=== design 1 ===
<file path="src/rtl/nn_pkg.sv">
// Shared types and helpers for the classifier datapath: argmax FSM states, the default
// score width used by dense_layer/neuron, and the saturating subtract used for margin.
package nn_pkg;

   localparam int NN_DATA_WIDTH = 32;
   localparam int SAT_W = 64;

   typedef enum logic [1:0] {IDLE, SCAN, DONE} argmax_state_t;

   // a - b one bit wider than the operands, clamped to [0, 2^(width-1)-1].
   function automatic logic [SAT_W-1:0] sat_sub(input logic signed [SAT_W-1:0] a,
                                                input logic signed [SAT_W-1:0] b,
                                                input int width);
      logic signed [SAT_W:0] diff;
      logic signed [SAT_W:0] limit;
      diff = (SAT_W+1)'(a) - (SAT_W+1)'(b);
      limit = ((SAT_W+1)'(1) <<< (width - 1)) - (SAT_W+1)'(1);
      if (diff > limit) return SAT_W'(limit);
      if (diff < 0) return '0;
      return SAT_W'(diff);
   endfunction

endpackage

</file>
<file path="src/rtl/argmax_layer.sv">
// Snapshot NUM_INPUTS signed scores and scan them one per clock for the maximum.
// Define ARGMAX_MARGIN_EN to also track the runner-up and report best-minus-second.
module argmax_layer
   import nn_pkg::*;
#(
   parameter int DATA_WIDTH = NN_DATA_WIDTH,
   parameter int NUM_INPUTS = 10,
   localparam int INDEX_WIDTH = $clog2(NUM_INPUTS)
) (
   input  logic                             clock,
   input  logic                             reset,
   input  logic                             inputs_ready,
   input  logic [NUM_INPUTS*DATA_WIDTH-1:0] inputs,
   output logic [INDEX_WIDTH-1:0]           class_index,
   output logic [DATA_WIDTH-1:0]            max_value,
   output logic                             output_ready,
   output logic                             busy
`ifdef ARGMAX_MARGIN_EN
   ,
   output logic [DATA_WIDTH-1:0]            margin
`endif
);

   if (NUM_INPUTS < 2) begin : g_bad_num_inputs
      $error("argmax_layer: NUM_INPUTS must be >= 2");
   end

   localparam logic [INDEX_WIDTH-1:0] LAST_IDX = INDEX_WIDTH'(NUM_INPUTS - 1);

   argmax_state_t                state;
   logic signed [DATA_WIDTH-1:0] snap [NUM_INPUTS];
   logic signed [DATA_WIDTH-1:0] best, candidate, next_best;
   logic [INDEX_WIDTH-1:0]       best_idx, idx, next_idx;
   logic                         last_compare;

`ifdef ARGMAX_MARGIN_EN
   localparam logic signed [DATA_WIDTH-1:0] MIN_SCORE = {1'b1, {(DATA_WIDTH-1){1'b0}}};
   logic signed [DATA_WIDTH-1:0] second, next_second;
`endif

   // Strict greater-than so that ties keep the lower index already held in best.
   always_comb begin
      candidate = snap[idx];
      last_compare = (idx == LAST_IDX);
      next_best = best;
      next_idx = best_idx;
      if (candidate > best) begin
         next_best = candidate;
         next_idx = idx;
      end
`ifdef ARGMAX_MARGIN_EN
      next_second = second;
      if (candidate > best) next_second = best;
      else if (candidate > second) next_second = candidate;
`endif
   end

   // The final SCAN edge registers the result directly, so DONE is the pulse cycle.
   always_ff @(posedge clock or negedge reset) begin
      if (!reset) begin
         state <= IDLE;
         for (int i = 0; i < NUM_INPUTS; i++) snap[i] <= '0;
         best <= '0;
         best_idx <= '0;
         idx <= '0;
         class_index <= '0;
         max_value <= '0;
         output_ready <= 1'b0;
         busy <= 1'b0;
`ifdef ARGMAX_MARGIN_EN
         second <= '0;
         margin <= '0;
`endif
      end else begin
         case (state)
            IDLE: begin
               output_ready <= 1'b0;
               if (inputs_ready) begin
                  for (int i = 0; i < NUM_INPUTS; i++)
                     snap[i] <= inputs[i*DATA_WIDTH +: DATA_WIDTH];
                  best <= inputs[0 +: DATA_WIDTH];
                  best_idx <= '0;
                  idx <= INDEX_WIDTH'(1);
                  busy <= 1'b1;
`ifdef ARGMAX_MARGIN_EN
                  second <= MIN_SCORE;
`endif
                  state <= SCAN;
               end
            end
            SCAN: begin
               best <= next_best;
               best_idx <= next_idx;
`ifdef ARGMAX_MARGIN_EN
               second <= next_second;
`endif
               if (last_compare) begin
                  class_index <= next_idx;
                  max_value <= next_best;
                  output_ready <= 1'b1;
`ifdef ARGMAX_MARGIN_EN
                  margin <= DATA_WIDTH'(sat_sub(SAT_W'(next_best), SAT_W'(next_second),
                                                DATA_WIDTH));
`endif
                  state <= DONE;
               end else begin
                  idx <= idx + INDEX_WIDTH'(1);
               end
            end
            DONE: begin
               output_ready <= 1'b0;
               busy <= 1'b0;
               state <= IDLE;
            end
            default: state <= IDLE;
         endcase
      end
   end

endmodule
</file>
<file path="config.mk">
export PLATFORM = sky130hd
export DESIGN_NAME = argmax_layer
export DESIGN_NICKNAME = d
export VERILOG_FILES = /design/src/rtl/nn_pkg.sv /design/src/rtl/argmax_layer.sv
export SDC_FILE = /design/constraint.sdc
export NUM_CORES = 1
export LEC_CHECK = 0
export ABC_AREA = 1
export CORE_MARGIN = 5
export CORE_UTILIZATION = 40
export DETAILED_ROUTE_END_ITERATION = 8
export PLACE_DENSITY = 0.66
export SLEW_MARGIN = 20
export SYNTH_ARGS = -nofsm -noshare
export SYNTH_HDL_FRONTEND = slang
export SYNTH_SLANG_ARGS = --single-unit
</file>
<file path="constraint.sdc">
create_clock -name clock -period 2.85 [get_ports clock]
set_input_delay 0.57 -clock clock [delete_from_list [all_inputs] [get_ports clock]]
set_output_delay 0.57 -clock clock [all_outputs]
set_load 0.01 [all_outputs]
</file>
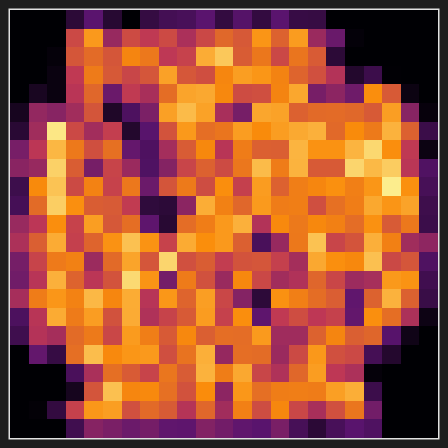
Figure 1: design 1, local utilization.
23 x 23 tiles, from black (low) to pale yellow (high), 0 to 100% covered.
fullest tile	96%
tiles over 75% full	20%
mean over tiles	50%
nearly empty tiles	12%

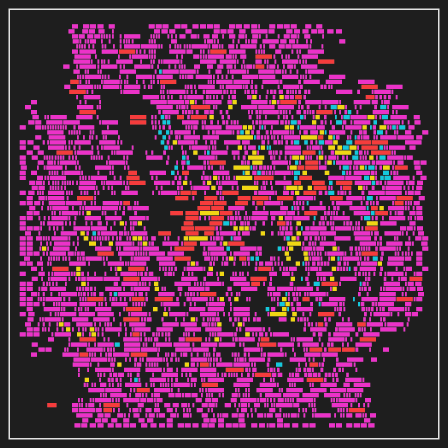
Figure 2: design 1, cells by drive strength.
color	size	cells	most used
magenta	x1 and smaller	2684	nand2_1
cyan	x2	100	inv_2
red	x6 and larger	127	clkbuf_16
yellow	x3 and x4	130	buf_4
Layout Area Growth over Synthesis: 39.2%
final worst slack: -556 ps
Non-Clock Buffer Count: 523

==> changes_impl.md <==
### Physical design

- CP arrival: roughly 3900 ps
- Hold slack: -11.4 ps
- Cts bufs inserted: between 40 and 50
- Final setup vio count: between 70 and 80
- Layout Skew: roughly 19 ps
- Tapcell Cnt: 615
- Clock Power: a little under 6 mW
- Final worst slack: -556 ps
- Reg clk slew, reported paths: about 60 ps
- Post-Syn Area: between 15000 and 20000 µm²
- Largest Register: snap
- Via count: 19203
- Outcome: complete, but fails checks
- Final Hold Vio Count: 7
- GR Util All Layers: 0.262
- Top cells excl fill/tap: 1207 x nand2_1, 398 x dfrtp_1, 359 x clkdlybuf4s50_1, 176 x o21ai_0, 136 x nor2_1
- Failing checks: hold timing, setup timing
- Multiplexer share: 0
- Worst r2r src: idx[0]
- Worst path most repeated cell: nand2_1
- CTS tree: done

=== design 2 ===
Figure 3. Routing congestion map (design 2).
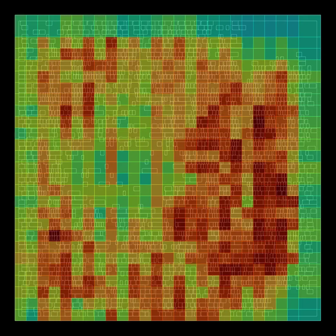
Figure 4. Sequential cells colored by netlist name (design 2).
Other sequential cells in the stronger gray, the rest of the logic in the fainter gray.
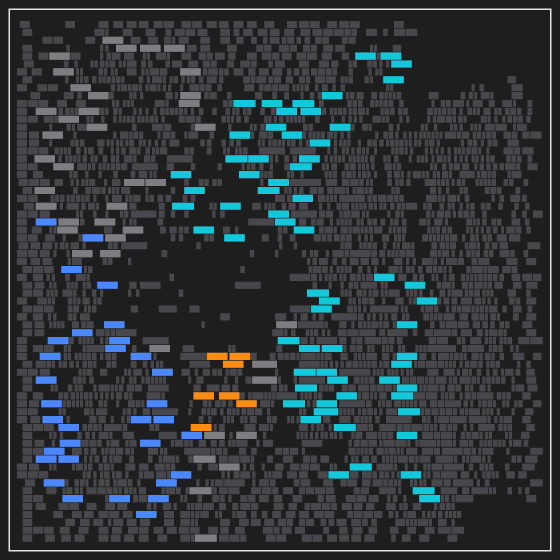
[src/rtl/muldiv_ctrl.sv]
// Execute-stage sequencer for multi-cycle MULT/MULTU/DIV/DIVU/MUL.
// Feeds operand magnitudes to the shared Mul/Div units, stalls until done, then fixes signs and writes back.
module muldiv_ctrl #(
    parameter int unsigned TIMEOUT = 64
) (
    input  logic        clk,
    input  logic        resetn,
    input  logic        req_valid,
    input  logic [2:0]  req_op,
    input  logic [31:0] req_a,
    input  logic [31:0] req_b,
    input  logic        flush,
    output logic        stall,
    output logic        busy,
    output logic        mul_valid,
    output logic [31:0] mul_a,
    output logic [31:0] mul_b,
    input  logic        mul_done,
    input  logic [63:0] mul_c,
    output logic        div_valid,
    output logic [31:0] div_a,
    output logic [31:0] div_b,
    input  logic        div_done,
    input  logic [63:0] div_c,
    output logic        hi_we,
    output logic        lo_we,
    output logic [31:0] hi_wdata,
    output logic [31:0] lo_wdata,
    output logic        gpr_valid,
    output logic [31:0] gpr_wdata,
    output logic        timeout
);

    localparam int unsigned CW = $clog2(TIMEOUT) + 1;

    localparam logic [2:0] OP_MULT  = 3'd1;
    localparam logic [2:0] OP_MULTU = 3'd2;
    localparam logic [2:0] OP_DIV   = 3'd3;
    localparam logic [2:0] OP_DIVU  = 3'd4;
    localparam logic [2:0] OP_MUL   = 3'd5;

    typedef enum logic [1:0] {S_IDLE, S_RUN, S_DONE} state_t;

    state_t        state_q, state_d;
    logic [2:0]    op_q;
    logic          sa_q, sb_q, dz_q, timeout_q;
    logic [31:0]   a_mag_q, b_mag_q;
    logic [63:0]   c_q;
    logic [CW-1:0] cnt_q;

    logic accept, req_signed, req_dz, is_mul_q, done_hit, tmo_hit;

    always_comb begin
        accept     = (state_q == S_IDLE) && req_valid && !flush &&
                     (req_op inside {[OP_MULT:OP_MUL]});
        req_signed = (req_op == OP_MULT) || (req_op == OP_DIV) || (req_op == OP_MUL);
        req_dz     = ((req_op == OP_DIV) || (req_op == OP_DIVU)) && (req_b == 32'd0);
        is_mul_q   = (op_q == OP_MULT) || (op_q == OP_MULTU) || (op_q == OP_MUL);
        done_hit   = is_mul_q ? mul_done : div_done;
        tmo_hit    = (cnt_q == CW'(TIMEOUT - 1));
    end

    // State register
    always_ff @(posedge clk) begin
        if (!resetn) state_q <= S_IDLE;
        else         state_q <= state_d;
    end

    // Next-state logic; flush overrides everything
    always_comb begin
        state_d = state_q;
        if (flush) begin
            state_d = S_IDLE;
        end else begin
            case (state_q)
                S_IDLE:  if (accept) state_d = req_dz ? S_DONE : S_RUN;
                S_RUN: begin
                    if (done_hit)     state_d = S_DONE;
                    else if (tmo_hit) state_d = S_IDLE;
                end
                S_DONE:  state_d = S_IDLE;
                default: state_d = S_IDLE;
            endcase
        end
    end

    // Operand, result and watchdog registers
    always_ff @(posedge clk) begin
        if (!resetn) begin
            op_q      <= 3'd0;
            sa_q      <= 1'b0;
            sb_q      <= 1'b0;
            dz_q      <= 1'b0;
            a_mag_q   <= 32'd0;
            b_mag_q   <= 32'd0;
            c_q       <= 64'd0;
            cnt_q     <= '0;
            timeout_q <= 1'b0;
        end else if (accept) begin
            op_q    <= req_op;
            sa_q    <= req_signed & req_a[31];
            sb_q    <= req_signed & req_b[31];
            dz_q    <= req_dz;
            a_mag_q <= (req_signed && req_a[31]) ? -req_a : req_a;
            b_mag_q <= (req_signed && req_b[31]) ? -req_b : req_b;
            c_q     <= req_dz ? {req_a, 32'hFFFF_FFFF} : 64'd0;
            cnt_q   <= '0;
        end else if (state_q == S_RUN && !flush) begin
            cnt_q <= cnt_q + CW'(1);
            if (done_hit)     c_q <= is_mul_q ? mul_c : div_c;
            else if (tmo_hit) timeout_q <= 1'b1;
        end
    end

    logic [63:0] prod;
    logic [31:0] quo, rem;

    // Outputs; write strobes exist only in DONE and a same-cycle flush kills them
    always_comb begin
        stall     = accept || (state_q == S_RUN);
        busy      = (state_q != S_IDLE);
        mul_valid = (state_q == S_RUN) && is_mul_q;
        div_valid = (state_q == S_RUN) && !is_mul_q;
        mul_a     = a_mag_q;
        mul_b     = b_mag_q;
        div_a     = a_mag_q;
        div_b     = b_mag_q;
        timeout   = timeout_q;
        hi_we     = 1'b0;
        lo_we     = 1'b0;
        hi_wdata  = 32'd0;
        lo_wdata  = 32'd0;
        gpr_valid = 1'b0;
        gpr_wdata = 32'd0;
        prod      = (sa_q ^ sb_q) ? -c_q : c_q;
        quo       = (sa_q ^ sb_q) ? -c_q[31:0] : c_q[31:0];
        rem       = sa_q ? -c_q[63:32] : c_q[63:32];
        if (state_q == S_DONE) begin
            case (op_q)
                OP_MULT, OP_MULTU: begin
                    hi_we    = !flush;
                    lo_we    = !flush;
                    hi_wdata = prod[63:32];
                    lo_wdata = prod[31:0];
                end
                OP_DIV, OP_DIVU: begin
                    hi_we    = !flush;
                    lo_we    = !flush;
                    hi_wdata = dz_q ? c_q[63:32] : rem;
                    lo_wdata = dz_q ? c_q[31:0]  : quo;
                end
                OP_MUL: begin
                    gpr_valid = !flush;
                    gpr_wdata = prod[31:0];
                end
                default: ;
            endcase
        end
    end

endmodule
[config.mk]
export PLATFORM = sky130hd
export DESIGN_NAME = muldiv_ctrl
export DESIGN_NICKNAME = d
export VERILOG_FILES = /design/src/rtl/muldiv_ctrl.sv
export SDC_FILE = /design/constraint.sdc
export NUM_CORES = 1
export LEC_CHECK = 0
export ABC_AREA = 1
export CORE_MARGIN = 2
export CORE_UTILIZATION = 40
export DETAILED_ROUTE_END_ITERATION = 10
export GPL_ROUTABILITY_DRIVEN = 0
export PLACE_DENSITY = 0.71
export SETUP_SLACK_MARGIN = 0.2
export SYNTH_ARGS = -nofsm -noshare
export SYNTH_HDL_FRONTEND = slang
export SYNTH_SLANG_ARGS = --single-unit
export TNS_END_PERCENT = 10
[constraint.sdc]
create_clock -name clk -period 3.3 [get_ports clk]
set_input_delay 0.825 -clock clk [delete_from_list [all_inputs] [get_ports clk]]
set_output_delay 0.825 -clock clk [all_outputs]
set_load 0.01 [all_outputs]
==> changes_impl.md <==
### Physical design

- Min-delay src: cnt_q[5]
- PD cells: around 300 nW/µm²
- Post-synthesis sequential area ratio: 0.218
- First-pass GRT wire length: around 87 mm
- Worst reg2reg path depth: 9
- Vias in the first global route: approximately 16000
- DRC: 0
- FMAX: around 300 MHz
- Failing checks: setup timing
- Final worst slack: -10.5 ps
- Final setup vio count: 1
- Logic inverters: around 220
- Outcome: complete, but fails checks
- XOR/XNOR Fraction of Synth Area: 0.0225
- CP arrival: about 2500 ps
- Top Layer Used: met5
- Final Hold Vio Count: 0
- Yosys adder share: 0.00473
- Fillers: 3147
- Grt total ovfl: 0
- Power of the sequential group: 1.94 mW
- Max rail drop VDD: 0.242 mV
- Hold Path Sink: cnt_q[5]
- # IOs: 433
- Relative slew slack: 0.618
- PostCTS Resize Cnt: roughly 320
- Post-layout nets: around 2900
- Area share of the leading cell type in the synthesized netlist: 0.218
Notes on Figure 3 above:
met2 usage: 0.537
GR met3 Demand/Resource: 0.0542
GR Util All Layers: 0.324
Avg WL per Cell: 18.5 µm

Notes on Figure 4 above:
color	signal	placed flops
blue	div_b	32
orange	cnt_q	7
cyan	c_q	64


=== design 3 ===
--- src/rtl/input_skew_feeder.sv ---
// input_skew_feeder: streams a block of buffer rows and skews them into a
// diagonal byte wavefront, lane i delayed i cycles behind lane 0.
module input_skew_feeder #(
    parameter int LANES = 16,
    parameter int DW    = 8,
    parameter int AW    = 5
) (
    input  logic                CLK,
    input  logic                RESET,
    input  logic                start,
    input  logic [AW-1:0]       base_addr,
    input  logic [AW:0]         len,
    output logic                busy,
    output logic                done,
    output logic                buf_cen,
    output logic [AW-1:0]       buf_a,
    input  logic [LANES*DW-1:0] buf_q,
    output logic [LANES*DW-1:0] lane_data,
    output logic [LANES-1:0]    lane_valid
);
    localparam logic [AW:0] DEPTH   = (AW+1)'(1 << AW);
    localparam logic [AW:0] DRAIN_N = (AW+1)'(LANES);

    typedef enum logic [1:0] {IDLE, READ, DRAIN, DONE} state_t;

    state_t              r_state, w_state_nxt;
    logic [AW:0]         r_cnt, w_len;
    logic [AW-1:0]       r_addr;
    logic                r_rd_tag, r_out_tag;
    logic [LANES*DW-1:0] r_out;

    assign w_len = (len > DEPTH) ? DEPTH : len;

    always_ff @(posedge CLK) begin
        if (!RESET) r_state <= IDLE;
        else        r_state <= w_state_nxt;
    end

    always_comb begin
        w_state_nxt = r_state;
        case (r_state)
            IDLE:    if (start) w_state_nxt = (w_len == '0) ? DONE : READ;
            READ:    if (r_cnt == (AW+1)'(1)) w_state_nxt = DRAIN;
            DRAIN:   if (r_cnt == '0) w_state_nxt = DONE;
            default: w_state_nxt = IDLE;
        endcase
        busy    = r_state != IDLE;
        done    = r_state == DONE;
        buf_cen = r_state != READ;
        buf_a   = (r_state == READ) ? r_addr : '0;
    end

    // Drain loads LANES and counts down through zero: LANES+1 cycles.
    always_ff @(posedge CLK) begin
        if (!RESET) begin
            r_cnt  <= '0;
            r_addr <= '0;
        end else if (r_state == IDLE && start) begin
            r_cnt  <= w_len;
            r_addr <= base_addr;
        end else if (r_state == READ) begin
            r_addr <= r_addr + 1'b1;
            r_cnt  <= (r_cnt == (AW+1)'(1)) ? DRAIN_N : r_cnt - 1'b1;
        end else if (r_state == DRAIN) begin
            r_cnt  <= r_cnt - 1'b1;
        end
    end

    always_ff @(posedge CLK) begin
        if (!RESET) begin
            r_rd_tag  <= 1'b0;
            r_out_tag <= 1'b0;
            r_out     <= '0;
        end else begin
            r_rd_tag  <= r_state == READ;
            r_out_tag <= r_rd_tag;
            r_out     <= buf_q;
        end
    end

    for (genvar i = 0; i < LANES; i++) begin : g_lane
        if (i == 0) begin : g_direct
            assign lane_valid[0]     = r_out_tag;
            assign lane_data[0 +: DW] = r_out_tag ? r_out[0 +: DW] : '0;
        end else begin : g_skew
            logic [DW-1:0] r_d [i];
            logic          r_v [i];
            always_ff @(posedge CLK) begin
                if (!RESET) begin
                    for (int j = 0; j < i; j++) begin
                        r_d[j] <= '0;
                        r_v[j] <= 1'b0;
                    end
                end else begin
                    r_d[0] <= r_out[i*DW +: DW];
                    r_v[0] <= r_out_tag;
                    for (int j = 1; j < i; j++) begin
                        r_d[j] <= r_d[j-1];
                        r_v[j] <= r_v[j-1];
                    end
                end
            end
            assign lane_valid[i]       = r_v[i-1];
            assign lane_data[i*DW +: DW] = r_v[i-1] ? r_d[i-1] : '0;
        end
    end
endmodule

--- config.mk ---
export PLATFORM = sky130hd
export DESIGN_NAME = input_skew_feeder
export DESIGN_NICKNAME = d
export VERILOG_FILES = /design/src/rtl/input_skew_feeder.sv
export SDC_FILE = /design/constraint.sdc
export NUM_CORES = 1
export LEC_CHECK = 0
export ABC_AREA = 1
export CAP_MARGIN = 10
export CORE_UTILIZATION = 56
export CTS_BUF_LIST = sky130_fd_sc_hd__clkbuf_8 sky130_fd_sc_hd__clkbuf_16
export DETAILED_ROUTE_END_ITERATION = 10
export PLACE_DENSITY = 0.86
export SYNTH_ARGS = -nofsm -noshare
export SYNTH_HDL_FRONTEND = slang
export SYNTH_SLANG_ARGS = --single-unit
--- constraint.sdc ---
create_clock -name CLK -period 1.55 [get_ports CLK]
set_input_delay 0.2325 -clock CLK [delete_from_list [all_inputs] [get_ports CLK]]
set_output_delay 0.2325 -clock CLK [all_outputs]
set_load 0.1 [all_outputs]
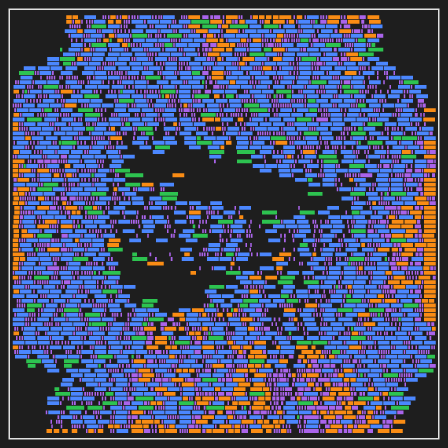
Figure 5: design 3, placement by cell class.
color	class	cells	share of their area
orange	remaining buffers and delay cells	404	13%
green	clock drivers and dummy loads	193	8.3%
blue	registers	1166	53%
purple	remaining logic cells	2686	26%

==> changes_impl.md <==
### Physical design

- PD cells: around 1400 nW/µm²
- Largest Register: g_lane.g_skew.r_d
- DR WL met3: approximately 3.4 mm
- M1 wire length: between 20 and 30 mm
- Design Area, Final: ~45000 µm²
- Final worst slack: -344 ps
- Failing checks: setup timing
- Worst EP required: around 1300 ps
- Final setup vio count: between 150 and 200
- Main logic family after synthesis: buffers and inverters
- PostCTS Resize Cnt: ~410
- Clock Power: between 20 and 30 mW
- Commonest cells in the netlist: 1305 x inv_1, 1302 x nand2_1, 1166 x dfxtp_1
- Sw frac: 0.225
- Complex Gates by Area: 0.00409
- Vias in the first global route: roughly 23000
- Slowest Stage Delay on Critical Path: 330 ps
- Max rail drop VDD: 1.11 mV
- Met2 routed WL: 39.9 mm
- FMAX: between 500 and 600 MHz
- GR met3 Demand/Resource: 0.0458
- Via count: roughly 23000
- RD Place Congestion: between 0.8 and 0.9
- Comb power: between 4 and 5 mW
- Max reg flops: 960
- Final Hold Vio Count: 0
- Non-Clock Buffer Count: approximately 400
- Power of the sequential group: between 30 and 40 mW
- Logic inverters: approximately 1300
- Outcome: complete, but fails checks
- Seq area share: 0.515
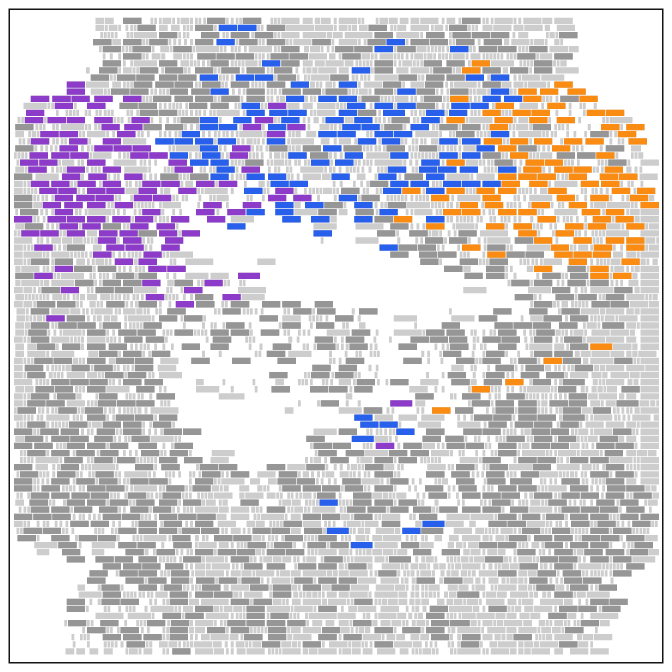
Figure 6: design 3, hierarchy map of the flops.
Other sequential cells in the stronger gray, the rest of the logic in the fainter gray.
color	scope	placed flops	where
purple	g_lane[15]	128	north-west
orange	g_lane[13]	109	north-east
blue	g_lane[14]	124	north
not colored	805
die area: 62700 µm²
fin util: 0.749
fin cells: 5240


=== design 4 ===
[config.mk]
export PLATFORM = sky130hd
export DESIGN_NAME = code_loader
export DESIGN_NICKNAME = d
export VERILOG_FILES = /design/src/rtl/code_loader.sv
export SDC_FILE = /design/constraint.sdc
export NUM_CORES = 1
export LEC_CHECK = 0
export CORE_UTILIZATION = 44
export DETAILED_ROUTE_END_ITERATION = 8
export GPL_TIMING_DRIVEN = 0
export PLACE_DENSITY = 0.72
export SYNTH_ARGS = -nofsm -noshare
export SYNTH_HDL_FRONTEND = slang
export SYNTH_SLANG_ARGS = --single-unit
[constraint.sdc]
create_clock -name clk -period 2 [get_ports clk]
set_input_delay 0.6 -clock clk [delete_from_list [all_inputs] [get_ports clk]]
set_output_delay 0.6 -clock clk [all_outputs]
set_load 0.02 [all_outputs]
[src/rtl/code_loader.sv]
// code_loader: streams big-endian byte pairs into code memory from address 0 while holding the CPU
// Optional feature macro: LOADER_CHECKSUM_EN (adds the trailing XOR checksum byte and CHK state)
// Ports:
//   clk, rst_n             clock, asynchronous active-low reset
//   start                  begins a load when idle
//   byte_valid, byte_data  byte stream in; byte_ready accepts it
//   mem_w_en, mem_addr, mem_d_in  code-memory write port
//   busy, cpu_hold         load in progress
//   done, error            sticky result of the last load
module code_loader #(
  parameter int DATA_W = 16,
  parameter int ADDR_W = 9
) (
  input  logic              clk,
  input  logic              rst_n,
  input  logic              start,
  input  logic              byte_valid,
  input  logic [7:0]        byte_data,
  output logic              byte_ready,
  output logic              mem_w_en,
  output logic [ADDR_W-1:0] mem_addr,
  output logic [DATA_W-1:0] mem_d_in,
  output logic              busy,
  output logic              cpu_hold,
  output logic              done,
  output logic              error
);
  typedef enum logic [3:0] {
    IDLE, LEN_HI, LEN_LO, DATA_HI, DATA_LO, WRITE,
`ifdef LOADER_CHECKSUM_EN
    CHK,
`endif
    DONE, FAIL
  } state_t;
`ifdef LOADER_CHECKSUM_EN
  localparam state_t TAIL = CHK;
`else
  localparam state_t TAIL = DONE;
`endif
  // Any length above capacity, including one with stray upper bits, is rejected
  localparam logic [15:0] CAP = 16'(1 << ADDR_W);
  state_t state, nxt;
  logic [7:0] len_hi;
  logic [ADDR_W:0] n, cnt, cnt_inc;
  logic [15:0] len;
  logic take, chk_st;
`ifdef LOADER_CHECKSUM_EN
  logic [7:0] acc;
  assign chk_st = state == CHK;
`else
  assign chk_st = 1'b0;
`endif
  assign len = {len_hi, byte_data};
  assign cnt_inc = cnt + (ADDR_W+1)'(1);
  assign take = byte_valid && byte_ready;
  // The address is the low bits of the word count, so it wraps to 0 after a full load
  assign mem_addr = cnt[ADDR_W-1:0];
  always_ff @(posedge clk or negedge rst_n)
    if (!rst_n) state <= IDLE;
    else state <= nxt;
  always_comb begin
    nxt = state;
    byte_ready = state inside {LEN_HI, LEN_LO, DATA_HI, DATA_LO} || chk_st;
    mem_w_en = state == WRITE;
    busy = byte_ready || mem_w_en;
    cpu_hold = busy;
    case (state)
      IDLE:    nxt = start ? LEN_HI : IDLE;
      LEN_HI:  nxt = take ? LEN_LO : LEN_HI;
      LEN_LO:  nxt = !take ? LEN_LO : (len > CAP) ? FAIL : (len == 16'd0) ? TAIL : DATA_HI;
      DATA_HI: nxt = take ? DATA_LO : DATA_HI;
      DATA_LO: nxt = take ? WRITE : DATA_LO;
      WRITE:   nxt = (cnt_inc == n) ? TAIL : DATA_HI;
`ifdef LOADER_CHECKSUM_EN
      CHK:     nxt = !take ? CHK : (byte_data == acc) ? DONE : FAIL;
`endif
      default: nxt = IDLE;
    endcase
  end
  always_ff @(posedge clk or negedge rst_n)
    if (!rst_n) begin
      len_hi <= '0;
      n <= '0;
      cnt <= '0;
      mem_d_in <= '0;
      done <= 1'b0;
      error <= 1'b0;
`ifdef LOADER_CHECKSUM_EN
      acc <= '0;
`endif
    end else begin
      if (state == IDLE && start) begin
        done <= 1'b0;
        error <= 1'b0;
        cnt <= '0;
`ifdef LOADER_CHECKSUM_EN
        acc <= '0;
`endif
      end
      if (nxt == DONE) done <= 1'b1;
      if (nxt == FAIL) error <= 1'b1;
      if (state == WRITE) cnt <= cnt_inc;
      if (take && state == LEN_HI) len_hi <= byte_data;
      if (take && state == LEN_LO) n <= len[ADDR_W:0];
      if (take && state == DATA_HI) mem_d_in[DATA_W-1:DATA_W-8] <= byte_data;
      if (take && state == DATA_LO) mem_d_in[7:0] <= byte_data;
`ifdef LOADER_CHECKSUM_EN
      if (take && !chk_st) acc <= acc ^ byte_data;
`endif
    end
endmodule

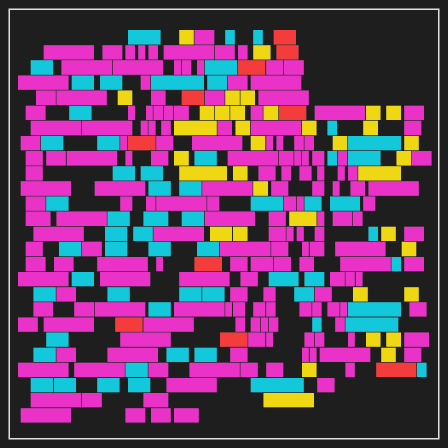
Figure 7: design 4, cells by drive strength.
color	size	cells	most used
cyan	x2	59	mux2_2
red	x6 and larger	10	clkbuf_8
yellow	x3 and x4	36	buf_4
magenta	x1 and smaller	178	dfrtp_1

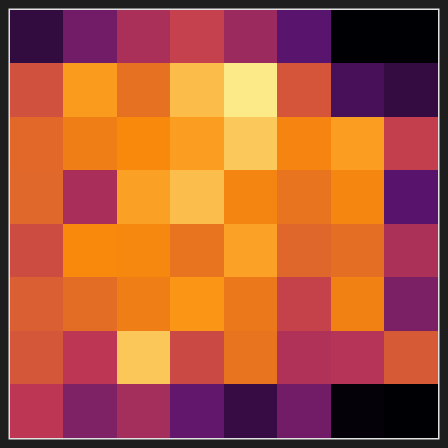
Figure 8: design 4, local utilization.
8 x 8 tiles, from black (low) to pale yellow (high), 0 to 100% covered.
nearly empty tiles	6.2%
mean over tiles	55%
densest ninth of the die	center
fullest tile	95%
Core Area: 5270 µm²
core utilization at floorplan: 0.469
fin util: 0.629

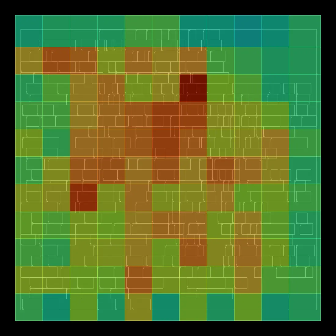
Figure 9: design 4, routing congestion map.
GR met3 Demand/Resource: 0.0476
Avg WL per Cell: 15.5 µm
GR Util All Layers: 0.205

==> changes_impl.md <==
### Physical design

- Die area: just under 6000 µm²
- Reg clk slew, reported paths: about 90 ps
- Site Rows: 26
- Non-Clock Buffer Count: around 76
- DR WL met3: roughly 220 µm
- CLK BUF: 6
- Via count: 1900
- Multiplexer share: 0.155
- Failing checks: setup timing
- Post-synthesis sequential area ratio: 0.496
- Gate power share: 0.523
- Grt total ovfl: 0
- First-pass GRT wire length: between 9 and 10 mm
- Nature of the critical path startpoint: flip-flop
- Post-CTS Setup Bufs: 13
- Relative slew slack: 0.577
- Placed Instance Area: 3010 µm²
- Synth area leader: dfrtp_1
- Post-layout min period: 2140 ps
- Reg2Reg Capture Point: done
- Largest net degree at the start of global routing: 38
- Final setup vio count: 2
- Final WL: ~5.5 mm
- DRC: 0
- PostCTS Resize Cnt: 42
- Seq area share: 0.372
- Critical path's top delay family: flip-flops
- Ys flops: slightly below 50
- Top Layer Used: met4
- Final worst slack: -141 ps
- Design Area, Final: around 3300 µm²
- Post-layout nets: about 300
- Vias in the first global route: around 1900
- Met2 usage: 0.334
- Inst Count DP: approximately 330
- Buffer and inverter count on the worst path: 3
- Sequential group share of total power: 0.356
- Leakage Power: ~1.5 nW
- RD Place Congestion: between 0.8 and 0.9
- Worst-margin pin slew: 632 ps
- Outcome: complete, but fails checks
- Logic area: roughly 1200 µm²
- Pint: 3.01 mW
- Met2 routed WL: about 2.7 mm

=== design 5 ===
File: src/rtl/heap_feeder.sv
// heap_feeder: packs keyed records into heap words and sequences the heap's
// init/en/flush controls per frame, holding off new frames until the heap drains.
module heap_feeder #(
  parameter int DATA_WIDTH   = 32,
  parameter int KEY_WIDTH    = 16,
  parameter int NLEVELS      = 4,
  parameter int INIT_CYCLES  = 2,
  parameter int DRAIN_CYCLES = 2*(2**(NLEVELS+1)-1)+4
) (
  input  logic                              clk,
  input  logic                              rstn,
  input  logic [KEY_WIDTH-1:0]              s_key,
  input  logic [DATA_WIDTH-KEY_WIDTH-3:0]   s_payload,
  input  logic                              s_valid,
  input  logic                              s_last,
  output logic                              s_ready,
  output logic [DATA_WIDTH-1:0]             heap_din,
  output logic                              heap_en,
  output logic                              heap_init,
  output logic                              heap_flush,
  output logic                              busy,
  output logic                              frame_done,
  output logic [15:0]                       frame_count,
  output logic                              overflow
);
  localparam int HEAP_SIZE = 2**(NLEVELS+1)-1;
  localparam int CW0 = $clog2(DRAIN_CYCLES > INIT_CYCLES ? DRAIN_CYCLES : INIT_CYCLES);
  localparam int CW = CW0 > 7 ? CW0 : 7;
  typedef enum logic [2:0] {IDLE, INIT, STREAM, FLUSH, DRAIN} state_t;
  state_t state, state_nxt;
  logic [CW-1:0] cnt;
  logic acc, start;
  assign s_ready = state == STREAM;
  assign busy = state != IDLE;
  assign acc = s_valid & s_ready;
  assign start = state == IDLE && s_valid;
  always_comb begin
    state_nxt = state;
    case (state)
      IDLE:    state_nxt = s_valid ? INIT : IDLE;
      INIT:    state_nxt = cnt == '0 ? STREAM : INIT;
      STREAM:  state_nxt = acc && s_last ? FLUSH : STREAM;
      FLUSH:   state_nxt = DRAIN;
      DRAIN:   state_nxt = cnt == '0 ? IDLE : DRAIN;
      default: state_nxt = IDLE;
    endcase
  end
  always_ff @(posedge clk or negedge rstn)
    if (!rstn) state <= IDLE;
    else state <= state_nxt;
  // One counter serves both INIT and DRAIN; it idles at zero elsewhere.
  always_ff @(posedge clk or negedge rstn) begin
    if (!rstn) begin
      cnt         <= '0;
      heap_din    <= '0;
      heap_en     <= 1'b0;
      heap_init   <= 1'b0;
      heap_flush  <= 1'b0;
      frame_done  <= 1'b0;
      frame_count <= '0;
      overflow    <= 1'b0;
    end else begin
      cnt        <= start ? CW'(INIT_CYCLES-1) : state == FLUSH ? CW'(DRAIN_CYCLES-1) :
                    cnt != '0 ? cnt - CW'(1) : cnt;
      heap_init  <= start;
      heap_flush <= state == FLUSH;
      frame_done <= state == DRAIN && cnt == '0;
      heap_en    <= acc;
      if (acc) heap_din <= {2'b00, s_payload, s_key};
      if (start) begin
        frame_count <= '0;
        overflow    <= 1'b0;
      end else if (acc) begin
        frame_count <= frame_count != 16'hFFFF ? frame_count + 16'd1 : frame_count;
        overflow    <= overflow | (frame_count >= 16'(HEAP_SIZE));
      end
    end
  end
endmodule
File: config.mk
export PLATFORM = sky130hd
export DESIGN_NAME = heap_feeder
export DESIGN_NICKNAME = d
export VERILOG_FILES = /design/src/rtl/heap_feeder.sv
export SDC_FILE = /design/constraint.sdc
export NUM_CORES = 1
export LEC_CHECK = 0
export CAP_MARGIN = 20
export CORE_UTILIZATION = 46
export DETAILED_ROUTE_END_ITERATION = 12
export PLACE_DENSITY = 0.79
export SLEW_MARGIN = 30
export SYNTH_ARGS = -nofsm -noshare
export SYNTH_HDL_FRONTEND = slang
export SYNTH_SLANG_ARGS = --single-unit
export TNS_END_PERCENT = 30
File: constraint.sdc
create_clock -name clk -period 2.65 [get_ports clk]
set_input_delay 0.795 -clock clk [delete_from_list [all_inputs] [get_ports clk]]
set_output_delay 0.795 -clock clk [all_outputs]
set_load 0.05 [all_outputs]
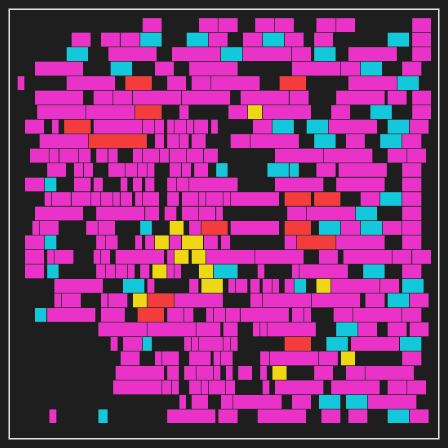
Figure 10: design 5, cells by drive strength.
color	size	cells	most used
magenta	x1 and smaller	284	clkdlybuf4s50_1
cyan	x2	42	mux2_2
red	x6 and larger	13	clkbuf_8
yellow	x3 and x4	13	buf_4
final worst slack: 60.7 ps
Non-Clock Buffer Count: 95
Layout Area Growth over Synthesis: 41.2%
Design Area, Final: 3990 µm²

==> changes_impl.md <==
### Physical design

- Outcome: completed
- Logic inverters: 9
- GR Util All Layers: 0.211
- Die area: 6460 µm²
- XOR/XNOR Fraction of Synth Area: 0.00930
- Fillers: 453
- Seq area share: 0.383
- Synth warn: 0
- Worst slack, placed: -266 ps
- H-tree Lvls: 3
- Fin. max-slew vios: 0
- Comb area share: 0.302
- Logic area: between 1000 and 1500 µm²
- Post-layout nets: 385
- Post-synth area from yosys stat: around 2800 µm²
- Nature of the critical path startpoint: input port
- Final setup vio count: 0
- Pint: around 2.6 mW
- Worst skew pair latency: between 300 and 400 ps
- Site Rows: 28

=== design 6 ===
Figure 11. Cells by drive strength (design 6).
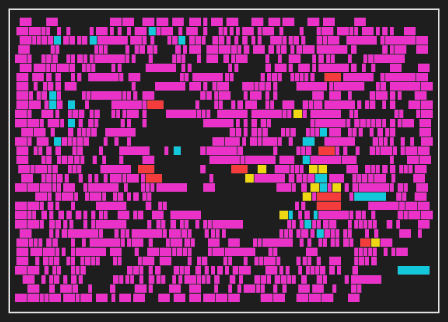
$ cat src/rtl/tinyalu_pkg.sv
// tinyalu_pkg: shared widths, FSM state encoding and defaults for the memory arbiter
package tinyalu_pkg;
  localparam int NUM_REQ     = 4;
  localparam int MEM_ADDR_W  = 14;
  localparam int MEM_WDATA_W = 16;
  localparam int MEM_RDATA_W = 8;
  localparam int ARB_TIMEOUT = 16;
  typedef logic [1:0] arb_state_t;
  localparam arb_state_t S_IDLE  = 2'd0;
  localparam arb_state_t S_ISSUE = 2'd1;
  localparam arb_state_t S_WAIT  = 2'd2;
  localparam arb_state_t S_DONE  = 2'd3;
endpackage

$ cat src/rtl/rr_priority_encoder.sv
// rr_priority_encoder: picks the first active request at or after last_i+1, wrapping
module rr_priority_encoder import tinyalu_pkg::*; (
  input  logic [NUM_REQ-1:0] req_i,
  input  logic [1:0]         last_i,
  output logic [1:0]         idx_o,
  output logic               valid_o
);
  // scan from the farthest offset down so the nearest offset after last_i wins
  always_comb begin
    idx_o = '0;
    for (int i = NUM_REQ; i >= 1; i--)
      if (req_i[last_i + 2'(i)]) idx_o = last_i + 2'(i);
  end
  assign valid_o = |req_i;
endmodule

$ cat src/rtl/mem_arbiter.sv
// mem_arbiter: round-robin arbitration of four requesters onto one SRAM port with timeout
module mem_arbiter #(
  parameter int NUM_REQ = 4,
  parameter int TIMEOUT = tinyalu_pkg::ARB_TIMEOUT
) (
  input  logic                                                  clk,
  input  logic                                                  reset_n,
  input  logic [NUM_REQ-1:0]                                    proc_req,
  input  logic [NUM_REQ-1:0]                                    proc_re,
  input  logic [NUM_REQ-1:0]                                    proc_we,
  input  logic [NUM_REQ-1:0][tinyalu_pkg::MEM_ADDR_W-1:0]       proc_addr,
  input  logic [NUM_REQ-1:0][tinyalu_pkg::MEM_WDATA_W-1:0]      proc_wdata,
  output logic [NUM_REQ-1:0]                                    proc_resp,
  output logic [tinyalu_pkg::MEM_RDATA_W-1:0]                   proc_rdata,
  output logic                                                  proc_err,
  output logic [1:0]                                            grant_id,
  output logic                                                  sram_re,
  output logic                                                  sram_we,
  output logic [tinyalu_pkg::MEM_ADDR_W-1:0]                    sram_addr,
  output logic [tinyalu_pkg::MEM_WDATA_W-1:0]                   sram_wdata,
  input  logic [tinyalu_pkg::MEM_RDATA_W-1:0]                   sram_rdata,
  input  logic                                                  sram_resp
);
  import tinyalu_pkg::*;
  localparam int CW = $clog2(TIMEOUT + 1);
  arb_state_t             state_q, state_d;
  logic [1:0]             grant_q, grant_d, last_q, last_d, pick;
  logic                   pick_v, re_q, re_d, we_q, we_d, err_q, err_d;
  logic [MEM_ADDR_W-1:0]  addr_q, addr_d;
  logic [MEM_WDATA_W-1:0] wdata_q, wdata_d;
  logic [MEM_RDATA_W-1:0] rdata_q, rdata_d;
  logic [CW-1:0]          cnt_q, cnt_d;
  logic                   busy;

  rr_priority_encoder u_rr (
    .req_i   (proc_req),
    .last_i  (last_q),
    .idx_o   (pick),
    .valid_o (pick_v)
  );

  // next-state: arbitrate in IDLE, strobe in ISSUE, wait for response or timeout, report in DONE
  always_comb begin
    state_d = state_q;
    grant_d = grant_q;
    last_d  = last_q;
    addr_d  = addr_q;
    wdata_d = wdata_q;
    re_d    = re_q;
    we_d    = we_q;
    rdata_d = rdata_q;
    err_d   = err_q;
    cnt_d   = cnt_q;
    case (state_q)
      S_IDLE: if (pick_v) begin
        state_d = S_ISSUE;
        grant_d = pick;
        addr_d  = proc_addr[pick];
        wdata_d = proc_wdata[pick];
        re_d    = proc_re[pick];
        we_d    = proc_we[pick];
      end
      S_ISSUE: begin
        cnt_d   = '0;
        state_d = (re_q == we_q) ? S_DONE : S_WAIT;
        err_d   = (re_q == we_q) ? 1'b1 : err_q;
        rdata_d = (re_q == we_q) ? '0 : rdata_q;
      end
      S_WAIT: if (sram_resp) begin
        state_d = S_DONE;
        rdata_d = we_q ? '0 : sram_rdata;
        err_d   = 1'b0;
      end else if (cnt_q == CW'(TIMEOUT - 1)) begin
        state_d = S_DONE;
        rdata_d = '0;
        err_d   = 1'b1;
      end else begin
        cnt_d = cnt_q + CW'(1);
      end
      default: begin
        state_d = S_IDLE;
        last_d  = grant_q;
      end
    endcase
  end

  // state registers; reset abandons any transfer in flight
  always_ff @(posedge clk or negedge reset_n) begin
    if (!reset_n) begin
      state_q <= S_IDLE;
      grant_q <= '0;
      last_q  <= 2'd3;
      addr_q  <= '0;
      wdata_q <= '0;
      re_q    <= 1'b0;
      we_q    <= 1'b0;
      rdata_q <= '0;
      err_q   <= 1'b0;
      cnt_q   <= '0;
    end else begin
      state_q <= state_d;
      grant_q <= grant_d;
      last_q  <= last_d;
      addr_q  <= addr_d;
      wdata_q <= wdata_d;
      re_q    <= re_d;
      we_q    <= we_d;
      rdata_q <= rdata_d;
      err_q   <= err_d;
      cnt_q   <= cnt_d;
    end
  end

  assign busy       = (state_q == S_ISSUE) || (state_q == S_WAIT);
  assign sram_re    = (state_q == S_ISSUE) && re_q && !we_q;
  assign sram_we    = (state_q == S_ISSUE) && we_q && !re_q;
  assign sram_addr  = busy ? addr_q : '0;
  assign sram_wdata = busy ? wdata_q : '0;
  assign proc_resp  = (state_q == S_DONE) ? NUM_REQ'(1) << grant_q : '0;
  assign grant_id   = (state_q == S_IDLE) ? 2'd0 : grant_q;
  assign proc_rdata = rdata_q;
  assign proc_err   = err_q;
endmodule

$ cat config.mk
export PLATFORM = sky130hd
export DESIGN_NAME = mem_arbiter
export DESIGN_NICKNAME = d
export VERILOG_FILES = /design/src/rtl/tinyalu_pkg.sv /design/src/rtl/rr_priority_encoder.sv /design/src/rtl/mem_arbiter.sv
export SDC_FILE = /design/constraint.sdc
export NUM_CORES = 1
export LEC_CHECK = 0
export ABC_AREA = 1
export CAP_MARGIN = 30
export CORE_ASPECT_RATIO = 0.7
export CORE_UTILIZATION = 40
export CTS_BUF_LIST = sky130_fd_sc_hd__clkbuf_8
export DETAILED_ROUTE_END_ITERATION = 12
export PLACE_DENSITY = 0.74
export RECOVER_POWER = 25
export SYNTH_ARGS = -nofsm -noshare
export SYNTH_HDL_FRONTEND = slang
export SYNTH_SLANG_ARGS = --single-unit
$ cat constraint.sdc
create_clock -name clk -period 3.2 [get_ports clk]
set_input_delay 0.48 -clock clk [delete_from_list [all_inputs] [get_ports clk]]
set_output_delay 0.48 -clock clk [all_outputs]
set_load 0.005 [all_outputs]
==> changes_impl.md <==
### Physical design

- Outcome: complete, but fails checks
- Failing checks: capacitance limit, slew limit
- Main area contributors: dfrtp_1 29%, nand2_1 23%, inv_1 16%
- Flop count: roughly 52
- GR met3 Demand/Resource: 0.0622
- Met2 routed WL: approximately 5.4 mm
- Site Rows: 31
- Most frequent logic cell in the layout: nand2_1
- Crit path depth: 6
- Antenna violations before repair: 0
- CTS root buffer: clkbuf_8
- Final setup vio count: 0
- Core utilization at floorplan: 0.416
- Net Sw Power: about 3 mW
- Critical path's top delay family: buffers and inverters
- Worst EP required: 2720 ps
- N_diodes: 0
- M1 wire length: about 6.1 mm
- Max cap viols: 1
- Fin. max-slew vios: 35
- Core Area: ~10000 µm²
- Flop-to-flop setup slack: around 1000 ps
- Post-Syn Area: 4350 µm²
- Simple share: 0.430
- Post-synthesis sequential area ratio: 0.300
- Part of the cycle the worst path needs: 0.790
- Nature of the critical path startpoint: flip-flop
- Detail Route Antenna Nets: 0
- Syn nets: 894
- Worst Hold Path Cells: 2
- XOR/XNOR Fraction of Synth Area: 0
- RD Place Congestion: between 0.9 and 1
- Worst-margin pin slew: about 1800 ps
- Critical path fanouts, max: 18
- Vias in the first global route: roughly 4400
About Figure 11:
color	size	cells	most used
yellow	x3 and x4	10	buf_4
cyan	x2	21	nand2_2
red	x6 and larger	9	clkbuf_8
magenta	x1 and smaller	874	nand2_1
Non-Clock Buffer Count: 200
Design Area, Final: 6350 µm²
Layout Area Growth over Synthesis: 46.1%
final worst slack: 672 ps


=== design 7 ===
$ cat src/rtl/pattern_vg2.sv
// Video test-pattern generator. Overlays or replaces the upstream pixel stream
// with a selectable pattern, with a fixed two-clock latency on all outputs.
module pattern_vg2 #(
   parameter int B               = 8,
   parameter int X_BITS          = 13,
   parameter int Y_BITS          = 13,
   parameter int FRACTIONAL_BITS = 1
) (
   input  logic                         clk_in,
   input  logic                         reset,
   input  logic [X_BITS-1:0]            x,
   input  logic [Y_BITS-1:0]            y,
   input  logic                         vn_in,
   input  logic                         hn_in,
   input  logic                         dn_in,
   input  logic [B-1:0]                 r_in,
   input  logic [B-1:0]                 g_in,
   input  logic [B-1:0]                 b_in,
   input  logic [X_BITS-1:0]            total_active_pix,
   input  logic [Y_BITS-1:0]            total_active_lines,
   input  logic [7:0]                   pattern,
   input  logic [B+FRACTIONAL_BITS-1:0] ramp_step,
   input  logic [X_BITS-1:0]            bar_width,
   input  logic [3:0]                   checker_shift,
   output logic                         vn_out,
   output logic                         hn_out,
   output logic                         den_out,
   output logic [B-1:0]                 r_out,
   output logic [B-1:0]                 g_out,
   output logic [B-1:0]                 b_out,
   output logic [7:0]                   active_pattern
);

   localparam int ACC_W = B + FRACTIONAL_BITS;
   localparam int PIPE_W = 3 * B + 3;

   typedef enum logic [7:0] {
      PAT_PASS    = 8'd0,
      PAT_BORDER  = 8'd1,
      PAT_MOIRE_X = 8'd2,
      PAT_MOIRE_Y = 8'd3,
      PAT_HRAMP   = 8'd4,
      PAT_VRAMP   = 8'd5,
      PAT_BARS    = 8'd6,
      PAT_CHECKER = 8'd7
   } pattern_t;

   logic [7:0]        active_q;
   logic              frame_start;
   logic [7:0]        cur_code;
   logic              x_first, x_last, y_first, y_last;

   logic [ACC_W-1:0]  h_acc, v_acc, h_val, v_val;
   logic [B-1:0]      h_pix, v_pix;

   logic [X_BITS-1:0] bar_cnt, bar_cnt_cur;
   logic [2:0]        bar_idx, bar_idx_cur;
   logic              bar_end;

   logic              x_cell, y_cell, cell_on;

   logic [B-1:0]      r_c, g_c, b_c;
   logic [PIPE_W-1:0] s1, s2;

   // The frame-start pixel already uses the newly requested code.
   assign frame_start = dn_in && (x == '0) && (y == '0);
   assign cur_code    = frame_start ? pattern : active_q;

   assign x_first = (x == '0);
   assign y_first = (y == '0);
   assign x_last  = (x == total_active_pix - X_BITS'(1));
   assign y_last  = (y == total_active_lines - Y_BITS'(1));

   assign h_val = x_first ? '0 : h_acc;
   assign v_val = y_first ? '0 : v_acc;
   assign h_pix = h_val[ACC_W-1:FRACTIONAL_BITS];
   assign v_pix = v_val[ACC_W-1:FRACTIONAL_BITS];

   assign bar_cnt_cur = x_first ? '0 : bar_cnt;
   assign bar_idx_cur = x_first ? '0 : bar_idx;
   assign bar_end     = (bar_cnt_cur == bar_width - X_BITS'(1));

   // Shifting the probe bit out of range yields 0 for oversized shifts.
   assign x_cell  = |(x & (X_BITS'(1) << checker_shift));
   assign y_cell  = |(y & (Y_BITS'(1) << checker_shift));
   assign cell_on = ~(x_cell ^ y_cell);

   always_comb begin
      r_c = r_in;
      g_c = g_in;
      b_c = b_in;
      if (!dn_in) begin
         if (cur_code inside {[PAT_MOIRE_X:PAT_CHECKER]}) begin
            r_c = '0;
            g_c = '0;
            b_c = '0;
         end
      end else begin
         case (cur_code)
            PAT_BORDER: begin
               if (x_first || y_first || x_last || y_last) begin
                  r_c = '1;
                  g_c = '1;
                  b_c = '1;
               end
            end
            PAT_MOIRE_X: begin
               r_c = {B{x[0]}};
               g_c = {B{x[0]}};
               b_c = {B{x[0]}};
            end
            PAT_MOIRE_Y: begin
               r_c = {B{y[0]}};
               g_c = {B{y[0]}};
               b_c = {B{y[0]}};
            end
            PAT_HRAMP: begin
               r_c = h_pix;
               g_c = h_pix;
               b_c = h_pix;
            end
            PAT_VRAMP: begin
               r_c = v_pix;
               g_c = v_pix;
               b_c = v_pix;
            end
            PAT_BARS: begin
               r_c = {B{~bar_idx_cur[1]}};
               g_c = {B{~bar_idx_cur[2]}};
               b_c = {B{~bar_idx_cur[0]}};
            end
            PAT_CHECKER: begin
               r_c = {B{cell_on}};
               g_c = {B{cell_on}};
               b_c = {B{cell_on}};
            end
            default: ;
         endcase
      end
   end

   always_ff @(posedge clk_in) begin
      if (reset) begin
         active_q <= '0;
         h_acc    <= '0;
         v_acc    <= '0;
         bar_cnt  <= '0;
         bar_idx  <= '0;
         s1       <= '0;
         s2       <= '0;
      end else begin
         if (frame_start) active_q <= pattern;
         if (dn_in && cur_code == PAT_HRAMP) h_acc <= h_val + ramp_step;
         if (dn_in && cur_code == PAT_VRAMP && x_last) v_acc <= v_val + ramp_step;
         if (dn_in && cur_code == PAT_BARS) begin
            if (bar_end) begin
               bar_cnt <= '0;
               bar_idx <= (bar_idx_cur == 3'd7) ? 3'd7 : bar_idx_cur + 3'd1;
            end else begin
               bar_cnt <= bar_cnt_cur + X_BITS'(1);
               bar_idx <= bar_idx_cur;
            end
         end
         s1 <= {vn_in, hn_in, dn_in, r_c, g_c, b_c};
         s2 <= s1;
      end
   end

   assign {vn_out, hn_out, den_out, r_out, g_out, b_out} = s2;
   assign active_pattern = active_q;

endmodule

$ cat config.mk
export PLATFORM = sky130hd
export DESIGN_NAME = pattern_vg2
export DESIGN_NICKNAME = d
export VERILOG_FILES = /design/src/rtl/pattern_vg2.sv
export SDC_FILE = /design/constraint.sdc
export NUM_CORES = 1
export LEC_CHECK = 0
export CAP_MARGIN = 0
export CORE_AREA = 4 4 147 149
export CTS_BUF_LIST = sky130_fd_sc_hd__clkbuf_2
export DETAILED_ROUTE_END_ITERATION = 10
export DIE_AREA = 0 0 151 153
export PLACE_DENSITY_LB_ADDON = 0.05
export REMOVE_ABC_BUFFERS = 1
export SLEW_MARGIN = 20
export SYNTH_ARGS = -nofsm -noshare
export SYNTH_HDL_FRONTEND = slang
export SYNTH_SLANG_ARGS = --single-unit
$ cat constraint.sdc
create_clock -name clk_in -period 4.2 [get_ports clk_in]
set_input_delay 0.63 -clock clk_in [delete_from_list [all_inputs] [get_ports clk_in]]
set_output_delay 0.63 -clock clk_in [all_outputs]
set_load 0.02 [all_outputs]
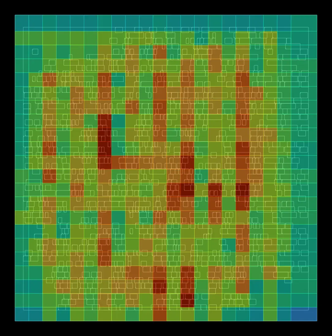
Figure 12: design 7, routing congestion map.
grt peak-use layer: met2
fin util: 0.466

==> changes_impl.md <==
### Physical design

- Worst setup EP type: flip-flop
- DRC: 0
- Outcome: completed
- Gate power share: 0.243
- Post-synthesis sequential area ratio: 0.274
- Layout Area Growth over Synthesis: 33.8%
- Post-synth area from yosys stat: between 7000 and 8000 µm²
- Final setup vio count: 0
- Worst min path class: input port to flip-flop
- Crit-path cells: clkdlybuf4s50_1 > or4_4 > or4_4 > buf_4 > and2_1 > ha_1 > o21ai_0 > a21boi_0 > o21ai_0 > a21oi_1 > xor2_1 > mux2_2 > a31oi_1
- Fillers: slightly above 2000
- Post-layout min period: between 3000 and 4000 ps
- Total power: between 1.5 and 2 mW
- Worst reg2reg path depth: 6
- Reg clk slew, reported paths: 320 ps
- Async set-reset flop share out of synthesis: 0
- Die width: between 150 and 200 µm
- Avg WL per Cell: ~16 µm
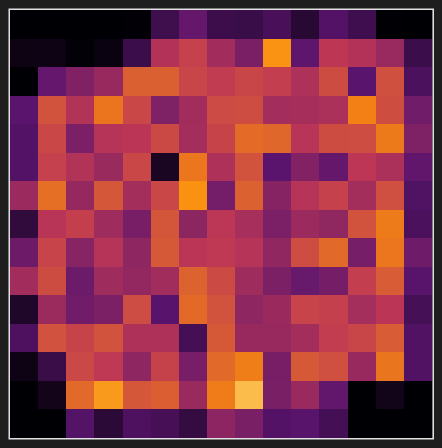
Figure 13: design 7, local utilization.
15 x 15 tiles, from black (low) to pale yellow (high), 0 to 100% covered.
nearly empty tiles	7.6%
tiles over 75% full	1.8%
emptiest ninth of the die	north-west
mean over tiles	39%
fullest tile	85%


=== design 8 ===
Figure 14. Cells by drive strength (design 8).
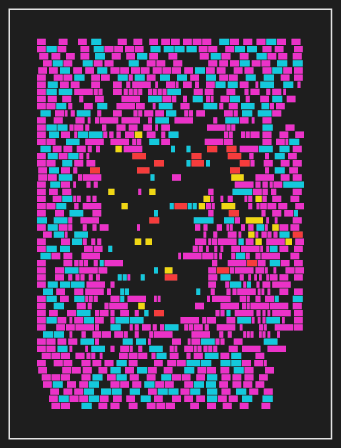
Figure 15. Placement by cell class (design 8).
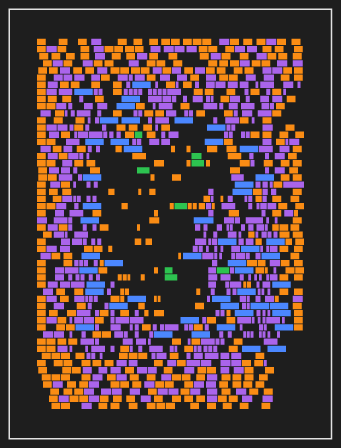
### config.mk
export PLATFORM = sky130hd
export DESIGN_NAME = wb_select_unit
export DESIGN_NICKNAME = d
export VERILOG_FILES = /design/src/rtl/wb_pkg.sv /design/src/rtl/wb_load_ext.sv /design/src/rtl/wb_select_unit.sv
export SDC_FILE = /design/constraint.sdc
export NUM_CORES = 1
export LEC_CHECK = 0
export CAP_MARGIN = 0
export CORE_ASPECT_RATIO = 1.4
export CORE_MARGIN = 10
export CORE_UTILIZATION = 33
export CTS_BUF_LIST = sky130_fd_sc_hd__clkbuf_8
export DETAILED_ROUTE_END_ITERATION = 6
export GPL_TIMING_DRIVEN = 0
export PLACE_DENSITY = 0.8
export SYNTH_ARGS = -nofsm -noshare
export SYNTH_HDL_FRONTEND = slang
export SYNTH_SLANG_ARGS = --single-unit
export TNS_END_PERCENT = 1
### constraint.sdc
create_clock -name clk -period 1.85 [get_ports clk]
set_clock_uncertainty 0.1 [all_clocks]
set_input_delay 0.185 -clock clk [delete_from_list [all_inputs] [get_ports clk]]
set_output_delay 0.185 -clock clk [all_outputs]
set_load 0.01 [all_outputs]
### src/rtl/wb_pkg.sv
// Shared types and defaults for the writeback select unit.
// Optional memory load-size extension is enabled with macro WB_LOADSIZE_EN.
package wb_pkg;

  typedef enum logic [1:0] {
    ST_IDLE     = 2'd0,
    ST_WAIT_MEM = 2'd1,
    ST_COMMIT   = 2'd2
  } wb_state_t;

  // load_size encodings; 2'b11 behaves like a word access
  localparam logic [1:0] LS_WORD = 2'b00;
  localparam logic [1:0] LS_HALF = 2'b01;
  localparam logic [1:0] LS_BYTE = 2'b10;

  localparam int DEF_DATA_W      = 32;
  localparam int DEF_NUM_SRC     = 9;
  localparam int DEF_MEM_SRC     = 2;
  localparam int DEF_MEM_TIMEOUT = 15;

endpackage

### src/rtl/wb_load_ext.sv
// Combinational sign extension of memory load data by access size.
// Only instantiated when WB_LOADSIZE_EN is defined.
module wb_load_ext
  import wb_pkg::*;
#(
  parameter int DATA_W = DEF_DATA_W
) (
  input  logic [DATA_W-1:0] data_in,
  input  logic [1:0]        load_size,
  output logic [DATA_W-1:0] data_out
);

  always_comb begin
    data_out = data_in;
    case (load_size)
      LS_WORD: data_out = data_in;
      LS_HALF: data_out = {{(DATA_W-16){data_in[15]}}, data_in[15:0]};
      LS_BYTE: data_out = {{(DATA_W-8){data_in[7]}}, data_in[7:0]};
      default: data_out = data_in;
    endcase
  end

endmodule

### src/rtl/wb_select_unit.sv
// Writeback source select with memory handshake, timeout and register-file strobe.
// Define WB_LOADSIZE_EN to sign-extend half/byte memory loads.
module wb_select_unit
  import wb_pkg::*;
#(
  parameter int DATA_W      = DEF_DATA_W,
  parameter int NUM_SRC     = DEF_NUM_SRC,
  parameter int MEM_SRC     = DEF_MEM_SRC,
  parameter int MEM_TIMEOUT = DEF_MEM_TIMEOUT,
  parameter int SEL_W       = $clog2(NUM_SRC)
) (
  input  logic                      clk,
  input  logic                      reset,
  input  logic [NUM_SRC*DATA_W-1:0] src_bus,
  input  logic [SEL_W-1:0]          sel,
  input  logic [4:0]                dst_addr,
  input  logic                      wb_req,
  input  logic                      mem_valid,
  input  logic [1:0]                load_size,
  output logic [DATA_W-1:0]         wb_data,
  output logic [4:0]                wb_addr,
  output logic                      wb_we,
  output logic                      busy,
  output logic                      sel_err
);

  localparam int                CNT_W     = $clog2(MEM_TIMEOUT + 1);
  localparam logic [CNT_W-1:0]  TIMEOUT_V = CNT_W'(MEM_TIMEOUT);
  localparam logic [SEL_W:0]    NUM_SRC_V = (SEL_W + 1)'(NUM_SRC);
  localparam logic [SEL_W-1:0]  MEM_SEL   = SEL_W'(MEM_SRC);

  wb_state_t         state_reg, state_next;
  logic [CNT_W-1:0]  cnt_reg, cnt_next, cnt_inc;
  logic [4:0]        dst_reg, dst_next;
  logic [1:0]        ls_reg, ls_next;
  logic              oor_reg, oor_next;
  logic              to_err_reg, to_err_next;
  logic [DATA_W-1:0] data_reg, data_next;
  logic [4:0]        addr_reg, addr_next;

  logic [DATA_W-1:0] src_arr [NUM_SRC];
  logic [DATA_W-1:0] src_sel;
  logic [DATA_W-1:0] mem_data;
  logic              in_range;

  for (genvar gi = 0; gi < NUM_SRC; gi++) begin : g_unpack
    assign src_arr[gi] = src_bus[gi*DATA_W +: DATA_W];
  end

  assign in_range = ({1'b0, sel} < NUM_SRC_V);

  always_comb begin
    src_sel = '0;
    if (in_range) src_sel = src_arr[sel];
  end

`ifdef WB_LOADSIZE_EN
  wb_load_ext #(
    .DATA_W   (DATA_W)
  ) u_load_ext (
    .data_in  (src_arr[MEM_SRC]),
    .load_size(ls_reg),
    .data_out (mem_data)
  );
`else
  logic unused_ls;
  assign unused_ls = ^ls_reg;
  assign mem_data  = src_arr[MEM_SRC];
`endif

  assign cnt_inc = cnt_reg + CNT_W'(1);

  always_comb begin
    state_next  = state_reg;
    cnt_next    = cnt_reg;
    dst_next    = dst_reg;
    ls_next     = ls_reg;
    oor_next    = oor_reg;
    data_next   = data_reg;
    addr_next   = addr_reg;
    to_err_next = 1'b0;
    case (state_reg)
      ST_IDLE: begin
        if (wb_req) begin
          dst_next = dst_addr;
          ls_next  = load_size;
          oor_next = !in_range;
          cnt_next = '0;
          if (sel == MEM_SEL) begin
            state_next = ST_WAIT_MEM;
          end else begin
            data_next  = src_sel;
            addr_next  = dst_addr;
            state_next = ST_COMMIT;
          end
        end
      end
      ST_WAIT_MEM: begin
        // mem_valid wins over a timeout landing on the same edge
        if (mem_valid) begin
          data_next  = mem_data;
          addr_next  = dst_reg;
          cnt_next   = '0;
          state_next = ST_COMMIT;
        end else if (cnt_inc == TIMEOUT_V) begin
          to_err_next = 1'b1;
          cnt_next    = '0;
          state_next  = ST_IDLE;
        end else begin
          cnt_next = cnt_inc;
        end
      end
      ST_COMMIT: state_next = ST_IDLE;
      default:   state_next = ST_IDLE;
    endcase
  end

  always_ff @(posedge clk) begin
    if (!reset) begin
      state_reg  <= ST_IDLE;
      cnt_reg    <= '0;
      dst_reg    <= '0;
      ls_reg     <= '0;
      oor_reg    <= 1'b0;
      to_err_reg <= 1'b0;
      data_reg   <= '0;
      addr_reg   <= '0;
    end else begin
      state_reg  <= state_next;
      cnt_reg    <= cnt_next;
      dst_reg    <= dst_next;
      ls_reg     <= ls_next;
      oor_reg    <= oor_next;
      to_err_reg <= to_err_next;
      data_reg   <= data_next;
      addr_reg   <= addr_next;
    end
  end

  // Writes to register 0 run the whole sequence but never strobe
  assign wb_we   = (state_reg == ST_COMMIT) && (dst_reg != 5'd0);
  assign busy    = (state_reg != ST_IDLE);
  assign sel_err = to_err_reg | ((state_reg == ST_COMMIT) && oor_reg);
  assign wb_data = data_reg;
  assign wb_addr = addr_reg;

endmodule

==> changes_impl.md <==
### Physical design

- CLK BUF: 5
- Vias in the first global route: between 6000 and 7000
- Worst Hold Path Cells: 4
- Worst skew pair latency: ~320 ps
- Final setup vio count: 1
- Buffer and inverter count on the worst path: 3
- GR met3 Demand/Resource: 0.0691
- Max cap viols: 0
- CP arrival: between 2000 and 2500 ps
- Complex Gates by Area: 0.333
- Crit. Startpoint: sel[0]
- Fin. max-slew vios: 0
- Ys flops: approximately 50
- Post-synth area from yosys stat: 4830 µm²
- Synth area leader: mux2_2
- Share of layout cells above drive strength 1: 0.254
- PortBufs: approximately 340
- Layout clock area frac: 0.0112
- CTS root buffer: clkbuf_8
- Non-Clock Buffer Count: between 300 and 400
- Outcome: complete, but fails checks
- H-tree Lvls: 2
- Syn nets: ~860
- First-pass GRT wire length: approximately 38 mm
- RD Place Congestion: around 0.9
- Commonest cells in the netlist: 124 x mux2_2, 101 x a21oi_1, 50 x dfxtp_1
- Pint: between 2 and 3 mW
- Failing checks: setup timing
- Reg2Reg Capture Point: wb_data[19]
- Main area contributors: mux2_2 29%, dfxtp_1 21%, a21oi_1 10%
- Worst setup EP type: flip-flop
- XOR/XNOR Fraction of Synth Area: 0.00181
- Tapcell Cnt: 189
- Hold Path Sink: state_reg[0]
- Final worst slack: -62.6 ps
- DR pass1 iterations: 6
- Unrepaired setup endpoints after global routing: yes
- Flop-to-flop setup slack: approximately 40 ps
- Top Layer Used: met4
About Figure 14:
color	size	cells	most used
yellow	x3 and x4	19	buf_4
red	x6 and larger	19	buf_6
cyan	x2	192	mux2_2
magenta	x1 and smaller	674	clkdlybuf4s50_1

About Figure 15:
color	class	cells	share of their area
purple	remaining logic cells	448	42%
blue	registers	50	12%
orange	remaining buffers and delay cells	398	45%
green	clock drivers and dummy loads	8	1.2%
fin util: 0.602
Design Area, Final: 8700 µm²
Site Rows: 52
Core Area: 14400 µm²
Seq area share: 0.115


=== design 9 ===
### src/rtl/i_sram_loader.sv
// i_sram_loader: gathers CHUNKS narrow input chunks into one wide SRAM line
// and writes consecutive lines starting at a base address, wrapping at DEPTH.
module i_sram_loader #(
    parameter int DEPTH   = 200,
    parameter int CHUNK_W = 48,
    parameter int CHUNKS  = 5
) (
    input  logic                       clock,
    input  logic                       reset,
    input  logic                       start,
    input  logic [7:0]                 base_addr,
    input  logic [7:0]                 line_count,
    input  logic                       in_valid,
    input  logic [CHUNK_W-1:0]         in_data,
    output logic                       in_ready,
    output logic                       WE,
    output logic [7:0]                 WriteAddress,
    output logic [CHUNK_W*CHUNKS-1:0]  WriteBus,
    output logic                       busy,
    output logic                       done,
    output logic                       error
);

    localparam int              LineW     = CHUNK_W * CHUNKS;
    localparam int              CntW      = (CHUNKS > 1) ? $clog2(CHUNKS) : 1;
    localparam logic [CntW-1:0] LastChunk = CntW'(CHUNKS - 1);
    localparam logic [8:0]      DepthLim  = 9'(DEPTH);
    localparam logic [7:0]      LastAddr  = 8'(DEPTH - 1);

    typedef enum logic [1:0] {
        IDLE,
        FILL,
        WRITE,
        DONE
    } stateT;

    stateT           state;
    stateT           nextState;
    logic [CntW-1:0] chunkCnt;
    logic [7:0]      curAddr;
    logic [7:0]      linesLeft;
    logic [LineW-1:0] lineBuf;
    logic [LineW-1:0] nextLine;
    logic            addrOk;
    logic            chunkXfer;

    // Qualify the start request and detect a chunk handshake in FILL.
    always_comb begin
        addrOk    = ({1'b0, base_addr} < DepthLim);
        chunkXfer = (state == FILL) && in_valid;
    end

    // Line image including the chunk arriving this cycle, chunk 0 in the LSBs.
    always_comb begin
        nextLine = lineBuf;
        for (int k = 0; k < CHUNKS; k++) begin
            if (chunkCnt == CntW'(k)) begin
                nextLine[k*CHUNK_W +: CHUNK_W] = in_data;
            end
        end
    end

    // State register; reset wins over every request and handshake.
    always_ff @(posedge clock) begin
        if (reset) begin
            state <= IDLE;
        end else begin
            state <= nextState;
        end
    end

    // Next-state decode plus the status outputs that follow the state directly.
    always_comb begin
        nextState = state;
        in_ready  = 1'b0;
        busy      = 1'b0;
        done      = 1'b0;
        case (state)
            IDLE: begin
                if (start && addrOk) begin
                    nextState = (line_count == 8'd0) ? DONE : FILL;
                end
            end
            FILL: begin
                in_ready = 1'b1;
                busy     = 1'b1;
                if (in_valid && (chunkCnt == LastChunk)) begin
                    nextState = WRITE;
                end
            end
            WRITE: begin
                busy      = 1'b1;
                nextState = (linesLeft == 8'd1) ? DONE : FILL;
            end
            DONE: begin
                done      = 1'b1;
                nextState = IDLE;
            end
            default: nextState = IDLE;
        endcase
    end

    // Datapath: load parameters, collect chunks, launch the registered write
    // on the last chunk so WE is high exactly during WRITE, then advance.
    always_ff @(posedge clock) begin
        if (reset) begin
            chunkCnt     <= '0;
            curAddr      <= 8'd0;
            linesLeft    <= 8'd0;
            lineBuf      <= '0;
            WE           <= 1'b0;
            WriteAddress <= 8'd0;
            WriteBus     <= '0;
            error        <= 1'b0;
        end else begin
            WE    <= 1'b0;
            error <= 1'b0;
            case (state)
                IDLE: begin
                    if (start) begin
                        if (!addrOk) begin
                            error <= 1'b1;
                        end else begin
                            curAddr   <= base_addr;
                            linesLeft <= line_count;
                            chunkCnt  <= '0;
                        end
                    end
                end
                FILL: begin
                    if (chunkXfer) begin
                        lineBuf <= nextLine;
                        if (chunkCnt == LastChunk) begin
                            chunkCnt     <= '0;
                            WE           <= 1'b1;
                            WriteAddress <= curAddr;
                            WriteBus     <= nextLine;
                        end else begin
                            chunkCnt <= chunkCnt + 1'b1;
                        end
                    end
                end
                WRITE: begin
                    curAddr   <= (curAddr == LastAddr) ? 8'd0 : curAddr + 8'd1;
                    linesLeft <= linesLeft - 8'd1;
                end
                default: begin
                end
            endcase
        end
    end

endmodule

### config.mk
export PLATFORM = sky130hd
export DESIGN_NAME = i_sram_loader
export DESIGN_NICKNAME = d
export VERILOG_FILES = /design/src/rtl/i_sram_loader.sv
export SDC_FILE = /design/constraint.sdc
export NUM_CORES = 1
export LEC_CHECK = 0
export CORE_MARGIN = 2
export CORE_UTILIZATION = 55
export CTS_BUF_LIST = sky130_fd_sc_hd__clkbuf_16
export CTS_CLUSTER_SIZE = 40
export DETAILED_ROUTE_END_ITERATION = 12
export HOLD_SLACK_MARGIN = 0.02
export PLACE_DENSITY = 0.85
export SYNTH_ARGS = -nofsm -noshare
export SYNTH_HDL_FRONTEND = slang
export SYNTH_SLANG_ARGS = --single-unit
### constraint.sdc
create_clock -name clock -period 4.1 [get_ports clock]
set_input_delay 0.615 -clock clock [delete_from_list [all_inputs] [get_ports clock]]
set_output_delay 0.615 -clock clock [all_outputs]
set_load 0.05 [all_outputs]
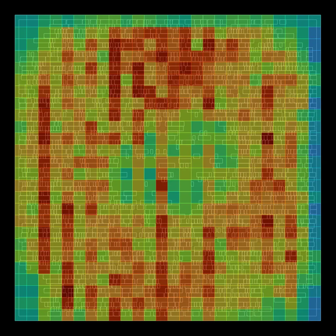
Figure 16: design 9, routing congestion map.
Avg WL per Cell: 17.5 µm
GR Util All Layers: 0.288
fin util: 0.711
grt peak-use layer: met2

==> changes_impl.md <==
### Physical design

- Worst min path class: flip-flop to flip-flop
- Hold Path Sink: WriteBus[50]
- Biggest consumer: sequential cells
- Initial DRC Count: ~1300
- Main area contributors: dfxtp_1 55%, nand2_1 18%, a21oi_1 12%
- Post-CTS Setup Bufs: 0
- M1 wire length: a little under 20 mm
- Worst reg2reg path depth: 6
- Outcome: completed
- Final Hold Vio Count: 0
- Post-synthesis sequential area ratio: 0.547
- Simple share: 0.211
- Complex Gates by Area: 0.158
- Top cells excl fill/tap: 804 x nand2_1, 463 x dfxtp_1, 411 x a21oi_1, 319 x clkdlybuf4s50_1, 64 x nor2_1
- FF/Latch Area: approximately 9300 µm²
- Antenna violations before repair: 0
- CLK BUF: about 47
- Largest Register: WriteBus
- Die Y-Extent: ~180 µm
- DR pass1 iterations: 5
- Flop-to-flop setup slack: approximately 1500 ps
- Sequential group share of total power: 0.483
- Hold slack: 448 ps
- PostCTS Resize Cnt: 0
- Hpwl dp: ~30 mm
- Fin cells: about 2800
- Met1 track demand over resource: 0.358
- Die area: between 30000 and 40000 µm²
- Yosys top cell by instances: nand2_1

=== design 10 ===
Figure 17. Sequential cells colored by netlist name (design 10).
Other sequential cells in the stronger gray, the rest of the logic in the fainter gray.
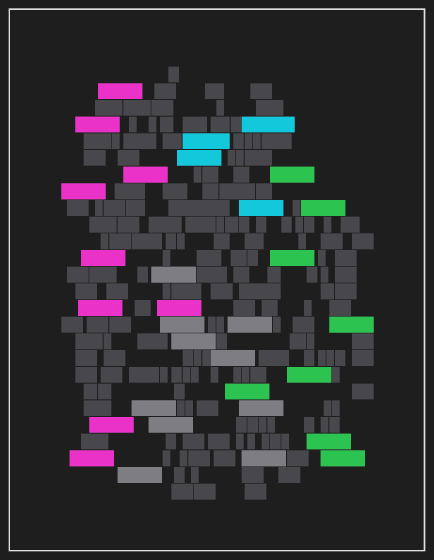
Figure 18. Routing congestion map (design 10).
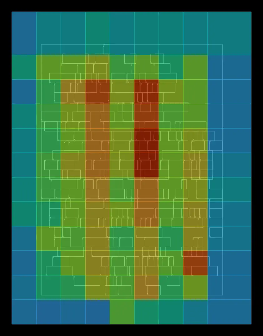
[src/rtl/serial_add_pkg.sv]
// Shared constants and state encoding for the bit-serial adder front/back end.
package serial_add_pkg;
    localparam int WIDTH = 8;
    localparam int CW    = 4;
    localparam int RES_W = WIDTH + 1;

    typedef logic [1:0] state_t;
    localparam state_t LOAD  = 2'd0;
    localparam state_t EXEC  = 2'd1;
    localparam state_t SHIFT = 2'd2;
endpackage

[src/rtl/serial_add_sequencer_shift_reg_r.sv]
// Right-shifting register: serial-in at the MSB, parallel load, sync clear.
module shift_reg_r #(
    parameter int W = 8
) (
    input  logic         clk,
    input  logic         clr,
    input  logic         en,
    input  logic         sin,
    input  logic         ld,
    input  logic [W-1:0] din,
    output logic [W-1:0] q
);
    always_ff @(posedge clk) begin
        if (clr)
            q <= '0;
        else if (ld)
            q <= din;
        else if (en)
            q <= {sin, q[W-1:1]};
    end
endmodule

[src/rtl/serial_add_sequencer.sv]
// Deserializes two LSB-first operands for the external adder, then streams the
// 9-bit {cout, sum} result back out LSB-first.
module serial_add_sequencer #(
    parameter int WIDTH = serial_add_pkg::WIDTH,
    parameter int CW    = serial_add_pkg::CW
) (
    input  logic             clk,
    input  logic             rst,
    input  logic             in_valid,
    output logic             in_ready,
    input  logic             in_a,
    input  logic             in_b,
    output logic [WIDTH-1:0] add_a,
    output logic [WIDTH-1:0] add_b,
    input  logic [WIDTH-1:0] add_sum,
    input  logic             add_cout,
    output logic             out_valid,
    input  logic             out_ready,
    output logic             out_bit,
    output logic             out_last,
    output logic             busy
);
    import serial_add_pkg::*;

    localparam int            RW       = WIDTH + 1;
    localparam logic [CW-1:0] LAST_IN  = CW'(WIDTH - 1);
    localparam logic [CW-1:0] LAST_OUT = CW'(WIDTH);

    state_t          state;
    logic [CW-1:0]   cnt;
    logic [RW-1:0]   res;
    logic            in_fire;
    logic            out_fire;
    logic            unused_res_hi;

    assign in_ready  = (state == LOAD);
    assign busy      = ~in_ready;
    assign out_valid = (state == SHIFT);
    assign out_last  = out_valid & (cnt == LAST_OUT);
    // Gate with out_valid so the idle output is a clean 0.
    assign out_bit   = out_valid & res[0];
    assign in_fire   = in_valid & in_ready;
    assign out_fire  = out_valid & out_ready;

    assign unused_res_hi = ^res[RW-1:1];

    always_ff @(posedge clk) begin
        if (rst) begin
            state <= LOAD;
            cnt   <= '0;
        end else begin
            case (state)
                LOAD: if (in_fire) begin
                    if (cnt == LAST_IN) begin
                        cnt   <= '0;
                        state <= EXEC;
                    end else begin
                        cnt <= cnt + 1'b1;
                    end
                end
                EXEC: state <= SHIFT;
                SHIFT: if (out_fire) begin
                    if (cnt == LAST_OUT) begin
                        cnt   <= '0;
                        state <= LOAD;
                    end else begin
                        cnt <= cnt + 1'b1;
                    end
                end
                default: begin
                    state <= LOAD;
                    cnt   <= '0;
                end
            endcase
        end
    end

    // Operand registers drive the adder directly, so they only move on accepted beats.
    shift_reg_r #(.W(WIDTH)) u_a_sr (
        .clk (clk),
        .clr (rst),
        .en  (in_fire),
        .sin (in_a),
        .ld  (1'b0),
        .din ('0),
        .q   (add_a)
    );

    shift_reg_r #(.W(WIDTH)) u_b_sr (
        .clk (clk),
        .clr (rst),
        .en  (in_fire),
        .sin (in_b),
        .ld  (1'b0),
        .din ('0),
        .q   (add_b)
    );

    shift_reg_r #(.W(RW)) u_res (
        .clk (clk),
        .clr (rst),
        .en  (out_fire),
        .sin (1'b0),
        .ld  (state == EXEC),
        .din ({add_cout, add_sum}),
        .q   (res)
    );
endmodule

[config.mk]
export PLATFORM = sky130hd
export DESIGN_NAME = serial_add_sequencer
export DESIGN_NICKNAME = d
export VERILOG_FILES = /design/src/rtl/serial_add_pkg.sv /design/src/rtl/serial_add_sequencer_shift_reg_r.sv /design/src/rtl/serial_add_sequencer.sv
export SDC_FILE = /design/constraint.sdc
export NUM_CORES = 1
export LEC_CHECK = 0
export CAP_MARGIN = 20
export CORE_ASPECT_RATIO = 1.4
export CORE_MARGIN = 8
export CORE_UTILIZATION = 39
export CTS_CLUSTER_SIZE = 8
export DETAILED_ROUTE_END_ITERATION = 6
export GPL_ROUTABILITY_DRIVEN = 0
export GPL_TIMING_DRIVEN = 0
export HOLD_SLACK_MARGIN = 0.1
export PLACE_DENSITY = 0.64
export SLEW_MARGIN = 20
export SYNTH_ARGS = -nofsm -noshare
export SYNTH_HDL_FRONTEND = slang
export SYNTH_SLANG_ARGS = --single-unit
[constraint.sdc]
create_clock -name clk -period 1.85 [get_ports clk]
set_clock_uncertainty 0.2 [all_clocks]
set_input_delay 0.185 -clock clk [delete_from_list [all_inputs] [get_ports clk]]
set_output_delay 0.185 -clock clk [all_outputs]
set_load 0.02 [all_outputs]
==> changes_impl.md <==
### Physical design

- Clock power frac: 0.428
- FMAX: about 560 MHz
- Part of the cycle the worst path needs: 0.963
- Avg Inst Size Synth: 9.32 µm²
- Yosys cell types: 34
- Synth warn: 0
- Crit-path cells: inv_2 > ha_1 > and3b_2 > and2_4 > buf_6
- Crit path depth: 5
- Worst EP required: about 1500 ps
- First-pass GRT wire length: approximately 5.3 mm
- Post-synthesis sequential area ratio: 0.429
- Min-delay src: in_b
- Clock Power: 586 µW
- Sw frac: 0.223
- MI comb cells: ~110
- Met1 track demand over resource: 0.115
- Site Rows: 26
- Worst reg2reg path depth: 7
- Complex Gates by Area: 0.202
- Final WL: about 3.1 mm
- PD cells: between 600 and 700 nW/µm²
- Net Sw Power: 306 µW
- Outcome: completed
- Slowest stage cell, crit path: dfxtp_4
- Mapped Cells: 155
- Inst Count DP: ~230
- Setup CP Type: flip-flop to primary output
- Tapcell Cnt: around 42
- Final setup vio count: 0
- Cts bufs inserted: 5
- Ys flops: 31
- Post-CTS Setup Bufs: 0
- Max rail drop VDD: 0.449 mV
- Fin. max-slew vios: 0
- Via density per instance: approximately 5
- Worst r2r src: cnt[0]
- M1 wire length: 1.22 mm
- Logic area: 746 µm²
- Met2 usage: 0.202
- Share of layout cells above drive strength 1: 0.211
- Crit. Startpoint: cnt[0]
- Top cells excl fill/tap: 36 x nand2_1, 30 x clkdlybuf4s50_1, 29 x dfxtp_1, 21 x a21oi_1, 10 x nor2_1
- Largest net degree at the start of global routing: 11
- Post-layout nets: ~220
## Picture notes: Figure 17
color	signal	placed flops
green	u_b_sr.q	8
magenta	u_res.q	9
cyan	cnt	4
not colored	10
FF/Latch Area: 626 µm²
fin util: 0.543
power of the sequential group: 683 µW

## Picture notes: Figure 18
grt peak-use layer: met2
GR met3 Demand/Resource: 0.0499


=== design 11 ===
[config.mk]
export PLATFORM = sky130hd
export DESIGN_NAME = snpu_host_seq
export DESIGN_NICKNAME = d
export VERILOG_FILES = /design/src/rtl/snpu_host_seq.sv
export SDC_FILE = /design/constraint.sdc
export NUM_CORES = 1
export LEC_CHECK = 0
export ABC_AREA = 1
export ABC_CLOCK_PERIOD_IN_PS = 1620
export CAP_MARGIN = 0
export CORE_MARGIN = 1
export CORE_UTILIZATION = 47
export CTS_CLUSTER_DIAMETER = 40
export CTS_CLUSTER_SIZE = 12
export DETAILED_ROUTE_END_ITERATION = 7
export PLACE_DENSITY = 0.74
export RECOVER_POWER = 50
export SLEW_MARGIN = 10
export SYNTH_ARGS = -nofsm -noshare
export SYNTH_HDL_FRONTEND = slang
export SYNTH_SLANG_ARGS = --single-unit
[constraint.sdc]
create_clock -name clk -period 1.62 [get_ports clk]
set_input_delay 0.243 -clock clk [delete_from_list [all_inputs] [get_ports clk]]
set_output_delay 0.243 -clock clk [all_outputs]
set_load 0.01 [all_outputs]
[src/rtl/snpu_host_seq.sv]
// Host-side sequencer: expands high-level game requests into SNPU command bytes,
// collects the responses and reports one result pulse per request.
module snpu_host_seq #(
  parameter int SHUF_ROUNDS = 4,
  parameter int TIMEOUT     = 15
) (
  input  logic       clk,
  input  logic       rst_n,
  input  logic       req_valid,
  output logic       req_ready,
  input  logic [1:0] req_kind,
  input  logic [4:0] req_arg,
  output logic       cmd_valid,
  input  logic       cmd_ready,
  output logic [7:0] cmd_data,
  input  logic       rsp_valid,
  input  logic [7:0] rsp_data,
  output logic       result_valid,
  output logic [7:0] result_data,
  output logic       result_err,
  output logic       busy
);

  typedef enum logic [2:0] {S_IDLE, S_ISSUE, S_WAIT, S_DONE, S_ERR} state_t;

  localparam logic [1:0] K_NEW_GAME  = 2'd0;
  localparam logic [1:0] K_LEGISLATE = 2'd1;
  localparam logic [1:0] K_PEEK      = 2'd2;

  state_t      state_reg, state_next;
  logic [1:0]  kind_reg;
  logic [4:0]  arg_reg;
  logic [4:0]  step_reg, step_next;
  logic [7:0]  timer_reg, timer_next;
  logic [1:0]  bits_reg;
  logic [7:0]  result_reg;
  logic [7:0]  cmd_byte;
  logic [4:0]  n_cmds;
  logic        last_cmd;
  logic        req_ok;
  logic [7:0]  done_value;

  always_comb begin
    req_ok = 1'b1;
    if (req_kind == K_NEW_GAME)
      req_ok = (req_arg >= 5'd5) && (req_arg <= 5'd10);
    else if (req_kind == K_LEGISLATE)
      req_ok = (req_arg[1:0] != 2'd3);
  end

  // Command byte for the current step of the latched request.
  always_comb begin
    cmd_byte = 8'hE0;
    n_cmds   = 5'd1;
    case (kind_reg)
      K_NEW_GAME: begin
        n_cmds = 5'(SHUF_ROUNDS + 2);
        if (step_reg == 5'd0)      cmd_byte = 8'h00;
        else if (step_reg == 5'd1) cmd_byte = {3'b001, arg_reg};
        else                       cmd_byte = {3'b011, 5'd0};
      end
      K_LEGISLATE: begin
        n_cmds = 5'd6;
        case (step_reg)
          5'd0, 5'd1, 5'd2: cmd_byte = {3'b100, step_reg};
          5'd3:             cmd_byte = {3'b101, 3'd0, arg_reg[1:0]};
          5'd4:             cmd_byte = {3'b110, 4'd0, arg_reg[2]};
          default:          cmd_byte = {3'b111, 5'd0};
        endcase
      end
      K_PEEK: begin
        n_cmds   = 5'd3;
        cmd_byte = {3'b100, step_reg};
      end
      default: begin
        n_cmds   = 5'd1;
        cmd_byte = {3'b111, 5'd0};
      end
    endcase
  end

  assign last_cmd = (step_reg == n_cmds - 5'd1);

  always_comb begin
    case (kind_reg)
      K_NEW_GAME: done_value = 8'h00;
      K_PEEK:     done_value = {5'd0, bits_reg, rsp_data[0]};
      default:    done_value = rsp_data;
    endcase
  end

  always_comb begin
    state_next = state_reg;
    step_next  = step_reg;
    timer_next = timer_reg;
    case (state_reg)
      S_IDLE: begin
        if (req_valid) begin
          state_next = req_ok ? S_ISSUE : S_ERR;
          step_next  = 5'd0;
        end
      end
      S_ISSUE: begin
        if (cmd_ready) begin
          state_next = S_WAIT;
          timer_next = 8'd0;
        end
      end
      S_WAIT: begin
        // A response arriving on the final allowed cycle still counts.
        if (rsp_valid) begin
          state_next = last_cmd ? S_DONE : S_ISSUE;
          step_next  = step_reg + 5'd1;
        end else if (timer_reg == 8'(TIMEOUT - 1)) begin
          state_next = S_ERR;
        end else begin
          timer_next = timer_reg + 8'd1;
        end
      end
      default: state_next = S_IDLE;
    endcase
  end

  always_ff @(posedge clk or negedge rst_n) begin
    if (!rst_n) begin
      state_reg  <= S_IDLE;
      kind_reg   <= 2'd0;
      arg_reg    <= 5'd0;
      step_reg   <= 5'd0;
      timer_reg  <= 8'd0;
      bits_reg   <= 2'd0;
      result_reg <= 8'd0;
    end else begin
      state_reg <= state_next;
      step_reg  <= step_next;
      timer_reg <= timer_next;
      if (state_reg == S_IDLE && req_valid) begin
        kind_reg <= req_kind;
        arg_reg  <= req_arg;
      end
      if (state_reg == S_WAIT && rsp_valid)
        bits_reg <= {bits_reg[0], rsp_data[0]};
      if (state_next == S_ERR)
        result_reg <= 8'd0;
      else if (state_reg == S_WAIT && state_next == S_DONE)
        result_reg <= done_value;
    end
  end

  assign req_ready    = (state_reg == S_IDLE);
  assign busy         = (state_reg != S_IDLE);
  assign cmd_valid    = (state_reg == S_ISSUE);
  assign cmd_data     = (state_reg == S_ISSUE) ? cmd_byte : 8'h00;
  assign result_valid = (state_reg == S_DONE) || (state_reg == S_ERR);
  assign result_err   = (state_reg == S_ERR);
  assign result_data  = result_reg;

endmodule

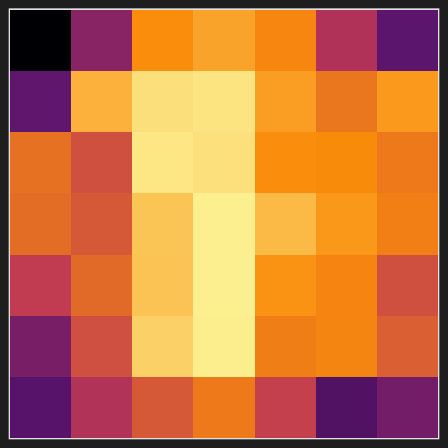
Figure 19: design 11, local utilization.
7 x 7 tiles, from black (low) to pale yellow (high), 0 to 100% covered.
tiles over 75% full	39%
fullest tile	97%
mean over tiles	66%
nearly empty tiles	2.0%

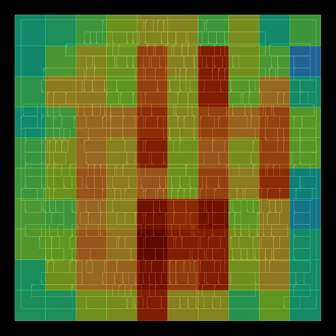
Figure 20: design 11, routing congestion map.
fin util: 0.738
met1 track demand over resource: 0.321
Avg WL per Cell: 13.8 µm

==> changes_impl.md <==
### Physical design

- M1 wire length: about 2.5 mm
- Clock sinks: 33
- Sw frac: 0.426
- Final worst slack: -392 ps
- Max cap viols: 0
- Simple share: 0.370
- Site Rows: 24
- Flop count: 33
- CLK BUF: 5
- Outcome: complete, but fails checks
- Total power: around 4.7 mW
- Worst EP required: 1380 ps
- Final setup vio count: 15
- DR pass1 iterations: 5
- Post-layout nets: between 400 and 500
- Mapped Cells: about 280
- FF/Latch Area: about 830 µm²
- Yosys adder share: 0.0414
- Worst Hold Path Cells: 2
- Main logic family after synthesis: simple AND/OR/NAND/NOR gates
- Async set-reset flop share out of synthesis: 1.00
- Worst r2r src: kind_reg[0]
- Top Layer Used: met4
- Layout clock area frac: 0.0230
- Logic inverters: 43
- Synth warn: 0
- Die area: approximately 4800 µm²
- Reg2Reg Capture Point: result_data[1]
- Failing checks: setup timing
- Worst reg2reg path depth: 11

=== design 12 ===
Figure 21. Local utilization (design 12).
15 x 15 tiles, from black (low) to pale yellow (high), 0 to 100% covered.
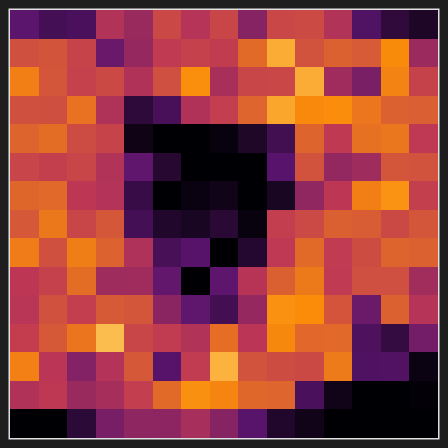
Figure 22. Placement by cell class (design 12).
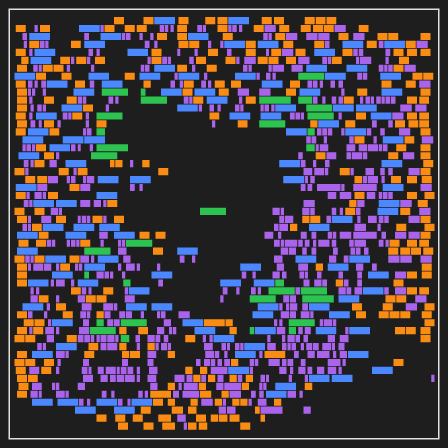
$ cat config.mk
export PLATFORM = sky130hd
export DESIGN_NAME = mem_access
export DESIGN_NICKNAME = d
export VERILOG_FILES = /design/src/rtl/mem_access.sv
export SDC_FILE = /design/constraint.sdc
export NUM_CORES = 1
export LEC_CHECK = 0
export CORE_UTILIZATION = 30
export DETAILED_ROUTE_END_ITERATION = 12
export PLACE_DENSITY = 0.62
export SLEW_MARGIN = 15
export SYNTH_ARGS = -nofsm -noshare
export SYNTH_HDL_FRONTEND = slang
export SYNTH_SLANG_ARGS = --single-unit
$ cat constraint.sdc
create_clock -name clk_i -period 3.03 [get_ports clk_i]
set_input_delay 0.7575 -clock clk_i [delete_from_list [all_inputs] [get_ports clk_i]]
set_output_delay 0.7575 -clock clk_i [all_outputs]
set_load 0.005 [all_outputs]
$ cat src/rtl/mem_access.sv
// Memory-stage data access: pass-through for ALU ops, req/ack bus transactions
// for loads and stores, with byte-lane steering and load alignment/extension.
module mem_access #(
    parameter int unsigned ADDR_WIDTH = 32,
    parameter int unsigned DATA_WIDTH = 32,
    parameter int unsigned TIMEOUT    = 255
) (
    input  logic                  clk_i,
    input  logic                  rst_i,
    input  logic                  mem_we_i,
    input  logic [ADDR_WIDTH-1:0] mem_addr_i,
    input  logic [DATA_WIDTH-1:0] mem_data_i,
    input  logic [3:0]            mem_op_i,
    input  logic [4:0]            reg_waddr_i,
    input  logic                  reg_we_i,
    input  logic [DATA_WIDTH-1:0] reg_wdata_i,
    output logic [4:0]            reg_waddr_o,
    output logic                  reg_we_o,
    output logic [DATA_WIDTH-1:0] reg_wdata_o,
    output logic                  stall_o,
    output logic                  misalign_o,
    output logic                  bus_err_o,
    output logic                  dbus_req_o,
    output logic                  dbus_we_o,
    output logic [ADDR_WIDTH-1:0] dbus_addr_o,
    output logic [DATA_WIDTH-1:0] dbus_wdata_o,
    output logic [3:0]            dbus_sel_o,
    input  logic                  dbus_ack_i,
    input  logic [DATA_WIDTH-1:0] dbus_rdata_i
);

    localparam int unsigned CNT_W = 8;

    localparam logic [3:0] OP_LB  = 4'd1;
    localparam logic [3:0] OP_LH  = 4'd2;
    localparam logic [3:0] OP_LW  = 4'd3;
    localparam logic [3:0] OP_LBU = 4'd4;
    localparam logic [3:0] OP_LHU = 4'd5;
    localparam logic [3:0] OP_SB  = 4'd6;
    localparam logic [3:0] OP_SH  = 4'd7;
    localparam logic [3:0] OP_SW  = 4'd8;

    typedef enum logic [1:0] {
        S_IDLE = 2'd0,
        S_BUSY = 2'd1,
        S_DONE = 2'd2
    } state_t;

    state_t                r_state;
    state_t                w_next;

    // Transaction context captured on entry to BUSY
    logic [3:0]            r_op;
    logic [1:0]            r_addr_lo;
    logic [4:0]            r_waddr;
    logic                  r_reg_we;
    logic                  r_is_load;
    logic                  r_timed_out;
    logic [CNT_W-1:0]      r_cnt;
    logic [DATA_WIDTH-1:0] r_result;
    logic                  r_bus_err;
    logic                  r_dbus_we;
    logic [ADDR_WIDTH-1:0] r_dbus_addr;
    logic [DATA_WIDTH-1:0] r_dbus_wdata;
    logic [3:0]            r_dbus_sel;

    logic                  w_is_load;
    logic                  w_is_store;
    logic                  w_is_byte;
    logic                  w_is_half;
    logic                  w_misalign;
    logic [3:0]            w_sel;
    logic [DATA_WIDTH-1:0] w_wdata;
    logic [7:0]            w_rbyte;
    logic [15:0]           w_rhalf;
    logic [DATA_WIDTH-1:0] w_fmt;
    logic                  w_start;
    logic                  w_timeout;
    logic                  w_tmo_hit;

    // Decode the incoming op
    always_comb begin
        w_is_load  = (mem_op_i >= OP_LB) && (mem_op_i <= OP_LHU);
        w_is_store = (mem_op_i >= OP_SB) && (mem_op_i <= OP_SW);
        w_is_byte  = (mem_op_i == OP_LB) || (mem_op_i == OP_LBU) || (mem_op_i == OP_SB);
        w_is_half  = (mem_op_i == OP_LH) || (mem_op_i == OP_LHU) || (mem_op_i == OP_SH);
        w_misalign = (w_is_half && mem_addr_i[0])
                   || (((mem_op_i == OP_LW) || (mem_op_i == OP_SW)) && (mem_addr_i[1:0] != 2'b00));
    end

    // Byte-lane enables and replicated store data for the incoming op
    always_comb begin
        w_sel   = 4'b1111;
        w_wdata = mem_data_i;
        if (w_is_byte) begin
            w_sel   = 4'(4'b0001 << mem_addr_i[1:0]);
            w_wdata = {4{mem_data_i[7:0]}};
        end else if (w_is_half) begin
            w_sel   = mem_addr_i[1] ? 4'b1100 : 4'b0011;
            w_wdata = {2{mem_data_i[15:0]}};
        end
    end

    // Extract and extend the addressed byte/half from read data
    always_comb begin
        case (r_addr_lo)
            2'd0:    w_rbyte = dbus_rdata_i[7:0];
            2'd1:    w_rbyte = dbus_rdata_i[15:8];
            2'd2:    w_rbyte = dbus_rdata_i[23:16];
            default: w_rbyte = dbus_rdata_i[31:24];
        endcase
        w_rhalf = r_addr_lo[1] ? dbus_rdata_i[31:16] : dbus_rdata_i[15:0];
        case (r_op)
            OP_LB:   w_fmt = {{24{w_rbyte[7]}}, w_rbyte};
            OP_LBU:  w_fmt = {24'd0, w_rbyte};
            OP_LH:   w_fmt = {{16{w_rhalf[15]}}, w_rhalf};
            OP_LHU:  w_fmt = {16'd0, w_rhalf};
            default: w_fmt = dbus_rdata_i;
        endcase
    end

    assign w_tmo_hit = (9'({1'b0, r_cnt}) + 9'd1) >= 9'(TIMEOUT);

    // State register
    always_ff @(posedge clk_i) begin
        if (rst_i) begin
            r_state <= S_IDLE;
        end else begin
            r_state <= w_next;
        end
    end

    // Next state and pipeline-facing outputs
    always_comb begin
        w_next      = r_state;
        w_start     = 1'b0;
        w_timeout   = 1'b0;
        stall_o     = 1'b0;
        misalign_o  = 1'b0;
        reg_waddr_o = reg_waddr_i;
        reg_we_o    = reg_we_i;
        reg_wdata_o = reg_wdata_i;
        case (r_state)
            S_IDLE: begin
                if (w_is_load || w_is_store) begin
                    reg_we_o = 1'b0;
                    if (w_misalign) begin
                        misalign_o = 1'b1;
                    end else begin
                        stall_o = 1'b1;
                        w_start = 1'b1;
                        w_next  = S_BUSY;
                    end
                end
            end
            S_BUSY: begin
                stall_o  = 1'b1;
                reg_we_o = 1'b0;
                if (dbus_ack_i) begin
                    w_next = S_DONE;
                end else if (w_tmo_hit) begin
                    w_timeout = 1'b1;
                    w_next    = S_DONE;
                end
            end
            S_DONE: begin
                reg_waddr_o = r_waddr;
                reg_we_o    = r_reg_we && r_is_load && !r_timed_out;
                reg_wdata_o = r_result;
                w_next      = S_IDLE;
            end
            default: begin
                w_next = S_IDLE;
            end
        endcase
    end

    // Transaction context, bus registers, timeout counter and load result
    always_ff @(posedge clk_i) begin
        if (rst_i) begin
            r_op         <= 4'd0;
            r_addr_lo    <= 2'd0;
            r_waddr      <= 5'd0;
            r_reg_we     <= 1'b0;
            r_is_load    <= 1'b0;
            r_timed_out  <= 1'b0;
            r_cnt        <= '0;
            r_result     <= '0;
            r_bus_err    <= 1'b0;
            r_dbus_we    <= 1'b0;
            r_dbus_addr  <= '0;
            r_dbus_wdata <= '0;
            r_dbus_sel   <= 4'd0;
        end else begin
            r_bus_err <= w_timeout;
            if (w_start) begin
                r_op         <= mem_op_i;
                r_addr_lo    <= mem_addr_i[1:0];
                r_waddr      <= reg_waddr_i;
                r_reg_we     <= reg_we_i;
                r_is_load    <= w_is_load;
                r_timed_out  <= 1'b0;
                r_cnt        <= '0;
                r_dbus_we    <= w_is_store;
                r_dbus_addr  <= {mem_addr_i[ADDR_WIDTH-1:2], 2'b00};
                r_dbus_wdata <= w_wdata;
                r_dbus_sel   <= w_sel;
            end else if (r_state == S_BUSY) begin
                if (dbus_ack_i) begin
                    if (r_is_load) begin
                        r_result <= w_fmt;
                    end
                end else begin
                    r_cnt <= r_cnt + CNT_W'(1);
                    if (w_timeout) begin
                        r_timed_out <= 1'b1;
                    end
                end
            end
        end
    end

    assign dbus_req_o   = (r_state == S_BUSY);
    assign dbus_we_o    = r_dbus_we;
    assign dbus_addr_o  = r_dbus_addr;
    assign dbus_wdata_o = r_dbus_wdata;
    assign dbus_sel_o   = r_dbus_sel;
    assign bus_err_o    = r_bus_err;

endmodule

==> changes_impl.md <==
### Physical design

- Cell total in the yosys stat output: 768
- Initial DRC Count: ~340
- Max rail drop VDD: 0.360 mV
- FF/Latch Area: ~2500 µm²
- Commonest cells in the netlist: 163 x nand2_1, 124 x dfxtp_1, 93 x a21oi_1
- Nature of the critical path startpoint: input port
- Placed Instance Area: 9070 µm²
- Worst setup EP type: primary output
- Worst min path class: flip-flop to flip-flop
- Outcome: completed
- Final WL: 21.6 mm
- Via density per instance: between 5 and 6
- Logic area: roughly 3400 µm²
- Comb power: about 1.2 mW
- Crit path depth: 8
- Layout Skew: ~5.5 ps
- Ys flops: 124
- Final setup vio count: 0
- Final Hold Vio Count: 0
- RD Place Congestion: ~0.82
- Yosys top cell by instances: nand2_1
- Top Layer Used: met4
- Grt total ovfl: 0
## Picture notes: Figure 21
tiles over 75% full	4.4%
mean over tiles	44%
nearly empty tiles	8.0%
emptiest ninth of the die	center
fullest tile	86%
fin util: 0.478
core utilization at floorplan: 0.307

## Picture notes: Figure 22
color	class	cells	share of their area
purple	remaining logic cells	579	37%
green	clock drivers and dummy loads	32	6.5%
blue	registers	124	26%
orange	remaining buffers and delay cells	292	30%
Seq area share: 0.255
Core Area: 20400 µm²
Design Area, Final: 9740 µm²


=== design 13 ===
Figure 23. Placement by cell class (design 13).
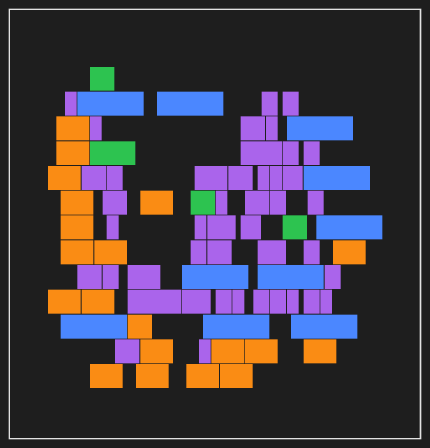
Figure 24. Cells by drive strength (design 13).
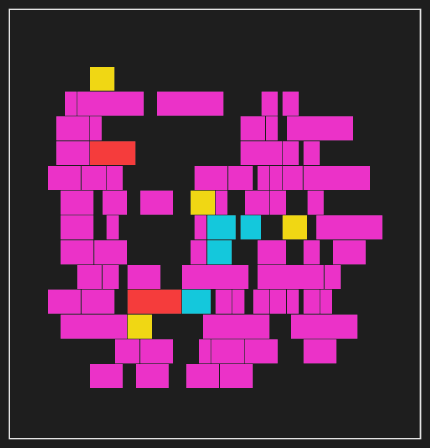
$ cat src/rtl/md_seq_pkg.sv
// Shared encodings and latency lookup for the Execute-stage multiply/divide sequencer.
package md_seq_pkg;

    localparam logic [2:0] WAY_MULT  = 3'd0;
    localparam logic [2:0] WAY_MULTU = 3'd1;
    localparam logic [2:0] WAY_DIV   = 3'd2;
    localparam logic [2:0] WAY_DIVU  = 3'd3;

    typedef enum logic {
        IDLE = 1'b0,
        RUN  = 1'b1
    } state_e;

    function automatic logic way_legal(input logic [2:0] way);
        return (way[2] == 1'b0);
    endfunction

    function automatic int unsigned lat_of_way(input logic [2:0]   way,
                                               input int unsigned mult_lat,
                                               input int unsigned div_lat);
        return ((way == WAY_MULT) || (way == WAY_MULTU)) ? mult_lat : div_lat;
    endfunction

endpackage

$ cat src/rtl/md_seq_if.sv
// Request/strobe bundle between the E-stage controller (master) and the MD sequencer (slave).
interface md_seq_if;

    logic       start;
    logic [2:0] way;
    logic       div_zero;
    logic       HIw;
    logic       LOw;
    logic       d_md_use;
    logic       busy;
    logic       d_stall;
    logic       opnd_le;
    logic [2:0] op_q;
    logic       res_we;
    logic       hi_we_mt;
    logic       lo_we_mt;
    logic       err;

    modport master (
        output start, way, div_zero, HIw, LOw, d_md_use,
        input  busy, d_stall, opnd_le, op_q, res_we, hi_we_mt, lo_we_mt, err
    );

    modport slave (
        input  start, way, div_zero, HIw, LOw, d_md_use,
        output busy, d_stall, opnd_le, op_q, res_we, hi_we_mt, lo_we_mt, err
    );

endinterface

$ cat src/rtl/md_seq.sv
// Multiply/divide sequencer: accepts ops, counts latency, strobes operand latch,
// HI/LO commit and mthi/mtlo writes, and raises the D-stage stall.
module md_seq
    import md_seq_pkg::*;
#(
    parameter int unsigned MULT_LAT = 5,
    parameter int unsigned DIV_LAT  = 10,
    parameter int unsigned CNT_W    = 4
) (
    input logic     clk,
    input logic     reset,
    md_seq_if.slave md
);

    state_e           state_q, state_d;
    logic [CNT_W-1:0] cnt_q, cnt_d;
    logic [2:0]       op_q, op_d;
    logic             zero_q, zero_d;
    logic             err_q, err_d;
    logic             busy;
    logic             accept;

    assign busy   = (state_q == RUN);
    assign accept = md.start & ~busy & way_legal(md.way) & ~reset;

    assign md.busy     = busy;
    assign md.d_stall  = md.d_md_use & (busy | md.start);
    assign md.opnd_le  = accept;
    assign md.op_q     = op_q;
    assign md.res_we   = busy & (cnt_q == '0) & ~zero_q;
    assign md.hi_we_mt = md.HIw & ~busy & ~reset;
    assign md.lo_we_mt = md.LOw & ~busy & ~reset;
    assign md.err      = err_q;

    always_comb begin
        state_d = state_q;
        cnt_d   = cnt_q;
        op_d    = op_q;
        zero_d  = zero_q;
        err_d   = err_q;
        if (busy) begin
            if (md.start | md.HIw | md.LOw) err_d = 1'b1;
            if (cnt_q == '0) state_d = IDLE;
            else             cnt_d   = cnt_q - CNT_W'(1);
        end else if (md.start) begin
            if (accept) begin
                state_d = RUN;
                op_d    = md.way;
                zero_d  = md.div_zero & md.way[1];
                // Load LAT-1 so that the zero-count cycle is the LAT-th busy cycle.
                cnt_d   = CNT_W'(lat_of_way(md.way, MULT_LAT, DIV_LAT) - 1);
            end else begin
                err_d = 1'b1;
            end
        end
    end

    always_ff @(posedge clk) begin
        if (reset) begin
            state_q <= IDLE;
            cnt_q   <= '0;
            op_q    <= '0;
            zero_q  <= 1'b0;
            err_q   <= 1'b0;
        end else begin
            state_q <= state_d;
            cnt_q   <= cnt_d;
            op_q    <= op_d;
            zero_q  <= zero_d;
            err_q   <= err_d;
        end
    end

endmodule

$ cat src/flat_wrapper.sv
// flat-port wrapper written by rule: the top's interface ports become plain ports
module md_seq_flat import md_seq_pkg::*;
#(
    parameter int unsigned MULT_LAT = 5,
    parameter int unsigned DIV_LAT  = 10,
    parameter int unsigned CNT_W    = 4
)
  (clk, reset, md_start, md_way, md_div_zero, md_HIw, md_LOw, md_d_md_use, md_busy, md_d_stall, md_opnd_le, md_op_q, md_res_we, md_hi_we_mt, md_lo_we_mt, md_err);
  md_seq_if md_i ();
  input logic clk;
  input logic reset;
  input wire logic [$bits(md_i.start)-1:0] md_start;
  input wire logic [$bits(md_i.way)-1:0] md_way;
  input wire logic [$bits(md_i.div_zero)-1:0] md_div_zero;
  input wire logic [$bits(md_i.HIw)-1:0] md_HIw;
  input wire logic [$bits(md_i.LOw)-1:0] md_LOw;
  input wire logic [$bits(md_i.d_md_use)-1:0] md_d_md_use;
  output wire logic [$bits(md_i.busy)-1:0] md_busy;
  output wire logic [$bits(md_i.d_stall)-1:0] md_d_stall;
  output wire logic [$bits(md_i.opnd_le)-1:0] md_opnd_le;
  output wire logic [$bits(md_i.op_q)-1:0] md_op_q;
  output wire logic [$bits(md_i.res_we)-1:0] md_res_we;
  output wire logic [$bits(md_i.hi_we_mt)-1:0] md_hi_we_mt;
  output wire logic [$bits(md_i.lo_we_mt)-1:0] md_lo_we_mt;
  output wire logic [$bits(md_i.err)-1:0] md_err;
  assign md_i.start = md_start;
  assign md_i.way = md_way;
  assign md_i.div_zero = md_div_zero;
  assign md_i.HIw = md_HIw;
  assign md_i.LOw = md_LOw;
  assign md_i.d_md_use = md_d_md_use;
  assign md_busy = md_i.busy;
  assign md_d_stall = md_i.d_stall;
  assign md_opnd_le = md_i.opnd_le;
  assign md_op_q = md_i.op_q;
  assign md_res_we = md_i.res_we;
  assign md_hi_we_mt = md_i.hi_we_mt;
  assign md_lo_we_mt = md_i.lo_we_mt;
  assign md_err = md_i.err;
  md_seq #(.MULT_LAT(MULT_LAT), .DIV_LAT(DIV_LAT), .CNT_W(CNT_W)) u_core (.clk(clk), .reset(reset), .md(md_i));
endmodule
$ cat config.mk
export PLATFORM = sky130hd
export DESIGN_NAME = md_seq_flat
export DESIGN_NICKNAME = d
export VERILOG_FILES = /design/src/rtl/md_seq_pkg.sv /design/src/rtl/md_seq_if.sv /design/src/rtl/md_seq.sv /design/src/flat_wrapper.sv
export SDC_FILE = /design/constraint.sdc
export NUM_CORES = 1
export LEC_CHECK = 0
export CORE_AREA = 4 4 41 43
export CTS_CLUSTER_DIAMETER = 80
export CTS_CLUSTER_SIZE = 24
export DETAILED_ROUTE_END_ITERATION = 16
export DIE_AREA = 0 0 45 47
export HOLD_SLACK_MARGIN = 0.02
export PLACE_DENSITY = 0.7
export SYNTH_ARGS = -nofsm -noshare
export SYNTH_HDL_FRONTEND = slang
export SYNTH_SLANG_ARGS = --single-unit
$ cat constraint.sdc
create_clock -name clk -period 3.4 [get_ports clk]
set_input_delay 0.34 -clock clk [delete_from_list [all_inputs] [get_ports clk]]
set_output_delay 0.34 -clock clk [all_outputs]
set_load 0.05 [all_outputs]
==> changes_impl.md <==
### Physical design

- Layout clock area frac: 0.0503
- Unrepaired setup endpoints after global routing: no
- Placed Instance Area: roughly 680 µm²
- Worst reg2reg path depth: 4
- Slowest Stage Delay on Critical Path: approximately 800 ps
- Largest Register: u_core.cnt_q
- Post-Syn Area: slightly below 500 µm²
- PostCTS Resize Cnt: 0
- Comb area share: 0.344
- Number of enable flip-flop cells: 0
- Sequential group share of total power: 0.421
- Worst slack, placed: around 530 ps
- First-pass GRT wire length: slightly below 2 mm
- Relative slew slack: 0.575
- Crit path depth: 4
- Top Layer Used: met4
- CLK BUF: 4
- Inst Count DP: 89
- Net Sw Power: around 87 µW
- Post-CTS Setup Bufs: 0
- Part of the cycle the worst path needs: 0.844
- Syn nets: about 68
- Post-layout nets: around 90
- Post-synth area from yosys stat: 494 µm²
- Clock sinks: 10
- CTS tree: done
- Outcome: completed
- Mapped Cells: about 57
- Power of the sequential group: 127 µW
Notes on Figure 23 above:
color	class	cells	share of their area
blue	registers	10	29%
purple	remaining logic cells	44	38%
green	clock drivers and dummy loads	4	5.2%
orange	remaining buffers and delay cells	20	28%

Notes on Figure 24 above:
color	size	cells
cyan	x2	4
red	x6 and larger	2
yellow	x3 and x4	4
magenta	x1 and smaller	68


=== design 14 ===
Figure 25. Local utilization (design 14).
11 x 12 tiles, from black (low) to pale yellow (high), 0 to 100% covered.
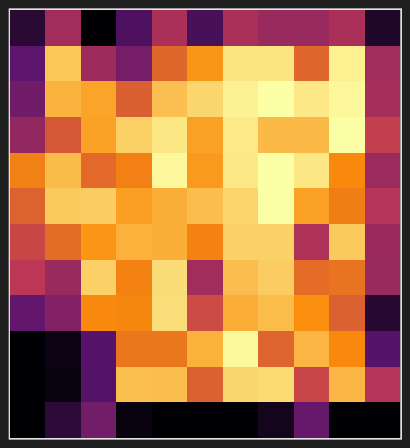
--- src/rtl/multicycle_ctrl_pkg.sv ---
// Shared encodings for the kanade32 multi-cycle controller: states, opcodes,
// ALU/mux select codes and the registered control-word payload.
package multicycle_ctrl_pkg;

    localparam int unsigned STATE_W  = 4;
    localparam int unsigned OP_W     = 6;
    localparam int unsigned ALU_OP_W = 3;

    typedef enum logic [STATE_W-1:0] {
        ST_IDLE     = 4'd0,
        ST_FETCH    = 4'd1,
        ST_DECODE   = 4'd2,
        ST_EXEC_R   = 4'd3,
        ST_RWB      = 4'd4,
        ST_EXEC_I   = 4'd5,
        ST_IWB      = 4'd6,
        ST_MEM_ADDR = 4'd7,
        ST_MEM_RD   = 4'd8,
        ST_LWB      = 4'd9,
        ST_MEM_WR   = 4'd10,
        ST_BRANCH   = 4'd11,
        ST_JUMP     = 4'd12,
        ST_TRAP     = 4'd13,
        ST_FAULT    = 4'd14
    } state_e;

    localparam logic [OP_W-1:0] OP_RTYPE  = 6'b000000;
    localparam logic [OP_W-1:0] OP_ADDI   = 6'b001000;
    localparam logic [OP_W-1:0] OP_LW     = 6'b100011;
    localparam logic [OP_W-1:0] OP_SW     = 6'b101011;
    localparam logic [OP_W-1:0] OP_BEQ    = 6'b000100;
    localparam logic [OP_W-1:0] OP_J      = 6'b000010;
    localparam logic [OP_W-1:0] FUNCT_ADD = 6'b100000;
    localparam logic [OP_W-1:0] FUNCT_SUB = 6'b100010;

    localparam logic [ALU_OP_W-1:0] ALU_OP_AND = 3'b000;
    localparam logic [ALU_OP_W-1:0] ALU_OP_OR  = 3'b001;
    localparam logic [ALU_OP_W-1:0] ALU_OP_ADD = 3'b010;
    localparam logic [ALU_OP_W-1:0] ALU_OP_SUB = 3'b110;
    localparam logic [ALU_OP_W-1:0] ALU_OP_SLT = 3'b111;

    localparam logic [1:0] PC_SRC_ALU    = 2'b00;
    localparam logic [1:0] PC_SRC_ALUOUT = 2'b01;
    localparam logic [1:0] PC_SRC_JUMP   = 2'b10;

    localparam logic [1:0] ALUB_RT      = 2'b00;
    localparam logic [1:0] ALUB_FOUR    = 2'b01;
    localparam logic [1:0] ALUB_IMM     = 2'b10;
    localparam logic [1:0] ALUB_IMM_SH2 = 2'b11;

    typedef struct packed {
        logic                pc_write;
        logic                pc_write_cond;
        logic [1:0]          pc_src;
        logic                i_or_d;
        logic                mem_read;
        logic                mem_write;
        logic                reg_dst;
        logic                mem_to_reg;
        logic                reg_write;
        logic                alu_src_a;
        logic [1:0]          alu_src_b;
        logic [ALU_OP_W-1:0] alu_op;
        logic                illegal;
        logic                fault;
    } ctrl_t;

    // Moore control word for a state; the FETCH ir_write/pc_write pulses are gated outside.
    function automatic ctrl_t ctrl_decode(input state_e st, input logic [OP_W-1:0] funct);
        ctrl_t c;
        c = '0;
        case (st)
            ST_FETCH: begin
                c.mem_read  = 1'b1;
                c.alu_src_b = ALUB_FOUR;
                c.alu_op    = ALU_OP_ADD;
            end
            ST_DECODE: begin
                c.alu_src_b = ALUB_IMM_SH2;
                c.alu_op    = ALU_OP_ADD;
            end
            ST_EXEC_R: begin
                c.alu_src_a = 1'b1;
                c.alu_src_b = ALUB_RT;
                c.alu_op    = (funct == FUNCT_SUB) ? ALU_OP_SUB : ALU_OP_ADD;
            end
            ST_RWB: begin
                c.reg_dst   = 1'b1;
                c.reg_write = 1'b1;
            end
            ST_EXEC_I, ST_MEM_ADDR: begin
                c.alu_src_a = 1'b1;
                c.alu_src_b = ALUB_IMM;
                c.alu_op    = ALU_OP_ADD;
            end
            ST_IWB:    c.reg_write = 1'b1;
            ST_MEM_RD: begin
                c.mem_read = 1'b1;
                c.i_or_d   = 1'b1;
            end
            ST_LWB: begin
                c.mem_to_reg = 1'b1;
                c.reg_write  = 1'b1;
            end
            ST_MEM_WR: begin
                c.mem_write = 1'b1;
                c.i_or_d    = 1'b1;
            end
            ST_BRANCH: begin
                c.alu_src_a     = 1'b1;
                c.alu_src_b     = ALUB_RT;
                c.alu_op        = ALU_OP_SUB;
                c.pc_write_cond = 1'b1;
                c.pc_src        = PC_SRC_ALUOUT;
            end
            ST_JUMP: begin
                c.pc_write = 1'b1;
                c.pc_src   = PC_SRC_JUMP;
            end
            ST_TRAP:  c.illegal = 1'b1;
            ST_FAULT: c.fault   = 1'b1;
            default:  ;
        endcase
        return c;
    endfunction

endpackage

--- src/rtl/multicycle_ctrl_mem_wait_timer.sv ---
// Counts consecutive memory wait cycles within one state and flags the cycle
// whose wait would bring the count to TIMEOUT_CYCLES (0 disables).
module mem_wait_timer #(
    parameter int unsigned TIMEOUT_CYCLES = 255,
    parameter int unsigned TO_W           = 8
) (
    input  logic clk,
    input  logic rst_n,
    input  logic wait_i,
    input  logic clear_i,
    output logic expired_c
);

    localparam logic [TO_W-1:0] LAST = TO_W'(TIMEOUT_CYCLES - 1);

    logic [TO_W-1:0] cnt_q, cnt_d;

    // Clear wins over increment; saturate at all-ones rather than wrapping.
    always_comb begin
        cnt_d = cnt_q;
        if (clear_i) begin
            cnt_d = '0;
        end else if (wait_i && (cnt_q != '1)) begin
            cnt_d = cnt_q + TO_W'(1);
        end
    end

    assign expired_c = (TIMEOUT_CYCLES != 0) && wait_i && (cnt_q >= LAST);

    always_ff @(posedge clk or negedge rst_n) begin
        if (!rst_n) begin
            cnt_q <= '0;
        end else begin
            cnt_q <= cnt_d;
        end
    end

endmodule

--- src/rtl/multicycle_ctrl.sv ---
// Multi-cycle control sequencer for kanade32: Moore FSM driving the shared
// ALU/memory datapath selects, with memory handshake, trap and timeout fault.
module multicycle_ctrl
    import multicycle_ctrl_pkg::*;
#(
    parameter int unsigned TIMEOUT_CYCLES = 255,
    parameter int unsigned TO_W           = 8
) (
    input  logic                clk,
    input  logic                rst_n,
    input  logic [OP_W-1:0]     ins_op,
    input  logic [OP_W-1:0]     func_code,
    input  logic                alu_zero,
    input  logic                mem_ready,
    output logic                pc_write,
    output logic                pc_write_cond,
    output logic [1:0]          pc_src,
    output logic                ir_write,
    output logic                i_or_d,
    output logic                mem_read,
    output logic                mem_write,
    output logic                reg_dst,
    output logic                mem_to_reg,
    output logic                reg_write,
    output logic                alu_src_a,
    output logic [1:0]          alu_src_b,
    output logic [ALU_OP_W-1:0] alu_op,
    output logic                illegal,
    output logic                fault,
    output logic [STATE_W-1:0]  state
);

    state_e state_q, state_d;
    ctrl_t  ctrl_q, ctrl_d;
    logic   mem_wait_c;
    logic   expired_c;
    logic   clear_c;
    logic   fetch_done_c;
    logic   unused_alu_zero_c;

    // alu_zero is combined with pc_write_cond in the datapath, not here.
    assign unused_alu_zero_c = alu_zero;

    assign mem_wait_c = ((state_q == ST_FETCH) || (state_q == ST_MEM_RD) ||
                         (state_q == ST_MEM_WR)) && !mem_ready;
    assign clear_c    = (state_d != state_q);

    mem_wait_timer #(
        .TIMEOUT_CYCLES (TIMEOUT_CYCLES),
        .TO_W           (TO_W)
    ) u_timer (
        .clk       (clk),
        .rst_n     (rst_n),
        .wait_i    (mem_wait_c),
        .clear_i   (clear_c),
        .expired_c (expired_c)
    );

    // Next-state logic; mem_ready takes priority over a timeout in the same cycle.
    always_comb begin
        state_d = state_q;
        case (state_q)
            ST_IDLE:  state_d = ST_FETCH;
            ST_FETCH: begin
                if (mem_ready)      state_d = ST_DECODE;
                else if (expired_c) state_d = ST_FAULT;
            end
            ST_DECODE: begin
                case (ins_op)
                    OP_RTYPE: state_d = ((func_code == FUNCT_ADD) || (func_code == FUNCT_SUB))
                                        ? ST_EXEC_R : ST_TRAP;
                    OP_ADDI:  state_d = ST_EXEC_I;
                    OP_LW,
                    OP_SW:    state_d = ST_MEM_ADDR;
                    OP_BEQ:   state_d = ST_BRANCH;
                    OP_J:     state_d = ST_JUMP;
                    default:  state_d = ST_TRAP;
                endcase
            end
            ST_EXEC_R:   state_d = ST_RWB;
            ST_RWB:      state_d = ST_FETCH;
            ST_EXEC_I:   state_d = ST_IWB;
            ST_IWB:      state_d = ST_FETCH;
            ST_MEM_ADDR: state_d = (ins_op == OP_SW) ? ST_MEM_WR : ST_MEM_RD;
            ST_MEM_RD: begin
                if (mem_ready)      state_d = ST_LWB;
                else if (expired_c) state_d = ST_FAULT;
            end
            ST_LWB:      state_d = ST_FETCH;
            ST_MEM_WR: begin
                if (mem_ready)      state_d = ST_FETCH;
                else if (expired_c) state_d = ST_FAULT;
            end
            ST_BRANCH:   state_d = ST_FETCH;
            ST_JUMP:     state_d = ST_FETCH;
            ST_TRAP:     state_d = ST_TRAP;
            ST_FAULT:    state_d = ST_FAULT;
            default:     state_d = ST_IDLE;
        endcase
    end

    // Registering the decode of the next state keeps outputs equal to decode(state_q).
    assign ctrl_d = ctrl_decode(state_d, func_code);

    always_ff @(posedge clk or negedge rst_n) begin
        if (!rst_n) begin
            state_q <= ST_IDLE;
            ctrl_q  <= '0;
        end else begin
            state_q <= state_d;
            ctrl_q  <= ctrl_d;
        end
    end

    assign fetch_done_c  = (state_q == ST_FETCH) && mem_ready;

    assign pc_write      = ctrl_q.pc_write | fetch_done_c;
    assign ir_write      = fetch_done_c;
    assign pc_write_cond = ctrl_q.pc_write_cond;
    assign pc_src        = ctrl_q.pc_src;
    assign i_or_d        = ctrl_q.i_or_d;
    assign mem_read      = ctrl_q.mem_read;
    assign mem_write     = ctrl_q.mem_write;
    assign reg_dst       = ctrl_q.reg_dst;
    assign mem_to_reg    = ctrl_q.mem_to_reg;
    assign reg_write     = ctrl_q.reg_write;
    assign alu_src_a     = ctrl_q.alu_src_a;
    assign alu_src_b     = ctrl_q.alu_src_b;
    assign alu_op        = ctrl_q.alu_op;
    assign illegal       = ctrl_q.illegal;
    assign fault         = ctrl_q.fault;
    assign state         = state_q;

endmodule
--- config.mk ---
export PLATFORM = sky130hd
export DESIGN_NAME = multicycle_ctrl
export DESIGN_NICKNAME = d
export VERILOG_FILES = /design/src/rtl/multicycle_ctrl_pkg.sv /design/src/rtl/multicycle_ctrl_mem_wait_timer.sv /design/src/rtl/multicycle_ctrl.sv
export SDC_FILE = /design/constraint.sdc
export NUM_CORES = 1
export LEC_CHECK = 0
export ABC_CLOCK_PERIOD_IN_PS = 9300
export CORE_ASPECT_RATIO = 1.1
export CORE_MARGIN = 1
export CORE_UTILIZATION = 55
export CTS_BUF_LIST = sky130_fd_sc_hd__clkbuf_2
export DETAILED_ROUTE_END_ITERATION = 6
export MAX_ROUTING_LAYER = met4
export PLACE_DENSITY = 0.93
export SLEW_MARGIN = 20
export SYNTH_ARGS = -nofsm -noshare
export SYNTH_HDL_FRONTEND = slang
export SYNTH_HIERARCHICAL = 1
export SYNTH_SLANG_ARGS = --single-unit
--- constraint.sdc ---
create_clock -name clk -period 9.3 [get_ports clk]
set_clock_uncertainty 0.05 [all_clocks]
set_input_delay 1.86 -clock clk [delete_from_list [all_inputs] [get_ports clk]]
set_output_delay 1.86 -clock clk [all_outputs]
set_load 0.05 [all_outputs]
==> changes_impl.md <==
### Physical design

- Outcome: completed
- Met1 track demand over resource: 0.297
- Worst slack, placed: roughly 3100 ps
- Unrepaired setup endpoints after global routing: no
- Post-synthesis sequential area ratio: 0.419
- Pint: slightly below 300 µW
- Multiplexer share: 0.0194
- Core Area: around 2800 µm²
- Layout clock area frac: 0.0222
- Share of layout cells above drive strength 1: 0.0887
- FMAX: between 150 and 200 MHz
- Avg Inst Size Synth: 9.41 µm²
- Setup CP Type: input port to flip-flop
- Placed Instance Area: 1980 µm²
- Part of the cycle the worst path needs: 0.627
- Grt total ovfl: 0
- Fillers: between 200 and 250
- PostCTS Resize Cnt: 0
- Clock Power: 73.5 µW
- Log Warnings: 28
- NonClk Buf Share: 0.181
- Final worst slack: 3470 ps
- Clk buf depth: 2
- Avg WL per Cell: 15.3 µm
- Worst reg2reg path depth: 14
- Fin. max-slew vios: 0
## Picture notes: Figure 25
densest ninth of the die	center
fullest tile	100%
mean over tiles	61%
emptiest ninth of the die	south-west
tiles over 75% full	43%
fin util: 0.717
core utilization at floorplan: 0.592



==> screenshots <==
Sequential cells colored by netlist name.
Other sequential cells in the stronger gray, the rest of the logic in the fainter gray.
panel A
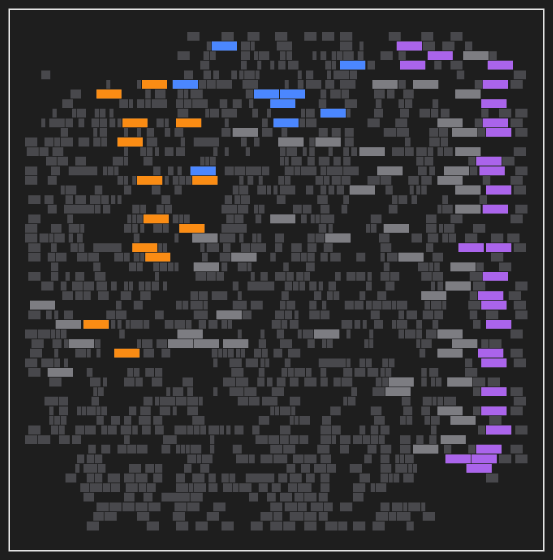
panel B
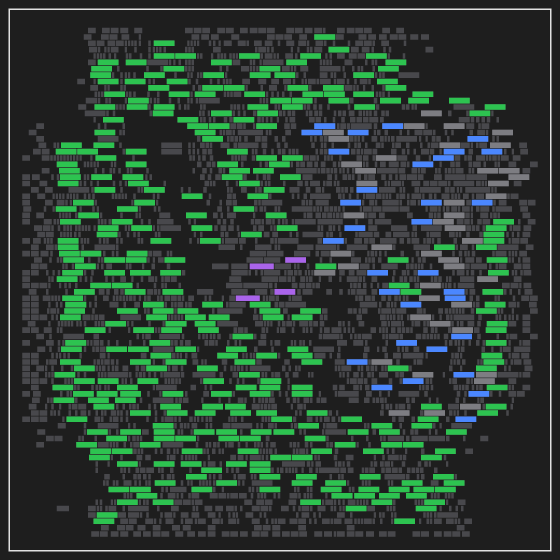
panel C
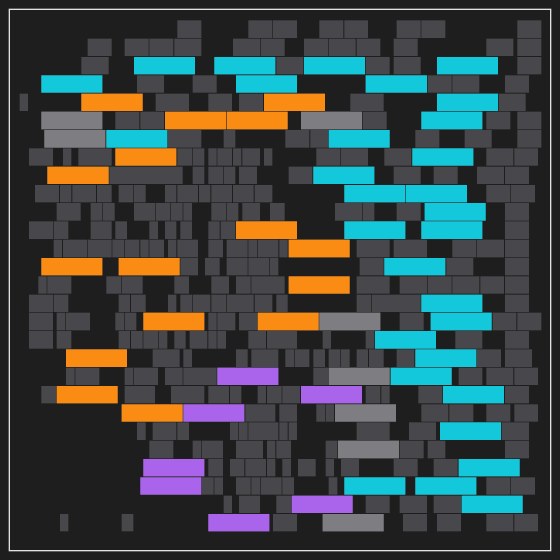
panel D
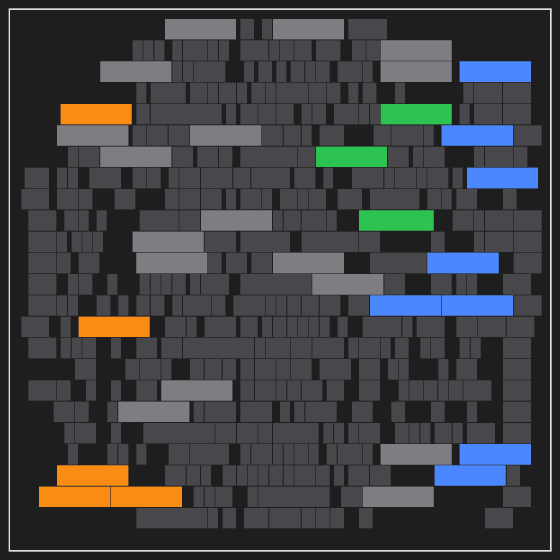
panel E
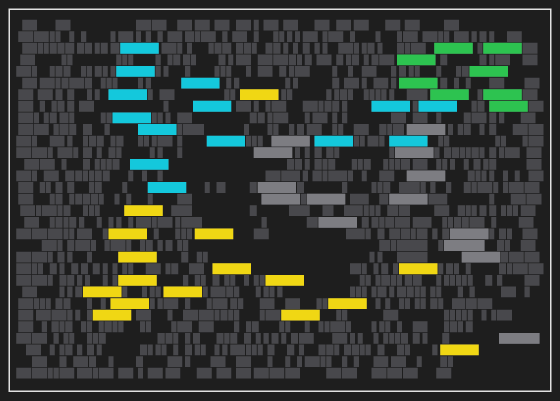
panel F
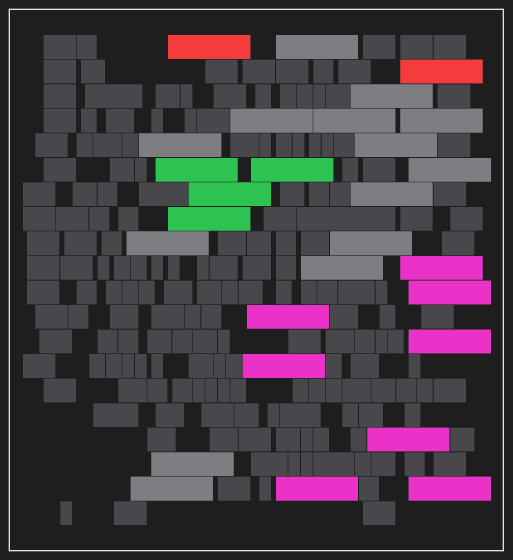
| from | picture |
|---|---|
| design 14 | panel F |
| design 1 | panel B |
| design 7 | panel A |
| design 6 | panel E |
| design 11 | panel D |
| design 5 | panel C |
The one with the fewest cells is panel F.
The one with the most sequential cells is panel B.


## Gallery

Cells by drive strength.
picture 1
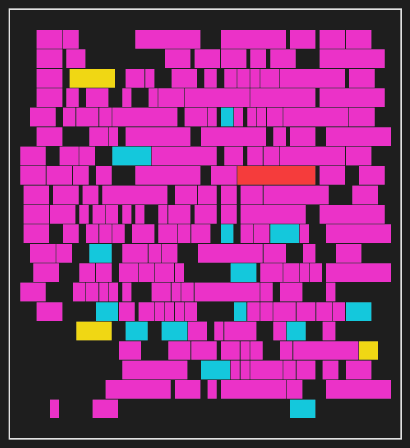
picture 2
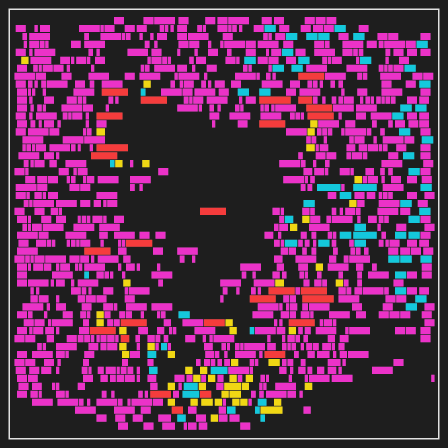
picture 3
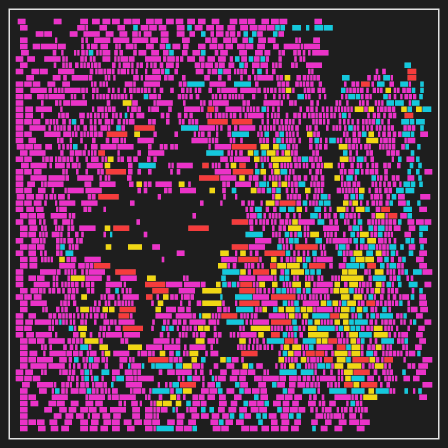
picture 4
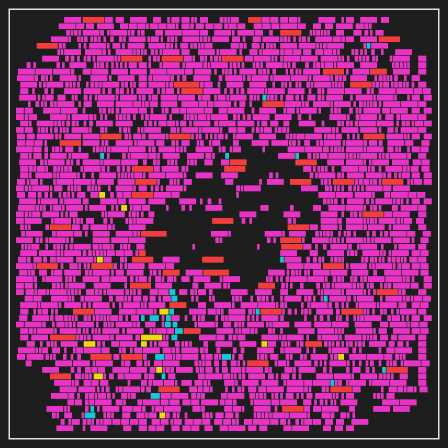
picture 5
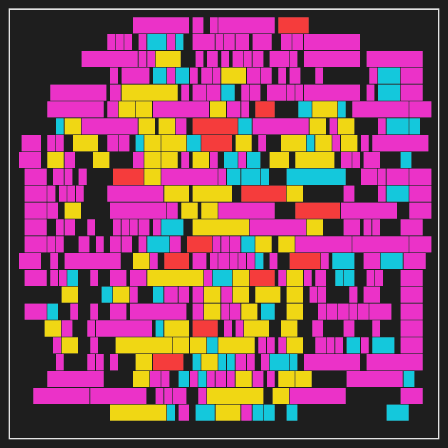
picture 6
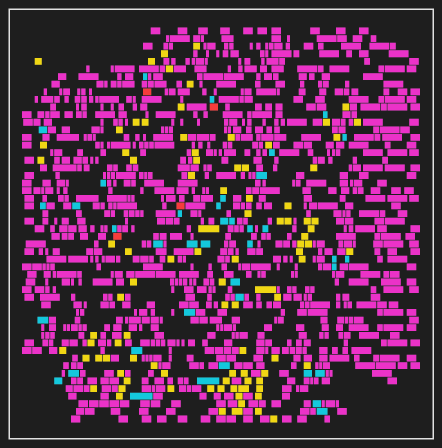
Design 9 is picture 4.
Design 12 is picture 2.
Design 14 is picture 1.
Design 7 is picture 6.
Design 11 is picture 5.
Design 2 is picture 3.
Of these, fewest cells: picture 1

Key to picture 4:
color	size	cells	most used
yellow	x3 and x4	12	buf_4
red	x6 and larger	60	clkbuf_16
magenta	x1 and smaller	2272	nand2_1
cyan	x2	26	clkinv_2

No activity file was given, so power comes from the tool's default toggle rates.
